######## block 1 ########
### The metal 3 layer, block 1

(4 px per um) Cells faint in the background.
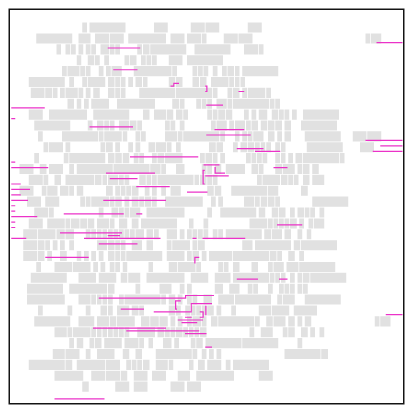

--- config.mk ---
export PLATFORM = sky130hd
export DESIGN_NAME = health_round_controller
export DESIGN_NICKNAME = d
export VERILOG_FILES = /design/src/rtl/health_round_controller.sv
export SDC_FILE = /design/constraint.sdc
export NUM_CORES = 1
export LEC_CHECK = 0
export ABC_AREA = 1
export CORE_MARGIN = 2
export CORE_UTILIZATION = 45
export CTS_BUF_LIST = sky130_fd_sc_hd__clkbuf_4
export CTS_CLUSTER_SIZE = 20
export DETAILED_ROUTE_END_ITERATION = 10
export GPL_ROUTABILITY_DRIVEN = 0
export GPL_TIMING_DRIVEN = 0
export PLACE_DENSITY = 0.77
export SYNTH_ARGS = -nofsm -noshare
export SYNTH_HDL_FRONTEND = slang
export SYNTH_SLANG_ARGS = --single-unit
--- constraint.sdc ---
create_clock -name clk -period 5.42 [get_ports clk]
set_input_delay 1.355 -clock clk [delete_from_list [all_inputs] [get_ports clk]]
set_output_delay 1.355 -clock clk [all_outputs]
set_load 0.01 [all_outputs]
--- src/rtl/health_round_controller.sv ---
// health_round_controller: fighter health, hit acceptance
// and best-of-N round/match sequencing for the HUD.
module health_round_controller #(
  parameter int HEALTH_W      = 9,
  parameter int MAX_HEALTH    = 200,
  parameter int DMG_HEAVY     = 40,
  parameter int DMG_MED       = 10,
  parameter int DMG_LIGHT     = 4,
  parameter int IFRAME_CYCLES = 8,
  parameter int ROUND_SECS    = 99,
  parameter int PAUSE_TICKS   = 3,
  parameter int WIN_ROUNDS    = 2
) (
  input  logic                clk,
  input  logic                reset,
  input  logic                tick,
  input  logic                start,
  input  logic                hit_on_1,
  input  logic                hit_on_2,
  input  logic [2:0]          attack_state_1,
  input  logic [2:0]          attack_state_2,
  output logic [HEALTH_W-1:0] health_1,
  output logic [HEALTH_W-1:0] health_2,
  output logic [1:0]          rounds_1,
  output logic [1:0]          rounds_2,
  output logic [6:0]          round_time,
  output logic [2:0]          state,
  output logic                dmg_pulse_1,
  output logic                dmg_pulse_2
);

  typedef enum logic [2:0] {
    S_IDLE       = 3'd0,
    S_FIGHT      = 3'd1,
    S_ROUND_P1   = 3'd2,
    S_ROUND_P2   = 3'd3,
    S_ROUND_DRAW = 3'd4,
    S_MATCH_P1   = 3'd5,
    S_MATCH_P2   = 3'd6
  } state_t;

  localparam logic [HEALTH_W-1:0] H_MAX =
    HEALTH_W'(MAX_HEALTH);
  localparam logic [HEALTH_W-1:0] D_HVY =
    HEALTH_W'(DMG_HEAVY);
  localparam logic [HEALTH_W-1:0] D_MED =
    HEALTH_W'(DMG_MED);
  localparam logic [HEALTH_W-1:0] D_LGT =
    HEALTH_W'(DMG_LIGHT);
  localparam logic [7:0] IF_LOAD =
    8'(IFRAME_CYCLES);
  localparam logic [6:0] T_LOAD =
    7'(ROUND_SECS);
  localparam logic [7:0] P_LAST =
    8'(PAUSE_TICKS - 1);
  localparam logic [1:0] R_WIN =
    2'(WIN_ROUNDS);

  state_t st;

  logic [7:0] iframe_1;
  logic [7:0] iframe_2;
  logic [7:0] pause_cnt;
  logic       q_1;
  logic       q_2;
  logic       q_1_d;
  logic       q_2_d;
  logic       alive;
  logic       acc_1;
  logic       acc_2;
  logic [HEALTH_W-1:0] dmg_1;
  logic [HEALTH_W-1:0] dmg_2;

  function automatic logic [HEALTH_W-1:0] dmg_of(
    input logic [2:0] code
  );
    logic [HEALTH_W-1:0] d;
    d = '0;
    case (code)
      3'd1:    d = D_LGT;
      3'd2:    d = D_MED;
      3'd3:    d = D_HVY;
      default: d = '0;
    endcase
    return d;
  endfunction

  function automatic logic [HEALTH_W-1:0] sat_sub(
    input logic [HEALTH_W-1:0] h,
    input logic [HEALTH_W-1:0] d
  );
    return (h > d) ? h - d : '0;
  endfunction

  // fighter 1 is hit by fighter 2's attack, and vice versa
  assign q_1 = hit_on_1 &&
               (attack_state_2 != 3'd0) &&
               (attack_state_2 < 3'd4);
  assign q_2 = hit_on_2 &&
               (attack_state_1 != 3'd0) &&
               (attack_state_1 < 3'd4);

  assign dmg_1 = dmg_of(attack_state_2);
  assign dmg_2 = dmg_of(attack_state_1);

  assign alive = (health_1 != '0) &&
                 (health_2 != '0);

  assign acc_1 = (st == S_FIGHT) && q_1 &&
                 !q_1_d && (iframe_1 == 8'd0) &&
                 alive;
  assign acc_2 = (st == S_FIGHT) && q_2 &&
                 !q_2_d && (iframe_2 == 8'd0) &&
                 alive;

  assign state = st;

  // rising-edge history so a held attack lands once
  always_ff @(posedge clk or negedge reset) begin
    if (!reset) begin
      q_1_d <= 1'b0;
      q_2_d <= 1'b0;
    end else begin
      q_1_d <= q_1;
      q_2_d <= q_2;
    end
  end

  // post-hit invulnerability windows, live only in FIGHT
  always_ff @(posedge clk or negedge reset) begin
    if (!reset) begin
      iframe_1 <= 8'd0;
      iframe_2 <= 8'd0;
    end else if (st != S_FIGHT) begin
      iframe_1 <= 8'd0;
      iframe_2 <= 8'd0;
    end else begin
      if (acc_1)
        iframe_1 <= IF_LOAD;
      else if (iframe_1 != 8'd0)
        iframe_1 <= iframe_1 - 8'd1;
      if (acc_2)
        iframe_2 <= IF_LOAD;
      else if (iframe_2 != 8'd0)
        iframe_2 <= iframe_2 - 8'd1;
    end
  end

  // match FSM with health, timer and round bookkeeping
  always_ff @(posedge clk or negedge reset) begin
    if (!reset) begin
      st          <= S_IDLE;
      health_1    <= H_MAX;
      health_2    <= H_MAX;
      rounds_1    <= 2'd0;
      rounds_2    <= 2'd0;
      round_time  <= T_LOAD;
      pause_cnt   <= 8'd0;
      dmg_pulse_1 <= 1'b0;
      dmg_pulse_2 <= 1'b0;
    end else begin
      dmg_pulse_1 <= acc_1;
      dmg_pulse_2 <= acc_2;
      unique case (st)
        S_IDLE, S_MATCH_P1, S_MATCH_P2: begin
          if (start) begin
            st         <= S_FIGHT;
            health_1   <= H_MAX;
            health_2   <= H_MAX;
            round_time <= T_LOAD;
            rounds_1   <= 2'd0;
            rounds_2   <= 2'd0;
          end
        end
        S_FIGHT: begin
          if (acc_1)
            health_1 <= sat_sub(health_1, dmg_1);
          if (acc_2)
            health_2 <= sat_sub(health_2, dmg_2);
          if (tick && round_time != 7'd0)
            round_time <= round_time - 7'd1;
          pause_cnt <= 8'd0;
          if (health_1 == '0 && health_2 == '0) begin
            st <= S_ROUND_DRAW;
          end else if (health_2 == '0) begin
            st       <= S_ROUND_P1;
            rounds_1 <= rounds_1 + 2'd1;
          end else if (health_1 == '0) begin
            st       <= S_ROUND_P2;
            rounds_2 <= rounds_2 + 2'd1;
          end else if (round_time == 7'd0) begin
            if (health_1 > health_2) begin
              st       <= S_ROUND_P1;
              rounds_1 <= rounds_1 + 2'd1;
            end else if (health_2 > health_1) begin
              st       <= S_ROUND_P2;
              rounds_2 <= rounds_2 + 2'd1;
            end else begin
              st <= S_ROUND_DRAW;
            end
          end
        end
        S_ROUND_P1, S_ROUND_P2, S_ROUND_DRAW: begin
          if (tick) begin
            if (pause_cnt == P_LAST) begin
              pause_cnt <= 8'd0;
              if (st == S_ROUND_P1 &&
                  rounds_1 == R_WIN) begin
                st <= S_MATCH_P1;
              end else if (st == S_ROUND_P2 &&
                           rounds_2 == R_WIN) begin
                st <= S_MATCH_P2;
              end else begin
                st         <= S_FIGHT;
                health_1   <= H_MAX;
                health_2   <= H_MAX;
                round_time <= T_LOAD;
              end
            end else begin
              pause_cnt <= pause_cnt + 8'd1;
            end
          end
        end
        default: st <= S_IDLE;
      endcase
    end
  end

endmodule

######## block 2 ########
==> src/rtl/buffer_pingpong_ctrl_pkg.sv <==
// Shared definitions for the ping-pong buffer controller.
//   bank_state_e : per-bank occupancy state (EMPTY -> SETTLE -> FULL -> EMPTY)
//   NUM_BANKS    : number of buffers handled by the controller
package buffer_pingpong_ctrl_pkg;

  typedef enum logic [1:0] {
    BANK_EMPTY  = 2'd0,
    BANK_SETTLE = 2'd1,
    BANK_FULL   = 2'd2
  } bank_state_e;

  localparam int unsigned NUM_BANKS = 2;

endpackage

==> src/rtl/buffer_pingpong_ctrl_wrap_counter.sv <==
// Enabled up-counter that wraps to zero after reaching MAX.
//   clk, rst : clock, asynchronous active-high reset (count -> 0)
//   en_i     : advance the count this cycle
//   cnt_o    : current count, 0..MAX
//   wrap_o   : en_i while count == MAX (count returns to 0 on this edge)
module pp_wrap_counter #(
  parameter int unsigned WIDTH = 8,
  parameter int unsigned MAX   = 1
) (
  input  logic             clk,
  input  logic             rst,
  input  logic             en_i,
  output logic [WIDTH-1:0] cnt_o,
  output logic             wrap_o
);

  localparam logic [WIDTH-1:0] MAX_V = WIDTH'(MAX);

  logic [WIDTH-1:0] cnt_q, cnt_d;
  logic             at_max;

  always_comb begin
    at_max = (cnt_q == MAX_V);
    cnt_d  = cnt_q;
    if (en_i) begin
      cnt_d = at_max ? '0 : cnt_q + 1'b1;
    end
  end

  always_ff @(posedge clk or posedge rst) begin
    if (rst) begin
      cnt_q <= '0;
    end else begin
      cnt_q <= cnt_d;
    end
  end

  assign cnt_o  = cnt_q;
  assign wrap_o = en_i & at_max;

endmodule

==> src/rtl/buffer_pingpong_ctrl.sv <==
// Ping-pong controller for two word buffers (registered write, combinational
// read). The producer fills one bank while the consumer sweeps the other bank
// PASSES times; a bank is only reopened for writing once its last pass ends.
//   clk, reset           : clock, asynchronous active-high reset
//   in_valid / in_ready  : producer handshake; buf_we/buf_wa drive the banks
//   buf_ra, rd_bank      : read address and bank select for the consumer
//   out_valid/out_ready  : consumer handshake; out_first/out_last mark addr 0
//                          and WORD_NUM-1 of each pass, pass_idx = pass number
//   frame_done           : registered pulse after a bank is released
//   bank_full            : bit b set while bank b is FULL
module buffer_pingpong_ctrl
  import buffer_pingpong_ctrl_pkg::*;
#(
  parameter int unsigned ADDR_WIDTH = 8,
  parameter int unsigned WORD_NUM   = 196,
  parameter int unsigned PASSES     = 1,
  parameter int unsigned PASS_WIDTH = 4
) (
  input  logic                  clk,
  input  logic                  reset,
  input  logic                  in_valid,
  output logic                  in_ready,
  output logic [1:0]            buf_we,
  output logic [ADDR_WIDTH-1:0] buf_wa,
  output logic [ADDR_WIDTH-1:0] buf_ra,
  output logic                  rd_bank,
  output logic                  out_valid,
  input  logic                  out_ready,
  output logic                  out_first,
  output logic                  out_last,
  output logic [PASS_WIDTH-1:0] pass_idx,
  output logic                  frame_done,
  output logic [1:0]            bank_full
);

  localparam logic [ADDR_WIDTH-1:0] LAST_ADDR = ADDR_WIDTH'(WORD_NUM - 1);

  bank_state_e state_q [NUM_BANKS];
  bank_state_e state_d [NUM_BANKS];
  logic        wbank_q, wbank_d;
  logic        rbank_q, rbank_d;
  logic        frame_done_q, frame_done_d;

  logic                  accept, take;
  logic                  wwrap, rwrap, pwrap;
  logic [ADDR_WIDTH-1:0] wcnt, rcnt;
  logic [PASS_WIDTH-1:0] pass_cnt;

  // Write side
  assign in_ready = (state_q[wbank_q] == BANK_EMPTY) & ~reset;
  assign accept   = in_valid & in_ready;

  pp_wrap_counter #(.WIDTH(ADDR_WIDTH), .MAX(WORD_NUM - 1)) u_wcnt (
    .clk    (clk),
    .rst    (reset),
    .en_i   (accept),
    .cnt_o  (wcnt),
    .wrap_o (wwrap)
  );

  // Read side
  assign out_valid = (state_q[rbank_q] == BANK_FULL) & ~reset;
  assign take      = out_valid & out_ready;

  pp_wrap_counter #(.WIDTH(ADDR_WIDTH), .MAX(WORD_NUM - 1)) u_rcnt (
    .clk    (clk),
    .rst    (reset),
    .en_i   (take),
    .cnt_o  (rcnt),
    .wrap_o (rwrap)
  );

  // pwrap marks the final word of the final pass: the read bank is released
  pp_wrap_counter #(.WIDTH(PASS_WIDTH), .MAX(PASSES - 1)) u_pass (
    .clk    (clk),
    .rst    (reset),
    .en_i   (rwrap),
    .cnt_o  (pass_cnt),
    .wrap_o (pwrap)
  );

  // A bank cannot be completed by the writer and released by the reader on
  // the same edge (EMPTY vs FULL), so both updates can be applied independently.
  always_comb begin
    wbank_d      = wbank_q ^ wwrap;
    rbank_d      = rbank_q ^ pwrap;
    frame_done_d = pwrap;
    for (int unsigned b = 0; b < NUM_BANKS; b++) begin
      state_d[b] = state_q[b];
      if (state_q[b] == BANK_SETTLE) state_d[b] = BANK_FULL;
      if (wwrap && (wbank_q == b[0])) state_d[b] = BANK_SETTLE;
      if (pwrap && (rbank_q == b[0])) state_d[b] = BANK_EMPTY;
    end
  end

  always_ff @(posedge clk or posedge reset) begin
    if (reset) begin
      for (int unsigned b = 0; b < NUM_BANKS; b++) begin
        state_q[b] <= BANK_EMPTY;
      end
      wbank_q      <= 1'b0;
      rbank_q      <= 1'b0;
      frame_done_q <= 1'b0;
    end else begin
      for (int unsigned b = 0; b < NUM_BANKS; b++) begin
        state_q[b] <= state_d[b];
      end
      wbank_q      <= wbank_d;
      rbank_q      <= rbank_d;
      frame_done_q <= frame_done_d;
    end
  end

  always_comb begin
    buf_we          = '0;
    buf_we[wbank_q] = accept;
    for (int unsigned b = 0; b < NUM_BANKS; b++) begin
      bank_full[b] = (state_q[b] == BANK_FULL);
    end
  end

  assign buf_wa     = wcnt;
  assign buf_ra     = rcnt;
  assign rd_bank    = rbank_q;
  assign out_first  = out_valid & (rcnt == '0);
  assign out_last   = out_valid & (rcnt == LAST_ADDR);
  assign pass_idx   = pass_cnt;
  assign frame_done = frame_done_q;

endmodule

==> config.mk <==
export PLATFORM = sky130hd
export DESIGN_NAME = buffer_pingpong_ctrl
export DESIGN_NICKNAME = d
export VERILOG_FILES = /design/src/rtl/buffer_pingpong_ctrl_pkg.sv /design/src/rtl/buffer_pingpong_ctrl_wrap_counter.sv /design/src/rtl/buffer_pingpong_ctrl.sv
export SDC_FILE = /design/constraint.sdc
export NUM_CORES = 1
export LEC_CHECK = 0
export CAP_MARGIN = 20
export CELL_PAD_IN_SITES_DETAIL_PLACEMENT = 1
export CELL_PAD_IN_SITES_GLOBAL_PLACEMENT = 1
export CORE_MARGIN = 1.5
export CORE_UTILIZATION = 41
export DETAILED_ROUTE_END_ITERATION = 8
export PLACE_DENSITY = 0.95
export SYNTH_ARGS = -nofsm -noshare
export SYNTH_HDL_FRONTEND = slang
export SYNTH_SLANG_ARGS = --single-unit
==> constraint.sdc <==
create_clock -name clk -period 4.1 [get_ports clk]
set_clock_uncertainty 0.1 [all_clocks]
set_input_delay 0.82 -clock clk [delete_from_list [all_inputs] [get_ports clk]]
set_output_delay 0.82 -clock clk [all_outputs]
set_load 0.01 [all_outputs]

==> notes/layouts.md <==
Pictures saved along the way, in no particular order.

Signal metal coverage by tile.
picture 1
(6 px per um) 13 x 13 tiles, from dark blue (low) to red (high), scaled to the fullest tile. Values are wire area over tile area, all layers added.
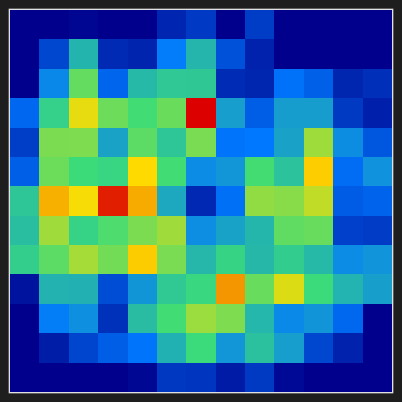
picture 2
(4 px per um) 20 x 20 tiles, from dark blue (low) to red (high), scaled to the fullest tile. Values are wire area over tile area, all layers added.
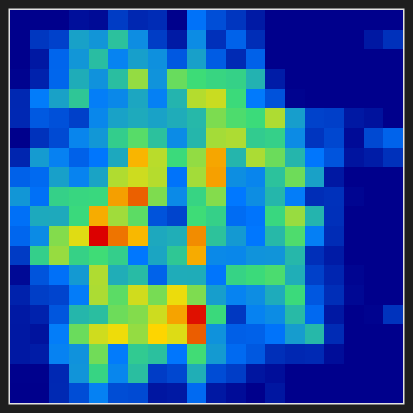
picture 2 -> block 1
picture 1 -> block 2

Key to picture 2:
emptiest ninth of the die: north-east
fullest tile: 0.58
nearly empty tiles: 22%

### I/O pins on the die edge, block 1

(4 px per um) Pins as bars across the die edge, other pins in grey.
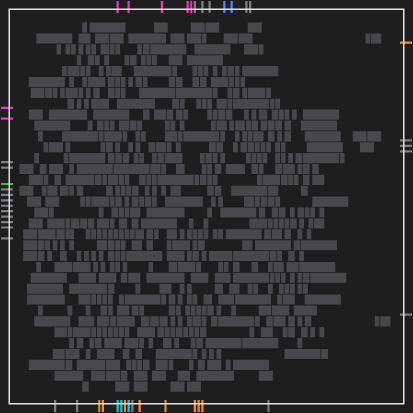
[orange] `health_1` | pins: 9 | direction: output | edge: 8 south, 1 east
[magenta] `round_time` | pins: 7 | direction: output | edge: 5 north, 2 west
[blue] `rounds_1` | pins: 2 | direction: output | edge: north
[green] `hit_on_2` | pins: 1 | direction: input | edge: west
[cyan] `attack_state_2` | pins: 3 | direction: input | edge: south
all pins by edge: 15 south, 14 west, 12 north, 5 east
die height: 98.2 um
chip width: 98.2 um
I/O Buffers: 43

Notes on 'The metal 3 layer' of block 1 above:
longest straight run: 21.6 um
main direction: horizontal
Vias: 3802
final wirelength: 9260 um

==> metrics.yaml, block 1 <==
async_flop_share: 1.00
cp_top_family: "simple AND/OR/NAND/NOR gates"
status: "completed"
synth_area_mm2: 0.00400
warnings: 28
pg_clk_uw: 261
use_met2: 0.330
yosys_warnings: 0
htree_levels: 3
relSlewSlack: 0.602
grt_pass1_wl_um: 15700
num_io_pins: 46
aoi_share: 0.0992
antenna_found_initial: 0
top_area_cell: "dfrtp_1"
routed_via_density: 5.22
p_sw_frac: 0.492
finalSetupViolations: 0
grt_usage: 0.197
drt_iter0_drc: 206
power.group.top: "combinational cells"
switchingPower_mw: 1.15
finClkSkew_ps: 15.6
end_kind: "flop"
fp-utilization: 0.460
p_clk_frac: 0.111
[block 1: layout make-up]
cell class              count  area (um^2)
fillers                   842         3990
well taps                 108          135
flip-flops and latches     58         1460
plain buffers               9         61.3
repair buffers             44          445
inverters                  77          289
multi-input cells         416         2190
clock inverters             6         33.8
clock buffers              10         75.1
[block 1: cells in the final DEF, fill, tap and decap left out, types with 22 or more instances in the layout]
cell,count
nand3_1,51
inv_1,75
clkdlybuf4s50_1,42
o21ai_0,22
ha_1,24
nor2_1,70
nand2_1,150
dfrtp_1,48
a21oi_1,28
### I/O pins on the die edge, block 2

(8 px per um) Pins as bars across the die edge, other pins in grey.
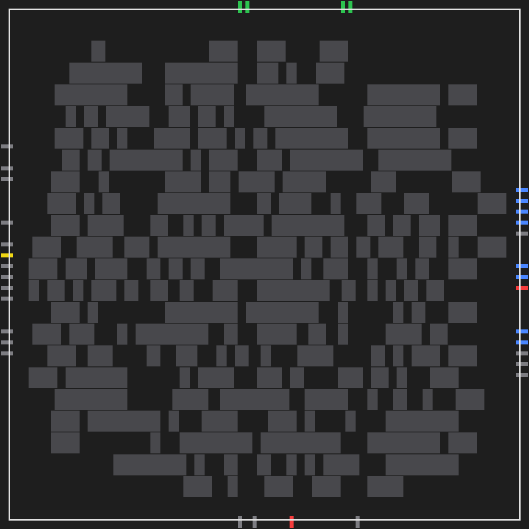
[green] `pass_idx` | pins: 4 | direction: output | edge: north
[red] `bank_full` | pins: 2 | direction: output | edge: 1 south, 1 east
[blue] `buf_wa` | pins: 8 | direction: output | edge: east
[yellow] `out_valid` | pins: 1 | direction: output | edge: west

### Congestion heat map, block 2

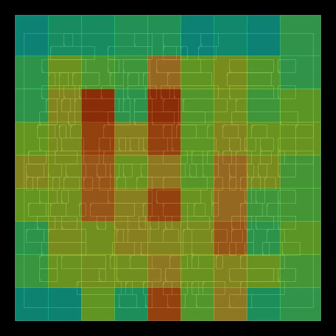
DR WL/cell: 15.9 um
met3 Use GR: 0.0429

==> metrics.yaml, block 2 <==
top_logic_kind: "simple AND/OR/NAND/NOR gates"
die_y_um: 63.6
finalHoldViolCount: 0
drv_cap: 0
fp-utilization: 0.438
status: "completed"
ys_sh_simple: 0.279
path_depth: 5
routed.top_layer: "met4"
yosys.area_share.adder: 0.0747
syn_area_per_cell_um2: 10.3
drive_gt1_frac: 0.136
synthesis.nets: 160
yosys_warnings: 0
worstSetupEndpoint: "buf_we[1]"
async_flop_share: 1.00
htree_levels: 1
min_path_type: "reg2reg"
area.growth.synth_to_final_pct: 29.9
cts.sinks: 27
timing.fmax_mhz: 279
nonClkBufAreaFrac: 0.183
grt_pass1_wl_um: 6200
grt_pass1_vias: 1299
coreArea_mm2: 0.00344
==> block 2: power by group through the flow <==
stage / Combinational [mW] / Sequential (mW) / Clock, mW
floorplan: 0.112 / 0.398 / 0
global placement: 0.242 / 0.388 / 0
detailed placement: 0.258 / 0.396 / 0
CTS: 0.259 / 0.393 / 0.151
global route: 0.285 / 0.403 / 0.164
finish: 0.260 / 0.393 / 0.147
==> block 2: flip-flops by register name (all words and copies together), names as in the netlist <==
signal,flops
u_rcnt.cnt_o,8
u_wcnt.cnt_o,8
state_q,4
u_pass.cnt_o,4
frame_done,1
rd_bank,1
wbank_q,1

######## block 3 ########
## config.mk

```make
export PLATFORM = sky130hd
export DESIGN_NAME = alu_result_stage
export DESIGN_NICKNAME = d
export VERILOG_FILES = /design/src/rtl/alu_pkg.sv /design/src/rtl/result_fifo2.sv /design/src/rtl/alu_result_stage.sv
export SDC_FILE = /design/constraint.sdc
export NUM_CORES = 1
export LEC_CHECK = 0
export CORE_MARGIN = 2
export CORE_UTILIZATION = 35
export CTS_CLUSTER_DIAMETER = 60
export DETAILED_ROUTE_END_ITERATION = 10
export GPL_TIMING_DRIVEN = 0
export HOLD_SLACK_MARGIN = 0.02
export SLEW_MARGIN = 40
export SYNTH_ARGS = -nofsm -noshare
export SYNTH_HDL_FRONTEND = slang
export SYNTH_SLANG_ARGS = --single-unit
```

## constraint.sdc

```tcl
create_clock -name clk -period 3.6 [get_ports clk]
set_clock_uncertainty 0.15 [all_clocks]
set_input_delay 0.36 -clock clk [delete_from_list [all_inputs] [get_ports clk]]
set_output_delay 0.36 -clock clk [all_outputs]
set_load 0.02 [all_outputs]
```

## src/rtl/alu_pkg.sv

```systemverilog
// alu_pkg: shared flag layout, condition codes and result entry type for the ALU result stage
package alu_pkg;
  localparam int FLAG_Z = 3;
  localparam int FLAG_C = 2;
  localparam int FLAG_S = 1;
  localparam int FLAG_O = 0;
  localparam int RES_DATA_W = 8;
  localparam int RES_REG_AW = 3;
  typedef enum logic [2:0] {
    COND_AL, COND_Z, COND_NZ, COND_C, COND_NC, COND_S, COND_NS, COND_O
  } cond_e;
  typedef struct packed {
    logic [RES_DATA_W-1:0] data;
    logic [RES_REG_AW-1:0] dest;
    logic wen;
    logic taken;
  } result_entry_t;
  function automatic logic cond_true(input logic [3:0] flags, input cond_e cond);
    case (cond)
      COND_Z:  return flags[FLAG_Z];
      COND_NZ: return ~flags[FLAG_Z];
      COND_C:  return flags[FLAG_C];
      COND_NC: return ~flags[FLAG_C];
      COND_S:  return flags[FLAG_S];
      COND_NS: return ~flags[FLAG_S];
      COND_O:  return flags[FLAG_O];
      default: return 1'b1;
    endcase
  endfunction
endpackage

```

## src/rtl/result_fifo2.sv

```systemverilog
// result_fifo2: two-entry FIFO of result entries; slot e0 is always the head
module result_fifo2
  import alu_pkg::*;
(
  input  logic          clk,
  input  logic          rst_n,
  input  logic          push,
  input  logic          pop,
  input  logic          flush,
  input  result_entry_t din,
  output result_entry_t head,
  output logic          full,
  output logic          empty
);
  result_entry_t e0, e1;
  logic [1:0] count;
  logic do_push, do_pop;
  assign full    = count == 2'd2;
  assign empty   = count == 2'd0;
  assign do_push = push & ~full;
  assign do_pop  = pop & ~empty;
  assign head    = e0;
  always_ff @(posedge clk or negedge rst_n) begin
    if (!rst_n) begin
      count <= 2'd0;
      e0    <= '0;
      e1    <= '0;
    end else if (flush) begin
      count <= 2'd0;
    end else begin
      count <= count + {1'b0, do_push} - {1'b0, do_pop};
      if (do_pop & full) e0 <= e1;
      else if (do_push & (empty | do_pop)) e0 <= din;
      if (do_push & ~empty & ~do_pop) e1 <= din;
    end
  end
endmodule

```

## src/rtl/alu_result_stage.sv

```systemverilog
// alu_result_stage: buffers ALU results toward writeback, keeps the status register and resolves branches
module alu_result_stage
  import alu_pkg::*;
#(
  parameter int DATA_W = 8,
  parameter int REG_AW = 3
) (
  input  logic              clk,
  input  logic              rst_n,
  input  logic              in_valid,
  output logic              in_ready,
  input  logic [DATA_W-1:0] in_data,
  input  logic [3:0]        in_flags,
  input  logic [3:0]        in_fmask,
  input  logic [REG_AW-1:0] in_dest,
  input  logic              in_wen,
  input  logic              in_branch,
  input  logic [2:0]        in_cond,
  input  logic              flush,
  output logic              out_valid,
  input  logic              out_ready,
  output logic [DATA_W-1:0] out_data,
  output logic [REG_AW-1:0] out_dest,
  output logic              out_wen,
  output logic              out_taken,
  output logic [3:0]        status
);
  result_entry_t entry, head;
  logic full, empty, accept;
  assign in_ready  = ~full & ~flush;
  assign accept    = in_valid & in_ready;
  assign out_valid = ~empty;
  assign out_data  = head.data;
  assign out_dest  = head.dest;
  assign out_wen   = head.wen;
  assign out_taken = head.taken;
  // branches resolve against the status committed before this op's own flag update
  always_comb begin
    entry.data  = in_data;
    entry.dest  = in_dest;
    entry.wen   = in_wen;
    entry.taken = in_branch & cond_true(status, cond_e'(in_cond));
  end
  always_ff @(posedge clk or negedge rst_n) begin
    if (!rst_n) status <= 4'b0000;
    else if (accept) status <= (status & ~in_fmask) | (in_flags & in_fmask);
  end
  result_fifo2 u_fifo (
    .clk  (clk),
    .rst_n(rst_n),
    .push (accept),
    .pop  (out_valid & out_ready),
    .flush(flush),
    .din  (entry),
    .head (head),
    .full (full),
    .empty(empty)
  );
endmodule
```

######## block 4 ########
===== src/rtl/gate_stim_seq_pkg.sv =====
// Shared types and constants for the gate stimulus sequencer.
// Holds the FSM state enum, vector-order mode encodings, bit positions of
// the gate-block result word and the 2-bit {a,b} vector tables for both orders.
package gate_stim_pkg;

  typedef enum logic [1:0] {
    ST_IDLE  = 2'd0,
    ST_DRIVE = 2'd1,
    ST_DONE  = 2'd2
  } state_e;

  localparam logic MODE_BIN  = 1'b0;
  localparam logic MODE_GRAY = 1'b1;

  localparam int unsigned RES_W   = 6;
  localparam int unsigned DWELL_W = 8;
  localparam int unsigned CNT_W   = 4;
  localparam int unsigned IDX_W   = 2;

  // Result word bit positions, bit 0 = and.
  localparam int unsigned RES_AND   = 0;
  localparam int unsigned RES_OR    = 1;
  localparam int unsigned RES_NOT_A = 2;
  localparam int unsigned RES_XOR   = 3;
  localparam int unsigned RES_XNOR  = 4;
  localparam int unsigned RES_NAND  = 5;

  // {a,b} per sequence position; element 0 is applied first.
  localparam logic [3:0][1:0] VEC_BIN  = {2'b11, 2'b10, 2'b01, 2'b00};
  localparam logic [3:0][1:0] VEC_GRAY = {2'b10, 2'b11, 2'b01, 2'b00};

  // Look up the {a,b} vector for a sequence position in the given order.
  function automatic logic [1:0] vec_lookup(input logic mode, input logic [IDX_W-1:0] idx);
    return (mode == MODE_GRAY) ? VEC_GRAY[idx] : VEC_BIN[idx];
  endfunction

endpackage


===== src/rtl/gate_stim_seq_if.sv =====
// Stimulus/response link between the sequencer and the gate block under test.
//   a, b : stimulus bits (sequencer -> gate block)
//   res  : gate block result word {nand,xnor,xor,not_a,or,and}
interface gate_stim_seq_if;
  import gate_stim_pkg::*;

  logic             a;
  logic             b;
  logic [RES_W-1:0] res;

  modport master (output a, output b, input res);
  modport slave  (input a, input b, output res);

endinterface


===== src/rtl/gate_stim_seq_expect.sv =====
// Golden gate model: combinational expected result for the given a/b.
//   a, b     : stimulus bits currently applied
//   expected : expected result word in res bit order
module gate_expect
  import gate_stim_pkg::*;
(
  input  logic             a,
  input  logic             b,
  output logic [RES_W-1:0] expected
);

  always_comb begin
    expected            = '0;
    expected[RES_AND]   = a & b;
    expected[RES_OR]    = a | b;
    expected[RES_NOT_A] = ~a;
    expected[RES_XOR]   = a ^ b;
    expected[RES_XNOR]  = ~(a ^ b);
    expected[RES_NAND]  = ~(a & b);
  end

endmodule


===== src/rtl/gate_stim_seq.sv =====
// Gate stimulus sequencer: walks {a,b} through all four input vectors
// (binary or gray order), holds each for DWELL cycles, compares the gate
// block result against a golden model at the end of each dwell, and counts
// mismatches over LOOPS passes.
//   clk, rst            : clock, synchronous active-high reset
//   start, abort, mode  : run request, run termination, vector order
//   stim                : a/b stimulus out, res result in
//   busy, done          : running flag, one-cycle completion pulse
//   vec_idx             : sequence position of the applied vector
//   err_cnt, err_flag   : saturating mismatch count, sticky mismatch flag
module gate_stim_seq
  import gate_stim_pkg::*;
#(
  parameter int unsigned DWELL = 10,
  parameter int unsigned LOOPS = 1
) (
  input  logic             clk,
  input  logic             rst,
  input  logic             start,
  input  logic             abort,
  input  logic             mode,
  gate_stim_seq_if.master  stim,
  output logic             busy,
  output logic             done,
  output logic [IDX_W-1:0] vec_idx,
  output logic [CNT_W-1:0] err_cnt,
  output logic             err_flag
);

  state_e             state_q, state_d;
  logic [DWELL_W-1:0] dwell_q, dwell_d;
  logic [CNT_W-1:0]   pass_q, pass_d;
  logic               mode_q, mode_d;
  logic [1:0]         ab_d;
  logic               busy_d, done_d, err_flag_d;
  logic [IDX_W-1:0]   vec_idx_d;
  logic [CNT_W-1:0]   err_cnt_d;

  logic [RES_W-1:0]   expected;
  logic               mismatch_c, last_dwell_c, last_vec_c, last_pass_c;

  gate_expect u_expect (
    .a        (stim.a),
    .b        (stim.b),
    .expected (expected)
  );

  assign mismatch_c   = (stim.res != expected);
  assign last_dwell_c = (dwell_q == DWELL_W'(DWELL - 1));
  assign last_vec_c   = (vec_idx == IDX_W'(3));
  assign last_pass_c  = (pass_q == CNT_W'(LOOPS - 1));

  // Next-state and next-output logic.
  always_comb begin
    state_d    = state_q;
    dwell_d    = dwell_q;
    pass_d     = pass_q;
    mode_d     = mode_q;
    ab_d       = {stim.a, stim.b};
    vec_idx_d  = vec_idx;
    err_cnt_d  = err_cnt;
    err_flag_d = err_flag;
    done_d     = 1'b0;

    unique case (state_q)
      ST_IDLE: begin
        ab_d      = 2'b00;
        vec_idx_d = '0;
        dwell_d   = '0;
        pass_d    = '0;
        if (start) begin
          state_d    = ST_DRIVE;
          mode_d     = mode;
          ab_d       = vec_lookup(mode, IDX_W'(0));
          err_cnt_d  = '0;
          err_flag_d = 1'b0;
        end
      end

      ST_DRIVE: begin
        if (abort) begin
          // Abort wins over this cycle's compare and vector advance.
          state_d   = ST_IDLE;
          ab_d      = 2'b00;
          vec_idx_d = '0;
          dwell_d   = '0;
          pass_d    = '0;
        end else if (last_dwell_c) begin
          dwell_d = '0;
          if (mismatch_c) begin
            err_flag_d = 1'b1;
            if (err_cnt != {CNT_W{1'b1}}) err_cnt_d = err_cnt + CNT_W'(1);
          end
          if (last_vec_c) begin
            vec_idx_d = '0;
            if (last_pass_c) begin
              state_d = ST_DONE;
              ab_d    = 2'b00;
              pass_d  = '0;
              done_d  = 1'b1;
            end else begin
              pass_d = pass_q + CNT_W'(1);
              ab_d   = vec_lookup(mode_q, IDX_W'(0));
            end
          end else begin
            vec_idx_d = vec_idx + IDX_W'(1);
            ab_d      = vec_lookup(mode_q, vec_idx + IDX_W'(1));
          end
        end else begin
          dwell_d = dwell_q + DWELL_W'(1);
        end
      end

      ST_DONE: begin
        state_d = ST_IDLE;
        ab_d    = 2'b00;
      end

      default: begin
        state_d   = ST_IDLE;
        ab_d      = 2'b00;
        vec_idx_d = '0;
      end
    endcase

    busy_d = (state_d == ST_DRIVE);
  end

  // State and output registers.
  always_ff @(posedge clk) begin
    if (rst) begin
      state_q  <= ST_IDLE;
      dwell_q  <= '0;
      pass_q   <= '0;
      mode_q   <= MODE_BIN;
      stim.a   <= 1'b0;
      stim.b   <= 1'b0;
      busy     <= 1'b0;
      done     <= 1'b0;
      vec_idx  <= '0;
      err_cnt  <= '0;
      err_flag <= 1'b0;
    end else begin
      state_q  <= state_d;
      dwell_q  <= dwell_d;
      pass_q   <= pass_d;
      mode_q   <= mode_d;
      stim.a   <= ab_d[1];
      stim.b   <= ab_d[0];
      busy     <= busy_d;
      done     <= done_d;
      vec_idx  <= vec_idx_d;
      err_cnt  <= err_cnt_d;
      err_flag <= err_flag_d;
    end
  end

endmodule

===== src/flat_wrapper.sv =====
// flat-port wrapper written by rule: the top's interface ports become plain ports
module gate_stim_seq_flat import gate_stim_pkg::*;
#(
  parameter int unsigned DWELL = 10,
  parameter int unsigned LOOPS = 1
)
  (clk, rst, start, abort, mode, busy, done, vec_idx, err_cnt, err_flag, stim_a, stim_b, stim_res);
  gate_stim_seq_if stim_i ();
  input  logic clk;
  input  logic rst;
  input  logic start;
  input  logic abort;
  input  logic mode;
  output logic busy;
  output logic done;
  output logic [IDX_W-1:0] vec_idx;
  output logic [CNT_W-1:0] err_cnt;
  output logic err_flag;
  output wire logic [$bits(stim_i.a)-1:0] stim_a;
  output wire logic [$bits(stim_i.b)-1:0] stim_b;
  input wire logic [$bits(stim_i.res)-1:0] stim_res;
  assign stim_a = stim_i.a;
  assign stim_b = stim_i.b;
  assign stim_i.res = stim_res;
  gate_stim_seq #(.DWELL(DWELL), .LOOPS(LOOPS)) u_core (.clk(clk), .rst(rst), .start(start), .abort(abort), .mode(mode), .stim(stim_i), .busy(busy), .done(done), .vec_idx(vec_idx), .err_cnt(err_cnt), .err_flag(err_flag));
endmodule

===== config.mk =====
export PLATFORM = sky130hd
export DESIGN_NAME = gate_stim_seq_flat
export DESIGN_NICKNAME = d
export VERILOG_FILES = /design/src/rtl/gate_stim_seq_pkg.sv /design/src/rtl/gate_stim_seq_if.sv /design/src/rtl/gate_stim_seq_expect.sv /design/src/rtl/gate_stim_seq.sv /design/src/flat_wrapper.sv
export SDC_FILE = /design/constraint.sdc
export NUM_CORES = 1
export LEC_CHECK = 0
export ABC_AREA = 0
export CAP_MARGIN = 10
export CORE_UTILIZATION = 53
export CTS_CLUSTER_SIZE = 40
export DETAILED_ROUTE_END_ITERATION = 8
export PLACE_DENSITY = 0.79
export RECOVER_POWER = 25
export SLEW_MARGIN = 40
export SYNTH_ARGS = -nofsm -noshare
export SYNTH_HDL_FRONTEND = slang
export SYNTH_SLANG_ARGS = --single-unit

===== constraint.sdc =====
create_clock -name clk -period 2.8 [get_ports clk]
set_input_delay 0.42 -clock clk [delete_from_list [all_inputs] [get_ports clk]]
set_output_delay 0.42 -clock clk [all_outputs]
set_load 0.005 [all_outputs]

### I/O pins on the die edge, block 4

(10 px per um) Pins as bars across the die edge, other pins in grey.
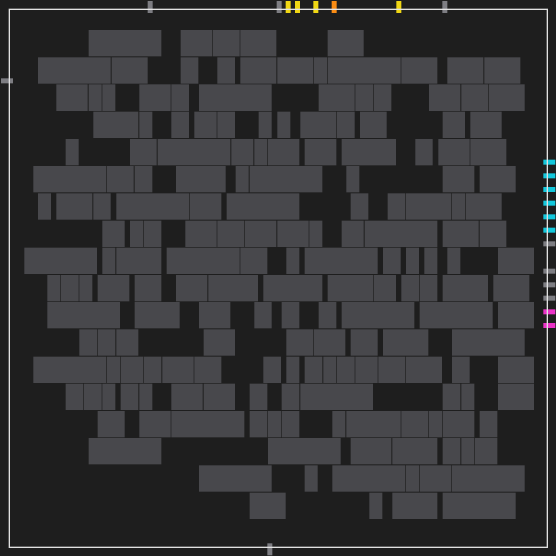
[orange] `start` | pins: 1 | direction: input | edge: north
[magenta] `vec_idx` | pins: 2 | direction: output | edge: east
[yellow] `err_cnt` | pins: 4 | direction: output | edge: north
[cyan] `stim_res` | pins: 6 | direction: input | edge: east
all pins by edge: 12 east, 8 north, 1 west, 1 south

==> metrics.yaml, block 4 <==
status: "completed"
finalCritPeriodShare: 0.817
critPathKind: "reg2reg"
warnings: 29
slew_viol_final: 0
fp-row-count: 18
reg2reg_depth: 7
grt-ovfl-total: 0
worstSetupStartpoint: "u_core.dwell_q[0]"
grt_pass1_wl_um: 5110
crit_fanout: 11
clockBufferDepth: 2
slowest_stage: "o21ai_1"
seq_area_um2: 520
power.group.top: "registers"
cts_setup_buffers: 0
nonClkBufAreaFrac: 0.138
period_minus_slack_ps: 2290
flop-count: 26
fp.dieW_um: 53.7
drive_gt1_frac: 0.0973
final_cell_area_mm2: 0.00169
setup_slack_ps: 512
dp_worst_setup_slack_ps: 462
synth_area_mm2: 0.00141
crit_buf_inv: 1
hold-worst-slack_ps: 476
yosys_cells: 163
[block 4: flip-flops by register name (all words and copies together), names as in the netlist]
signal,flops
u_core.stim.b,1
u_core.vec_idx,2
u_core.pass_q,4
u_core.stim.a,1
u_core.state_q,2
u_core.busy,1
u_core.err_cnt,4
u_core.err_flag,1
u_core.mode_q,1
u_core.dwell_q,8
u_core.done,1
### The metal 3 layer, block 3

(6 px per um) Cells faint in the background.
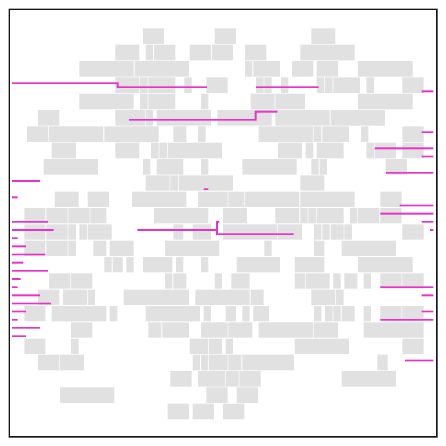
main direction: horizontal
share of all routed wire: 6.5%

### I/O pins on the die edge, block 3

(6 px per um) Pins as bars across the die edge, other pins in grey.
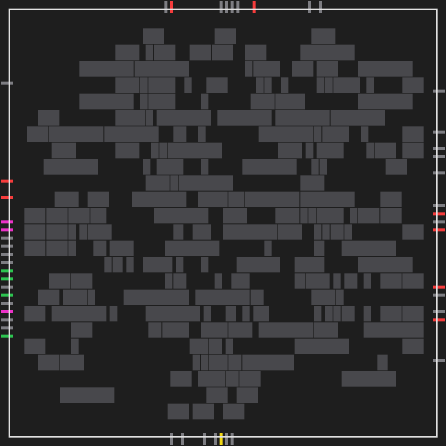
[magenta] `in_cond` | pins: 3 | direction: input | edge: west
[yellow] `out_valid` | pins: 1 | direction: output | edge: south
[green] `in_fmask` | pins: 4 | direction: input | edge: west
[red] `in_data` | pins: 8 | direction: input | edge: 4 east, 2 west, 2 north
all pins by edge: 18 west, 14 east, 9 north, 7 south

==> metrics.yaml, block 3 <==
status: "completed"
top_logic_kind: "simple AND/OR/NAND/NOR gates"
top_area_cell: "dfrtp_1"
yosys.area_share.adder: 0.0159
regToRegEndpoint: "u_fifo.count[1]"
clk_latency_ps: 280
coreArea_mm2: 0.00435
worst_path_largest_cell_delay_ps: 610
rr_startpoint: "u_fifo.count[1]"
finalHoldViolCount: 0
cp_top_family: "buffers and inverters"
critPathMostFrequentCell: "clkdlybuf4s50_1"
netlist_top_cells_count: "dfrtp_1 (32), nand2_1 (32), mux2_2 (17)"
worstSetupEndpoint: "in_ready"
gp_congestion: 0.746
drt-wirelength-per-cell_um: 13.0
relSlewSlack: 0.694
fp.dieW_um: 71.0
ys_sh_simple: 0.166
[block 3: cell families after synthesis]
logic type,Yosys count
simple gates,57
buf+inv,11
fa+ha+maj,2
mux,17
xor+xnor,2
flops,32
compound gates,22
[block 3: repair_timing]
action                                 CTS  global route
hold buffers                             1             0
setup buffers                            0             0
endpoints found under the hold margin   10             0
gates resized                            0             0
[block 3: cell type report]
cell class,instances,area [um^2]
Buffer,5,38.8
Clock buffer,6,72.6
Clock inverter,2,35.0
Fill cell,382,2110
Inverter,6,22.5
Multi-Input combinational cell,100,709
Sequential cell,32,801
Tap cell,52,65.1
Timing Repair Buffer,49,503

==> layout pictures side by side <==
Signal metal coverage by tile.
shot_01.png
(6 px per um) 14 x 14 tiles, from dark blue (low) to red (high), scaled to the fullest tile. Values are wire area over tile area, all layers added.
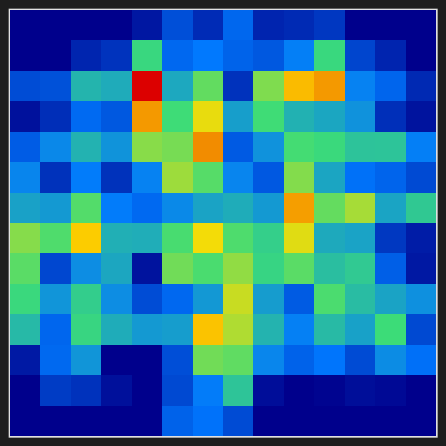
shot_02.png
(6 px per um) 11 x 11 tiles, from dark blue (low) to red (high), scaled to the fullest tile. Values are wire area over tile area, all layers added.
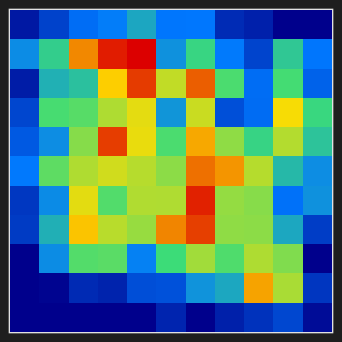
| picture | from |
|---|---|
| shot_02.png | block 4 |
| shot_01.png | block 3 |


######## block 5 ########
$ cat src/rtl/video_compositor.sv
// -----------------------------------------------------------------------------
// video_compositor
//
// Final video stage of the whack-a-mole display. The xvga timing signals
// (hsync, vsync, blank, hcount, vcount) are delayed by PIPE_DEPTH registers so
// they line up with the sprite ROM outputs. This stage then picks the visible
// layer from the game state, blinks the start prompt at frame rate, flashes a
// red border after a whack, and registers the result onto the 4-bit VGA pins.
//
// Optional feature: define GRID_OVERLAY_EN to draw a 2-pixel brown outline
// around the eight hole rectangles during play. Left undefined, no outline
// logic is built and background shows there instead.
//
// Ports
//   clk            pixel clock (same clock as the xvga generator)
//   reset          asynchronous, active-high
//   state[3:0]     game FSM state (0 = IDLE, 6 = WHACK, 8 = OVER)
//   hcount[10:0]   xvga pixel number
//   vcount[9:0]    xvga line number
//   hsync_in       xvga hsync, active low
//   vsync_in       xvga vsync, active low
//   blank_in       xvga blanking
//   mole_pixel     displaymole pixel, 0 = transparent
//   title_pixel    title banner pixel, 0 = transparent
//   start_pixel    start prompt pixel, 0 = transparent
//   gameover_pixel game-over screen pixel, 0 = transparent
//   vga_r/g/b      4-bit colour, top nibble of each 8-bit channel
//   vga_hs, vga_vs sync outputs, active low
//   frame_pulse    one-cycle pulse when the delayed vsync falls
// -----------------------------------------------------------------------------
module video_compositor #(
  parameter int          PIPE_DEPTH   = 3,
  parameter int          BLINK_FRAMES = 30,
  parameter int          FLASH_FRAMES = 12,
  parameter int          BORDER       = 8,
  parameter logic [23:0] BG_COLOR     = 24'h2F7F1F,
  parameter logic [23:0] FLASH_COLOR  = 24'hFF0000
) (
  input  logic        clk,
  input  logic        reset,
  input  logic [3:0]  state,
  input  logic [10:0] hcount,
  input  logic [9:0]  vcount,
  input  logic        hsync_in,
  input  logic        vsync_in,
  input  logic        blank_in,
  input  logic [23:0] mole_pixel,
  input  logic [23:0] title_pixel,
  input  logic [23:0] start_pixel,
  input  logic [23:0] gameover_pixel,
  output logic [3:0]  vga_r,
  output logic [3:0]  vga_g,
  output logic [3:0]  vga_b,
  output logic        vga_hs,
  output logic        vga_vs,
  output logic        frame_pulse
);

  localparam int BW = $clog2(2 * BLINK_FRAMES);
  localparam int FW = $clog2(FLASH_FRAMES + 1);

  localparam logic [3:0] ST_IDLE  = 4'd0;
  localparam logic [3:0] ST_WHACK = 4'd6;
  localparam logic [3:0] ST_OVER  = 4'd8;

  // Only the top nibble of each channel reaches the pins.
  localparam logic [11:0] BG_RGB    = {BG_COLOR[23:20], BG_COLOR[15:12], BG_COLOR[7:4]};
  localparam logic [11:0] FLASH_RGB = {FLASH_COLOR[23:20], FLASH_COLOR[15:12], FLASH_COLOR[7:4]};

  // ---------------------------------------------------------------------------
  // xvga timing delay line
  // ---------------------------------------------------------------------------
  logic [PIPE_DEPTH-1:0] hs_pipe, vs_pipe, bl_pipe;
  logic [10:0]           hc_pipe [PIPE_DEPTH];
  logic [9:0]            vc_pipe [PIPE_DEPTH];

  always_ff @(posedge clk or posedge reset) begin
    if (reset) begin
      hs_pipe <= '1;
      vs_pipe <= '1;
      bl_pipe <= '1;
      for (int i = 0; i < PIPE_DEPTH; i++) begin
        hc_pipe[i] <= '0;
        vc_pipe[i] <= '0;
      end
    end else begin
      hs_pipe[0] <= hsync_in;
      vs_pipe[0] <= vsync_in;
      bl_pipe[0] <= blank_in;
      hc_pipe[0] <= hcount;
      vc_pipe[0] <= vcount;
      for (int i = 1; i < PIPE_DEPTH; i++) begin
        hs_pipe[i] <= hs_pipe[i-1];
        vs_pipe[i] <= vs_pipe[i-1];
        bl_pipe[i] <= bl_pipe[i-1];
        hc_pipe[i] <= hc_pipe[i-1];
        vc_pipe[i] <= vc_pipe[i-1];
      end
    end
  end

  logic        hs_d, vs_d, bl_d;
  logic [10:0] hc_d;
  logic [9:0]  vc_d;

  assign hs_d = hs_pipe[PIPE_DEPTH-1];
  assign vs_d = vs_pipe[PIPE_DEPTH-1];
  assign bl_d = bl_pipe[PIPE_DEPTH-1];
  assign hc_d = hc_pipe[PIPE_DEPTH-1];
  assign vc_d = vc_pipe[PIPE_DEPTH-1];

  // vga_vs already holds last cycle's delayed vsync, so it doubles as the
  // edge-detect history register for the frame boundary.
  logic frame_edge;
  assign frame_edge = vga_vs & ~vs_d;

  // ---------------------------------------------------------------------------
  // Frame-rate counters
  // ---------------------------------------------------------------------------
  logic [BW-1:0] blink_cnt;
  logic [FW-1:0] flash_cnt;
  logic [3:0]    prev_state;
  logic          whack_entry;
  logic          blink_on;

  assign whack_entry = (prev_state != ST_WHACK) && (state == ST_WHACK);
  assign blink_on    = blink_cnt < BW'(BLINK_FRAMES);

  always_ff @(posedge clk or posedge reset) begin
    if (reset) begin
      blink_cnt  <= '0;
      flash_cnt  <= '0;
      prev_state <= ST_IDLE;
    end else begin
      prev_state <= state;
      if (frame_edge) begin
        blink_cnt <= (blink_cnt == BW'(2 * BLINK_FRAMES - 1)) ? '0 : blink_cnt + BW'(1);
      end
      // A fresh whack restarts the flash even if a frame boundary lands
      // on the same cycle.
      if (whack_entry) begin
        flash_cnt <= FW'(FLASH_FRAMES);
      end else if (frame_edge && (flash_cnt != '0)) begin
        flash_cnt <= flash_cnt - FW'(1);
      end
    end
  end

  // ---------------------------------------------------------------------------
  // Layer select
  // ---------------------------------------------------------------------------
  logic        on_border;
  logic [11:0] pix;

  assign on_border = (hc_d < 11'(BORDER)) || (hc_d >= 11'(1024 - BORDER)) ||
                     (vc_d < 10'(BORDER)) || (vc_d >= 10'(768 - BORDER));

`ifdef GRID_OVERLAY_EN
  localparam logic [23:0] GRID_COLOR = 24'h402000;
  localparam logic [11:0] GRID_RGB   = {GRID_COLOR[23:20], GRID_COLOR[15:12], GRID_COLOR[7:4]};

  // Hole rectangles are 212x256 on a 341-pixel column pitch starting at x=65
  // and a 256-line row pitch; the centre slot carries no outline.
  int   gx, gy;
  logic on_grid;

  assign gx = {21'd0, hc_d};
  assign gy = {22'd0, vc_d};

  always_comb begin
    on_grid = 1'b0;
    for (int r = 0; r < 3; r++) begin
      for (int c = 0; c < 3; c++) begin
        if (!(r == 1 && c == 1) &&
            gx >= 65 + 341 * c && gx < 65 + 341 * c + 212 &&
            gy >= 256 * r      && gy < 256 * r + 256 &&
            (gx < 65 + 341 * c + 2 || gx >= 65 + 341 * c + 210 ||
             gy < 256 * r + 2      || gy >= 256 * r + 254)) begin
          on_grid = 1'b1;
        end
      end
    end
  end
`endif

  always_comb begin
    pix = BG_RGB;
    if (bl_d) begin
      pix = '0;
    end else if (state == ST_IDLE) begin
      if (title_pixel != '0) begin
        pix = {title_pixel[23:20], title_pixel[15:12], title_pixel[7:4]};
      end else if (blink_on && (start_pixel != '0)) begin
        pix = {start_pixel[23:20], start_pixel[15:12], start_pixel[7:4]};
      end
    end else if (state == ST_OVER) begin
      if (gameover_pixel != '0) begin
        pix = {gameover_pixel[23:20], gameover_pixel[15:12], gameover_pixel[7:4]};
      end
    end else begin
      if ((flash_cnt != '0) && on_border) begin
        pix = FLASH_RGB;
      end else if (mole_pixel != '0) begin
        pix = {mole_pixel[23:20], mole_pixel[15:12], mole_pixel[7:4]};
`ifdef GRID_OVERLAY_EN
      end else if (on_grid) begin
        pix = GRID_RGB;
`endif
      end
    end
  end

  // ---------------------------------------------------------------------------
  // Output stage: colour and sync registered together
  // ---------------------------------------------------------------------------
  always_ff @(posedge clk or posedge reset) begin
    if (reset) begin
      vga_r       <= '0;
      vga_g       <= '0;
      vga_b       <= '0;
      vga_hs      <= 1'b1;
      vga_vs      <= 1'b1;
      frame_pulse <= 1'b0;
    end else begin
      vga_r       <= pix[11:8];
      vga_g       <= pix[7:4];
      vga_b       <= pix[3:0];
      vga_hs      <= hs_d;
      vga_vs      <= vs_d;
      frame_pulse <= frame_edge;
    end
  end

endmodule

$ cat config.mk
export PLATFORM = sky130hd
export DESIGN_NAME = video_compositor
export DESIGN_NICKNAME = d
export VERILOG_FILES = /design/src/rtl/video_compositor.sv
export SDC_FILE = /design/constraint.sdc
export NUM_CORES = 1
export LEC_CHECK = 0
export CAP_MARGIN = 20
export CORE_UTILIZATION = 42
export DETAILED_ROUTE_END_ITERATION = 6
export PLACE_DENSITY_LB_ADDON = 0.05
export SYNTH_ARGS = -nofsm -noshare
export SYNTH_HDL_FRONTEND = slang
export SYNTH_SLANG_ARGS = --single-unit
$ cat constraint.sdc
create_clock -name clk -period 3 [get_ports clk]
set_input_delay 0.45 -clock clk [delete_from_list [all_inputs] [get_ports clk]]
set_output_delay 0.45 -clock clk [all_outputs]
set_load 0.05 [all_outputs]
######## block 6 ########
==> config.mk <==
export PLATFORM = sky130hd
export DESIGN_NAME = if_fetch_stage
export DESIGN_NICKNAME = d
export VERILOG_FILES = /design/src/rtl/rv_pkg.sv /design/src/rtl/if_bht.sv /design/src/rtl/if_fetch_stage.sv
export SDC_FILE = /design/constraint.sdc
export NUM_CORES = 1
export LEC_CHECK = 0
export CAP_MARGIN = 20
export CORE_ASPECT_RATIO = 1.25
export CORE_MARGIN = 1.5
export CORE_UTILIZATION = 37
export DETAILED_ROUTE_END_ITERATION = 10
export SLEW_MARGIN = 40
export SYNTH_ARGS = -nofsm -noshare
export SYNTH_HDL_FRONTEND = slang
export SYNTH_SLANG_ARGS = --single-unit
==> constraint.sdc <==
create_clock -name clk -period 4.2 [get_ports clk]
set_clock_uncertainty 0.2 [all_clocks]
set_input_delay 0.84 -clock clk [delete_from_list [all_inputs] [get_ports clk]]
set_output_delay 0.84 -clock clk [all_outputs]
set_load 0.01 [all_outputs]
==> src/rtl/rv_pkg.sv <==
// Shared RV32 definitions: opcodes, the bubble instruction and immediate
// extraction helpers used by both fetch and decode.
package rv_pkg;

  localparam logic [6:0] OP_CONDITIONAL_JMP   = 7'b1100011;
  localparam logic [6:0] OP_UNCONDITIONAL_JMP = 7'b1101111;
  localparam logic [6:0] OP_INDIRECT_JMP      = 7'b1100111;
  localparam logic [6:0] OP_IMM               = 7'b0010011;
  localparam logic [6:0] OP_REG               = 7'b0110011;
  localparam logic [6:0] OP_LOAD              = 7'b0000011;
  localparam logic [6:0] OP_STORE             = 7'b0100011;

  localparam logic [31:0] NOP_INSTR = 32'h0000_0013;

  function automatic logic [31:0] imm_b(input logic [31:0] instr);
    return {{20{instr[31]}}, instr[7], instr[30:25], instr[11:8], 1'b0};
  endfunction

  function automatic logic [31:0] imm_j(input logic [31:0] instr);
    return {{12{instr[31]}}, instr[19:12], instr[20], instr[30:21], 1'b0};
  endfunction

endpackage

==> src/rtl/if_bht.sv <==
// Branch history table: 2**IDX_W saturating 2-bit counters, combinational
// lookup port and one clocked update port.
module if_bht #(
  parameter int IDX_W = 6
) (
  input  logic             clk,
  input  logic             rst_n,
  input  logic [IDX_W-1:0] rd_idx,
  output logic [1:0]       rd_ctr,
  input  logic             upd_valid,
  input  logic [IDX_W-1:0] upd_idx,
  input  logic             upd_taken
);

  localparam int DEPTH = 1 << IDX_W;

  logic [1:0] ctr [DEPTH];

  // Lookup reads the registered array, so a same-cycle update is not visible.
  assign rd_ctr = ctr[rd_idx];

  // NOTE: the counter array is reset in flops on purpose; every entry must be
  // weakly not-taken after reset, which a RAM macro could not provide.
  always_ff @(posedge clk or negedge rst_n) begin
    if (!rst_n) begin
      for (int i = 0; i < DEPTH; i++) ctr[i] <= 2'b01;
    end else if (upd_valid) begin
      if (upd_taken && ctr[upd_idx] != 2'b11)
        ctr[upd_idx] <= ctr[upd_idx] + 2'd1;
      else if (!upd_taken && ctr[upd_idx] != 2'b00)
        ctr[upd_idx] <= ctr[upd_idx] - 2'd1;
    end
  end

endmodule

==> src/rtl/if_fetch_stage.sv <==
// Instruction fetch: PC register, BHT-based direction prediction with target
// computation, and the IF/ID pipeline register feeding decode.
module if_fetch_stage #(
  parameter logic [31:0] RESET_PC  = 32'h0000_0000,
  parameter int          BHT_IDX_W = 6,
  parameter logic [31:0] NOP_INSTR = rv_pkg::NOP_INSTR
) (
  input  logic        clk,
  input  logic        rst_n,
  output logic [31:0] imem_addr,
  input  logic [31:0] imem_data,
  input  logic        stall,
  input  logic        redirect_valid,
  input  logic [31:0] redirect_pc,
  input  logic        bht_update_valid,
  input  logic [31:0] bht_update_pc,
  input  logic        bht_update_taken,
  output logic [31:0] IF_ID_instruction,
  output logic [31:0] IF_ID_pc,
  output logic        IF_ID_take
);

  import rv_pkg::*;

  logic [31:0] pc;
  logic [31:0] pc_next;
  logic [31:0] target;
  logic        take;
  logic [1:0]  bht_ctr;

  assign imem_addr = pc;

  if_bht #(.IDX_W(BHT_IDX_W)) u_bht (
    .clk       (clk),
    .rst_n     (rst_n),
    .rd_idx    (pc[BHT_IDX_W+1:2]),
    .rd_ctr    (bht_ctr),
    .upd_valid (bht_update_valid),
    .upd_idx   (bht_update_pc[BHT_IDX_W+1:2]),
    .upd_taken (bht_update_taken)
  );

  // NOTE: every output of a combinational block gets a default first, so no
  // path through the case can leave it unassigned and infer a latch.
  always_comb begin
    take   = 1'b0;
    target = pc + imm_b(imem_data);
    case (imem_data[6:0])
      OP_UNCONDITIONAL_JMP: begin
        take   = 1'b1;
        target = pc + imm_j(imem_data);
      end
      OP_CONDITIONAL_JMP: take = bht_ctr[1];
      default: ;
    endcase
  end

  always_comb begin
    if (redirect_valid)  pc_next = {redirect_pc[31:2], 2'b00};
    else if (stall)      pc_next = pc;
    else if (take)       pc_next = target;
    else                 pc_next = pc + 32'd4;
  end

  // NOTE: sequential state uses non-blocking assignments so all flops update
  // from the same pre-edge values regardless of block ordering.
  always_ff @(posedge clk or negedge rst_n) begin
    if (!rst_n) pc <= RESET_PC;
    else        pc <= pc_next;
  end

  // A flush overrides stall but keeps IF_ID_pc; only the payload is squashed.
  always_ff @(posedge clk or negedge rst_n) begin
    if (!rst_n) begin
      IF_ID_instruction <= NOP_INSTR;
      IF_ID_pc          <= RESET_PC;
      IF_ID_take        <= 1'b0;
    end else if (redirect_valid) begin
      IF_ID_instruction <= NOP_INSTR;
      IF_ID_take        <= 1'b0;
    end else if (!stall) begin
      IF_ID_instruction <= imem_data;
      IF_ID_pc          <= pc;
      IF_ID_take        <= take;
    end
  end

  logic unused_bits;
  assign unused_bits = ^{redirect_pc[1:0], bht_update_pc[31:BHT_IDX_W+2],
                         bht_update_pc[1:0], bht_ctr[0]};

endmodule

######## block 7 ########
### src/rtl/simon_pkg.sv
// Shared types and constants for the Simon memory game sequencer.
package simon_pkg;

    typedef enum logic [2:0] {
        ST_IDLE     = 3'd0,
        ST_GEN      = 3'd1,
        ST_SHOW_ON  = 3'd2,
        ST_SHOW_OFF = 3'd3,
        ST_LISTEN   = 3'd4,
        ST_OVER     = 3'd5,
        ST_WIN      = 3'd6
    } state_e;

    // Fibonacci taps 16,14,13,11 expressed as a mask over state bits [15:0].
    localparam logic [15:0] LFSR_TAPS = 16'hB400;

    function automatic int max3(input int a, input int b, input int c);
        int m;
        m = (a > b) ? a : b;
        return (m > c) ? m : c;
    endfunction

endpackage

### src/rtl/simon_seq_lfsr16.sv
// Free-running 16-bit Fibonacci LFSR; advances on every clock, never gated.
module lfsr16
    import simon_pkg::*;
#(
    parameter logic [15:0] SEED = 16'hACE1
) (
    input  logic        clk,
    input  logic        rst_n,
    output logic [15:0] o_state
);

    logic [15:0] r_lfsr;
    logic        w_feedback;

    assign w_feedback = ^(r_lfsr & LFSR_TAPS);

    always_ff @(posedge clk or negedge rst_n) begin
        if (!rst_n) begin
            r_lfsr <= SEED;
        end else begin
            r_lfsr <= {r_lfsr[14:0], w_feedback};
        end
    end

    assign o_state = r_lfsr;

endmodule

### src/rtl/simon_seq.sv
// Simon game sequencer: grows a random button sequence, plays it back,
// then checks the player's replay against it with a per-press timeout.
module simon_seq
    import simon_pkg::*;
#(
    parameter int          NUM_BUTTONS    = 4,
    parameter int          MAX_LEN        = 16,
    parameter int          SHOW_CYCLES    = 4,
    parameter int          GAP_CYCLES     = 2,
    parameter int          TIMEOUT_CYCLES = 1000,
    parameter logic [15:0] LFSR_SEED      = 16'hACE1
) (
    input  logic                           clk,
    input  logic                           rst_n,
    input  logic                           start,
    input  logic                           player_valid,
    input  logic [$clog2(NUM_BUTTONS)-1:0] player_num,
    output logic                           simon_turn,
    output logic [$clog2(NUM_BUTTONS)-1:0] simon_num,
    output logic                           simon_pressed,
    output logic                           game_over,
    output logic                           win,
    output logic [$clog2(MAX_LEN+1)-1:0]   level
);

    localparam int BW      = $clog2(NUM_BUTTONS);
    localparam int LW      = $clog2(MAX_LEN + 1);
    localparam int IW      = (MAX_LEN > 1) ? $clog2(MAX_LEN) : 1;
    localparam int CNT_MAX = max3(SHOW_CYCLES, GAP_CYCLES, TIMEOUT_CYCLES);
    localparam int TW      = $clog2(CNT_MAX + 1);

    localparam logic [TW-1:0] SHOW_LAST    = TW'(SHOW_CYCLES - 1);
    localparam logic [TW-1:0] GAP_LAST     = TW'(GAP_CYCLES - 1);
    localparam logic [TW-1:0] TIMEOUT_LAST = TW'(TIMEOUT_CYCLES - 1);
    localparam logic [LW-1:0] LEVEL_MAX    = LW'(MAX_LEN);

    state_e        r_state;
    logic [LW-1:0] r_level;
    logic [IW-1:0] r_idx;
    logic [TW-1:0] r_timer;
    logic          r_simon_turn;
    logic [BW-1:0] r_simon_num;
    logic          r_simon_pressed;
    logic          r_game_over;
    logic          r_win;

    logic [BW-1:0] r_mem [MAX_LEN];

    logic [15:0]   w_lfsr;
    logic [BW-1:0] w_rand_num;
    logic [BW-1:0] w_first_num;
    logic [BW-1:0] w_next_num;
    logic [BW-1:0] w_expect_num;
    logic [IW-1:0] w_idx_inc;
    logic [IW-1:0] w_level_idx;
    logic          w_idx_is_last;
    logic          w_gen_we;
    logic          w_unused_lfsr;

    lfsr16 #(
        .SEED (LFSR_SEED)
    ) u_lfsr (
        .clk     (clk),
        .rst_n   (rst_n),
        .o_state (w_lfsr)
    );

    assign w_rand_num    = w_lfsr[BW-1:0];
    assign w_unused_lfsr = ^w_lfsr[15:BW];

    assign w_level_idx   = r_level[IW-1:0];
    assign w_idx_inc     = r_idx + IW'(1);
    assign w_idx_is_last = (LW'(r_idx) == (r_level - LW'(1)));
    assign w_next_num    = r_mem[w_idx_inc];
    assign w_expect_num  = r_mem[r_idx];
    // On the first round entry 0 is being written this very cycle, so bypass it.
    assign w_first_num   = (r_level == '0) ? w_rand_num : r_mem[0];

    assign w_gen_we = (r_state == ST_GEN);

    // Sequence storage; no reset because only entries below level are read.
    always_ff @(posedge clk) begin
        if (w_gen_we) begin
            r_mem[w_level_idx] <= w_rand_num;
        end
    end

    always_ff @(posedge clk or negedge rst_n) begin
        if (!rst_n) begin
            r_state         <= ST_IDLE;
            r_level         <= '0;
            r_idx           <= '0;
            r_timer         <= '0;
            r_simon_turn    <= 1'b0;
            r_simon_num     <= '0;
            r_simon_pressed <= 1'b0;
            r_game_over     <= 1'b0;
            r_win           <= 1'b0;
        end else begin
            case (r_state)
                ST_IDLE, ST_OVER, ST_WIN: begin
                    if (start) begin
                        r_state      <= ST_GEN;
                        r_level      <= '0;
                        r_idx        <= '0;
                        r_timer      <= '0;
                        r_game_over  <= 1'b0;
                        r_win        <= 1'b0;
                        r_simon_turn <= 1'b1;
                    end
                end

                ST_GEN: begin
                    r_level         <= r_level + LW'(1);
                    r_idx           <= '0;
                    r_timer         <= '0;
                    r_simon_num     <= w_first_num;
                    r_simon_pressed <= 1'b1;
                    r_state         <= ST_SHOW_ON;
                end

                ST_SHOW_ON: begin
                    if (r_timer == SHOW_LAST) begin
                        r_timer         <= '0;
                        r_simon_pressed <= 1'b0;
                        r_state         <= ST_SHOW_OFF;
                    end else begin
                        r_timer <= r_timer + TW'(1);
                    end
                end

                ST_SHOW_OFF: begin
                    if (r_timer == GAP_LAST) begin
                        r_timer <= '0;
                        if (w_idx_is_last) begin
                            r_idx        <= '0;
                            r_simon_turn <= 1'b0;
                            r_state      <= ST_LISTEN;
                        end else begin
                            r_idx           <= w_idx_inc;
                            r_simon_num     <= w_next_num;
                            r_simon_pressed <= 1'b1;
                            r_state         <= ST_SHOW_ON;
                        end
                    end else begin
                        r_timer <= r_timer + TW'(1);
                    end
                end

                ST_LISTEN: begin
                    // A press on the final timeout cycle takes priority over the timeout.
                    if (player_valid) begin
                        r_timer <= '0;
                        if (player_num != w_expect_num) begin
                            r_game_over <= 1'b1;
                            r_state     <= ST_OVER;
                        end else if (!w_idx_is_last) begin
                            r_idx <= w_idx_inc;
                        end else if (r_level == LEVEL_MAX) begin
                            r_win   <= 1'b1;
                            r_state <= ST_WIN;
                        end else begin
                            r_simon_turn <= 1'b1;
                            r_state      <= ST_GEN;
                        end
                    end else if (r_timer == TIMEOUT_LAST) begin
                        r_timer     <= '0;
                        r_game_over <= 1'b1;
                        r_state     <= ST_OVER;
                    end else begin
                        r_timer <= r_timer + TW'(1);
                    end
                end

                default: begin
                    r_state <= ST_IDLE;
                end
            endcase
        end
    end

    assign simon_turn    = r_simon_turn;
    assign simon_num     = r_simon_num;
    assign simon_pressed = r_simon_pressed;
    assign game_over     = r_game_over;
    assign win           = r_win;
    assign level         = r_level;

endmodule

### config.mk
export PLATFORM = sky130hd
export DESIGN_NAME = simon_seq
export DESIGN_NICKNAME = d
export VERILOG_FILES = /design/src/rtl/simon_pkg.sv /design/src/rtl/simon_seq_lfsr16.sv /design/src/rtl/simon_seq.sv
export SDC_FILE = /design/constraint.sdc
export NUM_CORES = 1
export LEC_CHECK = 0
export CAP_MARGIN = 10
export CORE_MARGIN = 2
export CORE_UTILIZATION = 35
export CTS_CLUSTER_DIAMETER = 50
export DETAILED_ROUTE_END_ITERATION = 7
export MAX_ROUTING_LAYER = met4
export SLEW_MARGIN = 15
export SYNTH_ARGS = -nofsm -noshare
export SYNTH_HDL_FRONTEND = slang
export SYNTH_SLANG_ARGS = --single-unit
### constraint.sdc
create_clock -name clk -period 2.5 [get_ports clk]
set_input_delay 0.75 -clock clk [delete_from_list [all_inputs] [get_ports clk]]
set_output_delay 0.75 -clock clk [all_outputs]
set_load 0.03 [all_outputs]
######## block 8 ########
--- config.mk ---
export PLATFORM = sky130hd
export DESIGN_NAME = jtpopeye_bck_sched
export DESIGN_NICKNAME = d
export VERILOG_FILES = /design/src/rtl/jtpopeye_bck_sched.sv
export SDC_FILE = /design/constraint.sdc
export NUM_CORES = 1
export LEC_CHECK = 0
export CORE_ASPECT_RATIO = 0.6
export CORE_UTILIZATION = 53
export CTS_BUF_LIST = sky130_fd_sc_hd__clkbuf_8 sky130_fd_sc_hd__clkbuf_16
export DETAILED_ROUTE_END_ITERATION = 8
export PLACE_DENSITY_LB_ADDON = 0.12
export SLEW_MARGIN = 25
export SYNTH_ARGS = -nofsm -noshare
export SYNTH_HDL_FRONTEND = slang
export SYNTH_SLANG_ARGS = --single-unit
--- constraint.sdc ---
create_clock -name clk -period 2.65 [get_ports clk]
set_clock_uncertainty 0.15 [all_clocks]
set_input_delay 0.265 -clock clk [delete_from_list [all_inputs] [get_ports clk]]
set_output_delay 0.265 -clock clk [all_outputs]
set_load 0.05 [all_outputs]
--- src/rtl/jtpopeye_bck_sched.sv ---
// Popeye background RAM scheduler: CPU write FIFO issued in free pixel slots.
// Define JTPOPEYE_BCK_CLR_EN to build the full-RAM clear engine.
module jtpopeye_bck_sched #(
  parameter int DEPTH = 4
) (
  input  logic        clk,
  input  logic        rst_n,
  input  logic        pxl_cen,
  input  logic        cpu_cen,
  input  logic        cpu_we,
  input  logic [12:0] cpu_addr,
  input  logic [3:0]  cpu_din,
  input  logic [1:0]  vid_slot,
  input  logic [11:0] vid_addr,
  input  logic        clr_req,
  output logic        cpu_wait,
  output logic        ovf,
  output logic [4:0]  fifo_level,
  output logic        clr_busy,
  output logic [11:0] ram_addr,
  output logic [3:0]  ram_din,
  output logic        ram_we_lsb,
  output logic        ram_we_msb
);
  localparam int AW = $clog2(DEPTH);
  localparam logic [AW:0] FULL = (AW+1)'(DEPTH);
  localparam logic [1:0] IDLE  = 2'd0;
  localparam logic [1:0] ISSUE = 2'd1;
  localparam logic [1:0] RECOV = 2'd2;

  logic [16:0]   mem [DEPTH];
  logic [AW-1:0] wr_ptr, rd_ptr;
  logic [AW:0]   lvl, lvl_nx;
  logic [1:0]    st;
  logic [16:0]   head;
  logic          we_l, push, push_ok, pop;
  logic          free, full, empty;
  logic          clr_go, clr_msb;
  logic [11:0]   clr_addr;

  assign free  = (vid_slot == 2'b00) | (vid_slot == 2'b01);
  assign full  = lvl == FULL;
  assign empty = lvl == '0;
  assign push  = cpu_cen & cpu_we & ~we_l;
  assign pop   = pxl_cen & free & ~empty & (st == IDLE);
  assign push_ok = push & (~full | pop);
  assign head  = mem[rd_ptr];
  assign fifo_level = 5'(lvl);

  always_comb begin
    lvl_nx = lvl;
    if (push_ok & ~pop) lvl_nx = lvl + 1'b1;
    else if (pop & ~push_ok) lvl_nx = lvl - 1'b1;
  end

  always_ff @(posedge clk) begin
    if (push_ok) mem[wr_ptr] <= {cpu_addr, cpu_din};
  end

  always_ff @(posedge clk or negedge rst_n) begin
    if (!rst_n) begin
      we_l     <= 1'b0;
      ovf      <= 1'b0;
      wr_ptr   <= '0;
      rd_ptr   <= '0;
      lvl      <= '0;
      cpu_wait <= 1'b0;
    end else begin
      if (cpu_cen) we_l <= cpu_we;
      if (push & ~push_ok) ovf <= 1'b1;
      if (push_ok) wr_ptr <= wr_ptr + 1'b1;
      if (pop) rd_ptr <= rd_ptr + 1'b1;
      lvl      <= lvl_nx;
      cpu_wait <= lvl_nx == FULL;
    end
  end

  // Non-issue periods always mirror the video fetch address.
  always_ff @(posedge clk or negedge rst_n) begin
    if (!rst_n) begin
      st         <= IDLE;
      ram_addr   <= '0;
      ram_din    <= '0;
      ram_we_lsb <= 1'b0;
      ram_we_msb <= 1'b0;
    end else if (pxl_cen) begin
      ram_addr   <= vid_addr;
      ram_we_lsb <= 1'b0;
      ram_we_msb <= 1'b0;
      unique case (1'b1)
        pop: begin
          st         <= ISSUE;
          ram_addr   <= head[15:4];
          ram_din    <= head[3:0];
          ram_we_msb <= head[16];
          ram_we_lsb <= ~head[16];
        end
        clr_go: begin
          st         <= ISSUE;
          ram_addr   <= clr_addr;
          ram_din    <= 4'h0;
          ram_we_msb <= clr_msb;
          ram_we_lsb <= ~clr_msb;
        end
        st == ISSUE: st <= RECOV;
        default:     st <= IDLE;
      endcase
    end
  end

`ifdef JTPOPEYE_BCK_CLR_EN
  logic [12:0] cnt;
  logic        clr_l, clr_iss;

  assign clr_go   = pxl_cen & free & empty & (st == IDLE) & clr_busy;
  assign clr_addr = cnt[11:0];
  assign clr_msb  = cnt[12];

  // A new request overrides any increment landing in the same clk.
  always_ff @(posedge clk or negedge rst_n) begin
    if (!rst_n) begin
      cnt      <= '0;
      clr_l    <= 1'b0;
      clr_iss  <= 1'b0;
      clr_busy <= 1'b0;
    end else begin
      clr_l <= clr_req;
      if (pxl_cen) clr_iss <= clr_go;
      if (pxl_cen && st == ISSUE && clr_iss) begin
        cnt <= cnt + 1'b1;
        if (&cnt) clr_busy <= 1'b0;
      end
      if (clr_req & ~clr_l) begin
        clr_busy <= 1'b1;
        cnt      <= '0;
      end
    end
  end
`else
  logic unused_clr;
  assign unused_clr = clr_req;
  assign clr_go   = 1'b0;
  assign clr_addr = '0;
  assign clr_msb  = 1'b0;
  assign clr_busy = 1'b0;
`endif

endmodule


==> notes/layouts.md <==
Pictures saved along the way, in no particular order.

Metal 2.
panel A
(2 px per um) Cells faint in the background.
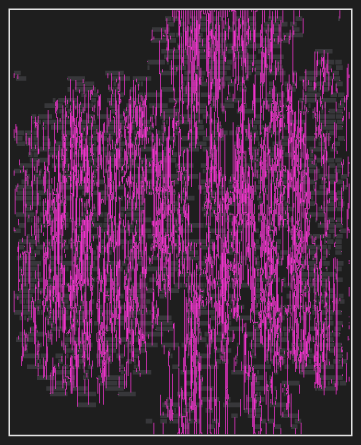
panel B
(4 px per um) Cells faint in the background.
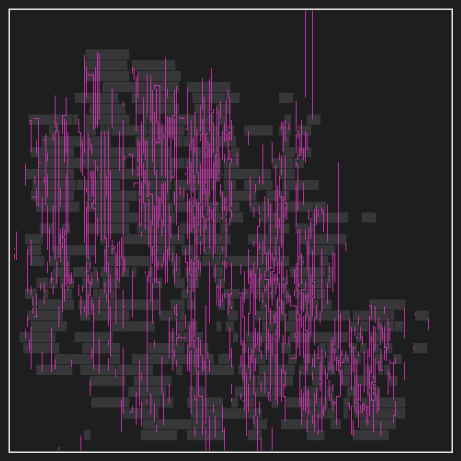
panel C
(6 px per um) Cells faint in the background.
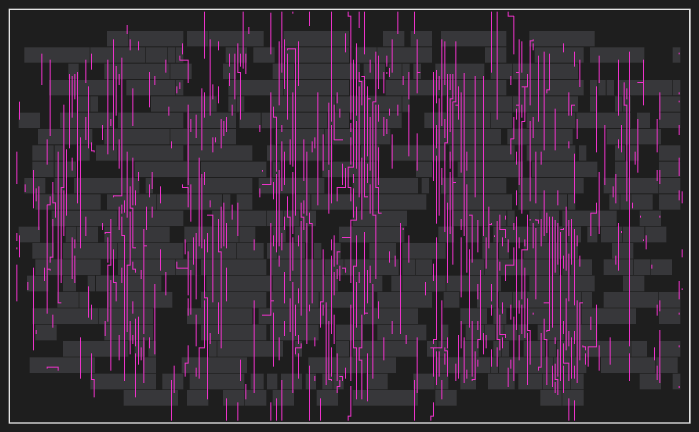
panel D
(6 px per um) Cells faint in the background.
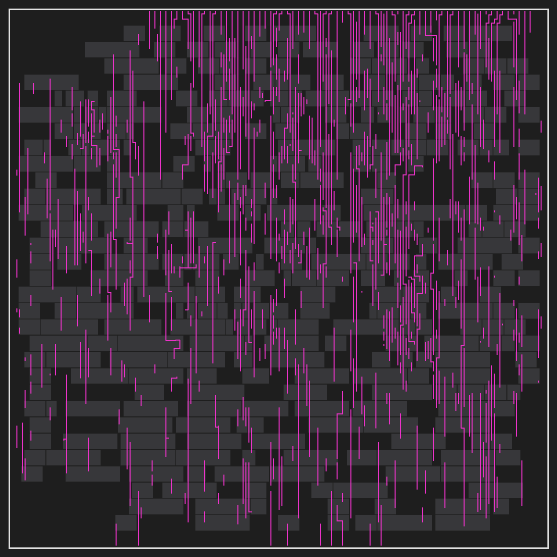
- largest die: panel A
panel C: block 8
panel A: block 6
panel B: block 7
panel D: block 5

### The metal 3 layer, block 8

(6 px per um) Cells faint in the background.
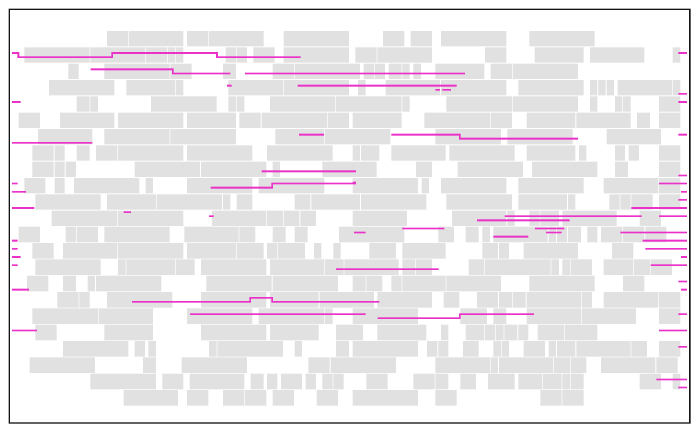
wire length on this layer: 489 um
main direction: horizontal
share of all routed wire: 6.5%

### Congestion heat map, block 8

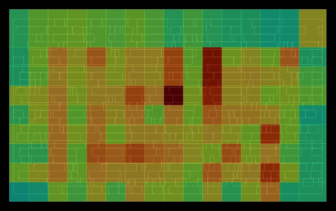
met1 Resource Use GR: 0.293
GR Util met2: 0.340
met3 Use GR: 0.0865
Core Util, Final: 0.725
DR WL/cell: 18.5 um

==> metrics.yaml, block 8 <==
area.growth.synth_to_final_pct: 27.4
ys_area_mm2: 0.00393
status: "completed"
critPathMostFrequentCell: "buf_4"
met2WireLength_um: 3440
cp_top_family: "simple AND/OR/NAND/NOR gates"
pwr-share-seq: 0.405
hold-worst-slack_ps: 202
pg_comb_mw: 1.73
fp.dieW_um: 113
post_cts_resized: 0
num_io_pins: 63
tapCellCount: 87
die_y_um: 68.7
warnings: 33
power.group.top: "registers"
routed_via_density: 5.60
finalSetupViolations: 0
nets: 362
block 8: registers in the layout, summed over array words and instances (netlist names):
signal	flops
cpu_wait	1
st	2
ram_addr	12
lvl	3
wr_ptr	2
mem	68
ovf	1
we_l	1
rd_ptr	2
ram_we_msb	1
ram_din	4
ram_we_lsb	1
block 8: placed cells by master, fill, tap and decap left out, types with 9 or more instances in the layout:
master           netlist  final
nand2_1               32     32
clkbuf_16              0      9
dfrtp_1               30     30
nand2b_1              12     12
nand3_1               25     25
mux4_2                17     17
edfxtp_1              68     68
buf_4                  3     15
inv_1                  7     11
clkdlybuf4s50_1        0     57
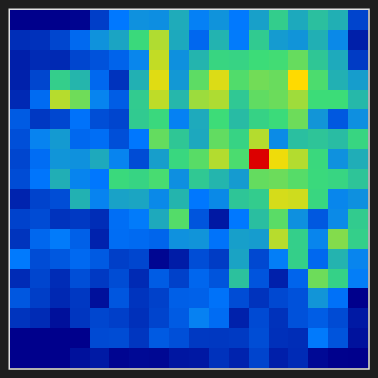
*Signal metal coverage by tile, block 5*
(4 px per um) 18 x 18 tiles, from dark blue (low) to red (high), scaled to the fullest tile. Values are wire area over tile area, all layers added.
fullest tile: 0.59
tiles over half the peak: 13%
mean over tiles: 0.17
nearly empty tiles: 5.9%
emptiest ninth of the die: south-west
densest ninth of the die: east

==> metrics.yaml, block 5 <==
status: "completed"
cts_hold_buf: 0
dp_worst_setup_slack_ps: 524
hold-worst-slack_ps: 348
arrival_ps: 2410
aoi_share: 0.134
cts_root_buffer: "clkbuf_8"
routed.top_layer: "met4"
area.growth.synth_to_final_pct: 53.0
drv_cap: 0
place_inst: 473
antenna_found_initial: 0
rr_startpoint: "vga_vs"
fin_cells: 489
reg2reg_slack_ps: 950
worstSetupStartpoint: "gameover_pixel[13]"
==> block 5: power breakdown <==
group          switching [mW]  total, mW  internal, mW
Combinational           0.247      0.528         0.281
Sequential             0.0934       1.33          1.24
Clock                   0.430      0.839         0.409
Total                   0.771       2.70          1.93
==> block 5: layout make-up <==
type                       instances  share of cell area
clock buffer                       9              0.0251
clock inverter                     7              0.0190
inverter                           6             0.00482
multi-input combinational        148               0.222
sequential                        83               0.424
tap                               99              0.0251
timing repair buffer             137               0.279
### Signal metal coverage by tile, block 7

(3 px per um) 22 x 22 tiles, from dark blue (low) to red (high), scaled to the fullest tile. Values are wire area over tile area, all layers added.
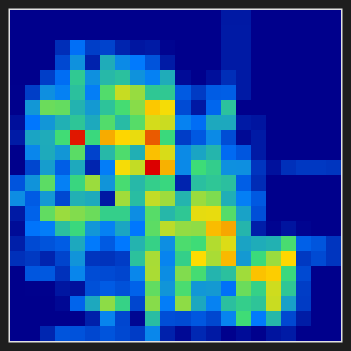
tiles over half the peak: 16%
fullest tile: 0.51
nearly empty tiles: 32%
mean over tiles: 0.12
DR WL/cell: 17.0 um
Total GRT Usage: 0.171

==> metrics.yaml, block 7 <==
setup_slack_ps: 9.48
flop-count: 76
switchingPower_mw: 1.90
crit_fanout: 9
first_pass_iters: 4
pg_clk_mw: 1.26
dp_worst_setup_slack_ps: -149
critical_path_required_ps: 2720
numCtsBuffers: 9
area.growth.synth_to_final_pct: 23.0
yosys.area_share.adder: 0.0297
end_kind: "flop"
inv_count: 9
netlist_top_cells_count: "dfrtp_1 (36), edfxtp_1 (32), nor2_1 (30)"
p_sw_frac: 0.364
timing.fmax_mhz: 402
worst_path_largest_cell_delay_ps: 500
status: "completed"
grt_pass1_wl_um: 14900
io_buffers: 16
fp.dieW_um: 110
critPathMostFrequentCell: "mux4_2"
use_met3: 0.0382
path_depth: 8
finalSetupViolations: 0
synth_area_mm2: 0.00396
fin_cells: 533
block 7: what timing repair did:
| item | 4_1_cts | 5_1_grt |
|---|---|---|
| endpoints found under the hold margin | 0 | 0 |
| cloned | 0 | 0 |
| pin swaps | 6 | 7 |
| setup buffers | 2 | 0 |
| gates resized | 9 | 9 |
| setup endpoints to repair | 7 | 13 |
### Congestion heat map, block 6

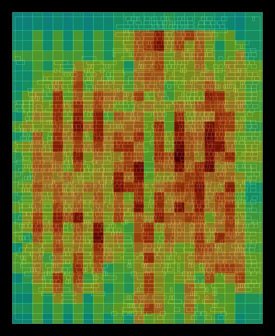
Core Util, Final: 0.520
met1 Resource Use GR: 0.262

==> metrics.yaml, block 6 <==
holdPathEnd: "u_bht.ctr[108]"
drt-wirelength-per-cell_um: 18.9
min_path_type: "reg2reg"
cts.sinks: 223
finalCritPeriodShare: 0.973
status: "completed"
routed_via_density: 5.38
critical_path_required_ps: 4450
setup-tns-final_ps: 0
crit_fanout: 3
syn_area_per_cell_um2: 9.41
clockBufferDepth: 3
pg_clk_mw: 2.37
grt-ovfl-total: 0
finalSetupViolations: 0
synthMuxAreaShare: 0.126
yosys_cells: 1379
rr_startpoint: "u_bht.ctr[63]"
place_inst: 2130
aoi_share: 0.169
whs_path_depth: 2
htree_levels: 1
dp_worst_setup_slack_ps: -846
reg2reg_slack_ps: 590
most-common-layout-cells: "nand2_1 (276), buf_4 (194), dfrtp_1 (156)"
-- block 6: area by class of cell --
class	instances	area, um^2
fill	3166	16600
multi-input combinational	1053	7210
sequential	223	5660
timing repair buffer	383	3520
clock buffer	38	756
tap	468	586
clock inverter	9	140
inverter	20	75.1
-- block 6: flip-flops by register name, indices dropped and copies added (netlist names) --
name               count
IF_ID_instruction     32
IF_ID_take             1
imem_addr             31
u_bht.ctr            128
IF_ID_pc              31
-- block 6: through the flow --
step                power [mW]  hold WS (ps)
CTS                       6.81           150
global placement          4.34           260
finish                    6.76           263
global route              7.09           294
floorplan                 3.56           258
detailed placement        4.39           261


## Gallery

I/O pins on the die edge.
Plate I
(6 px per um) Pins as bars across the die edge, other pins in grey.
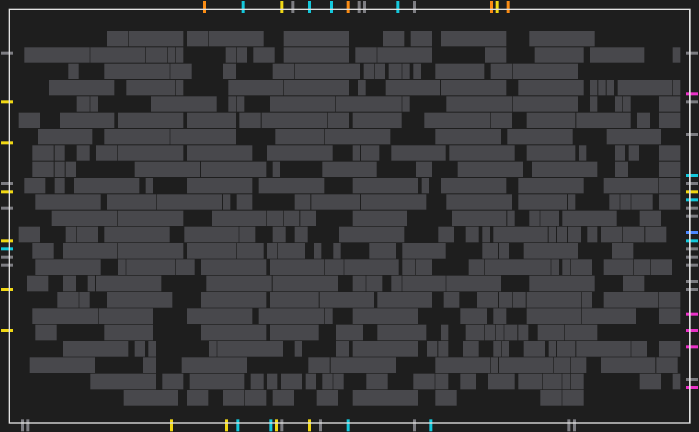
Plate II
(6 px per um) Pins as bars across the die edge, other pins in grey.
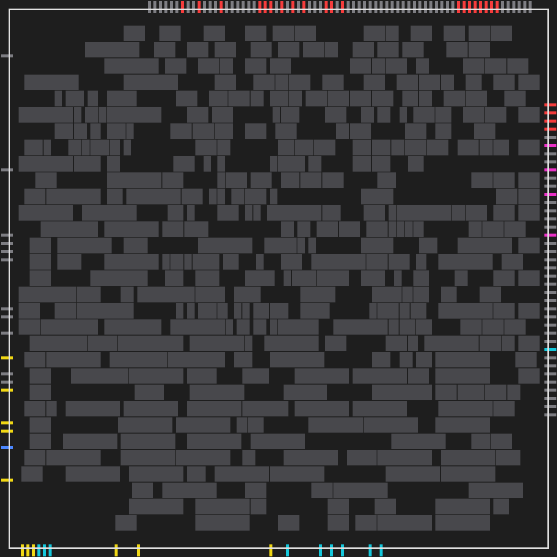
Plate III
(4 px per um) Pins as bars across the die edge, other pins in grey.
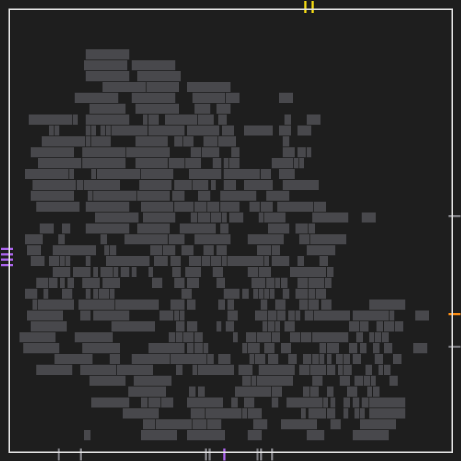
Plate IV
(2 px per um) Pins as bars across the die edge, other pins in grey.
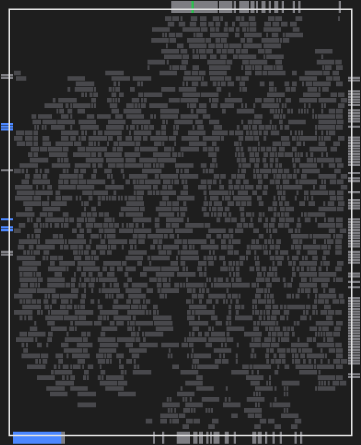
- most pins: Plate IV
- largest die: Plate IV
Plate IV: block 6
Plate I: block 8
Plate III: block 7
Plate II: block 5


==> screenshots <==
Metal 2.
image #1
(4 px per um) Cells faint in the background.
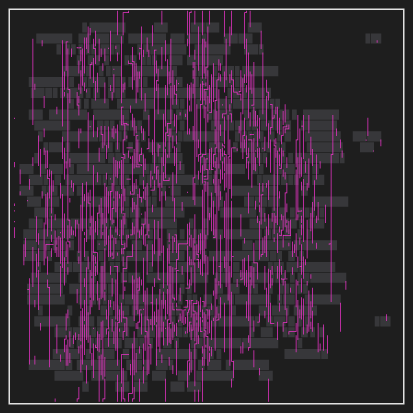
image #2
(8 px per um) Cells faint in the background.
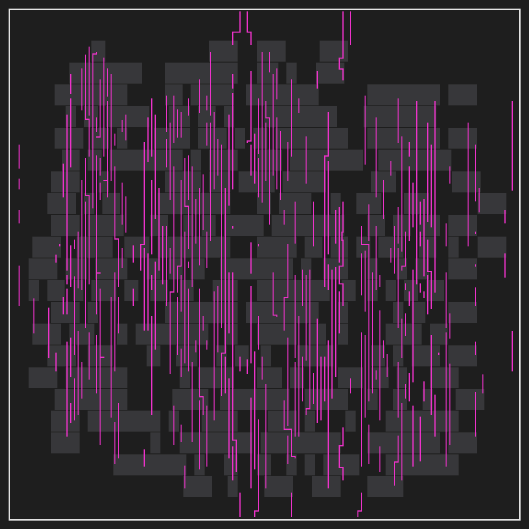
image #3
(6 px per um) Cells faint in the background.
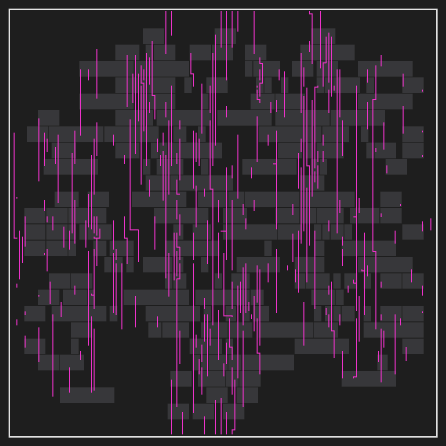
image #4
(10 px per um) Cells faint in the background.
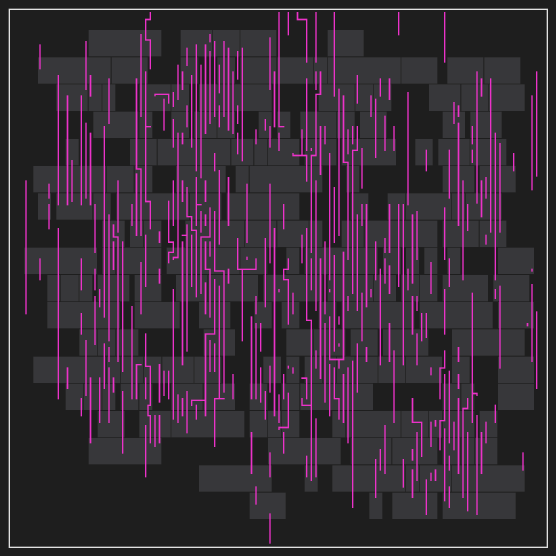
- smallest die: image #4
- largest die: image #1
image #2 -> block 2
image #4 -> block 4
image #1 -> block 1
image #3 -> block 3

Key to image #2:
wire length on this layer: 1960 um
nets with wire on the layer: 176
share of all routed wire: 54%

No activity file was given, so power comes from the tool's default toggle rates.
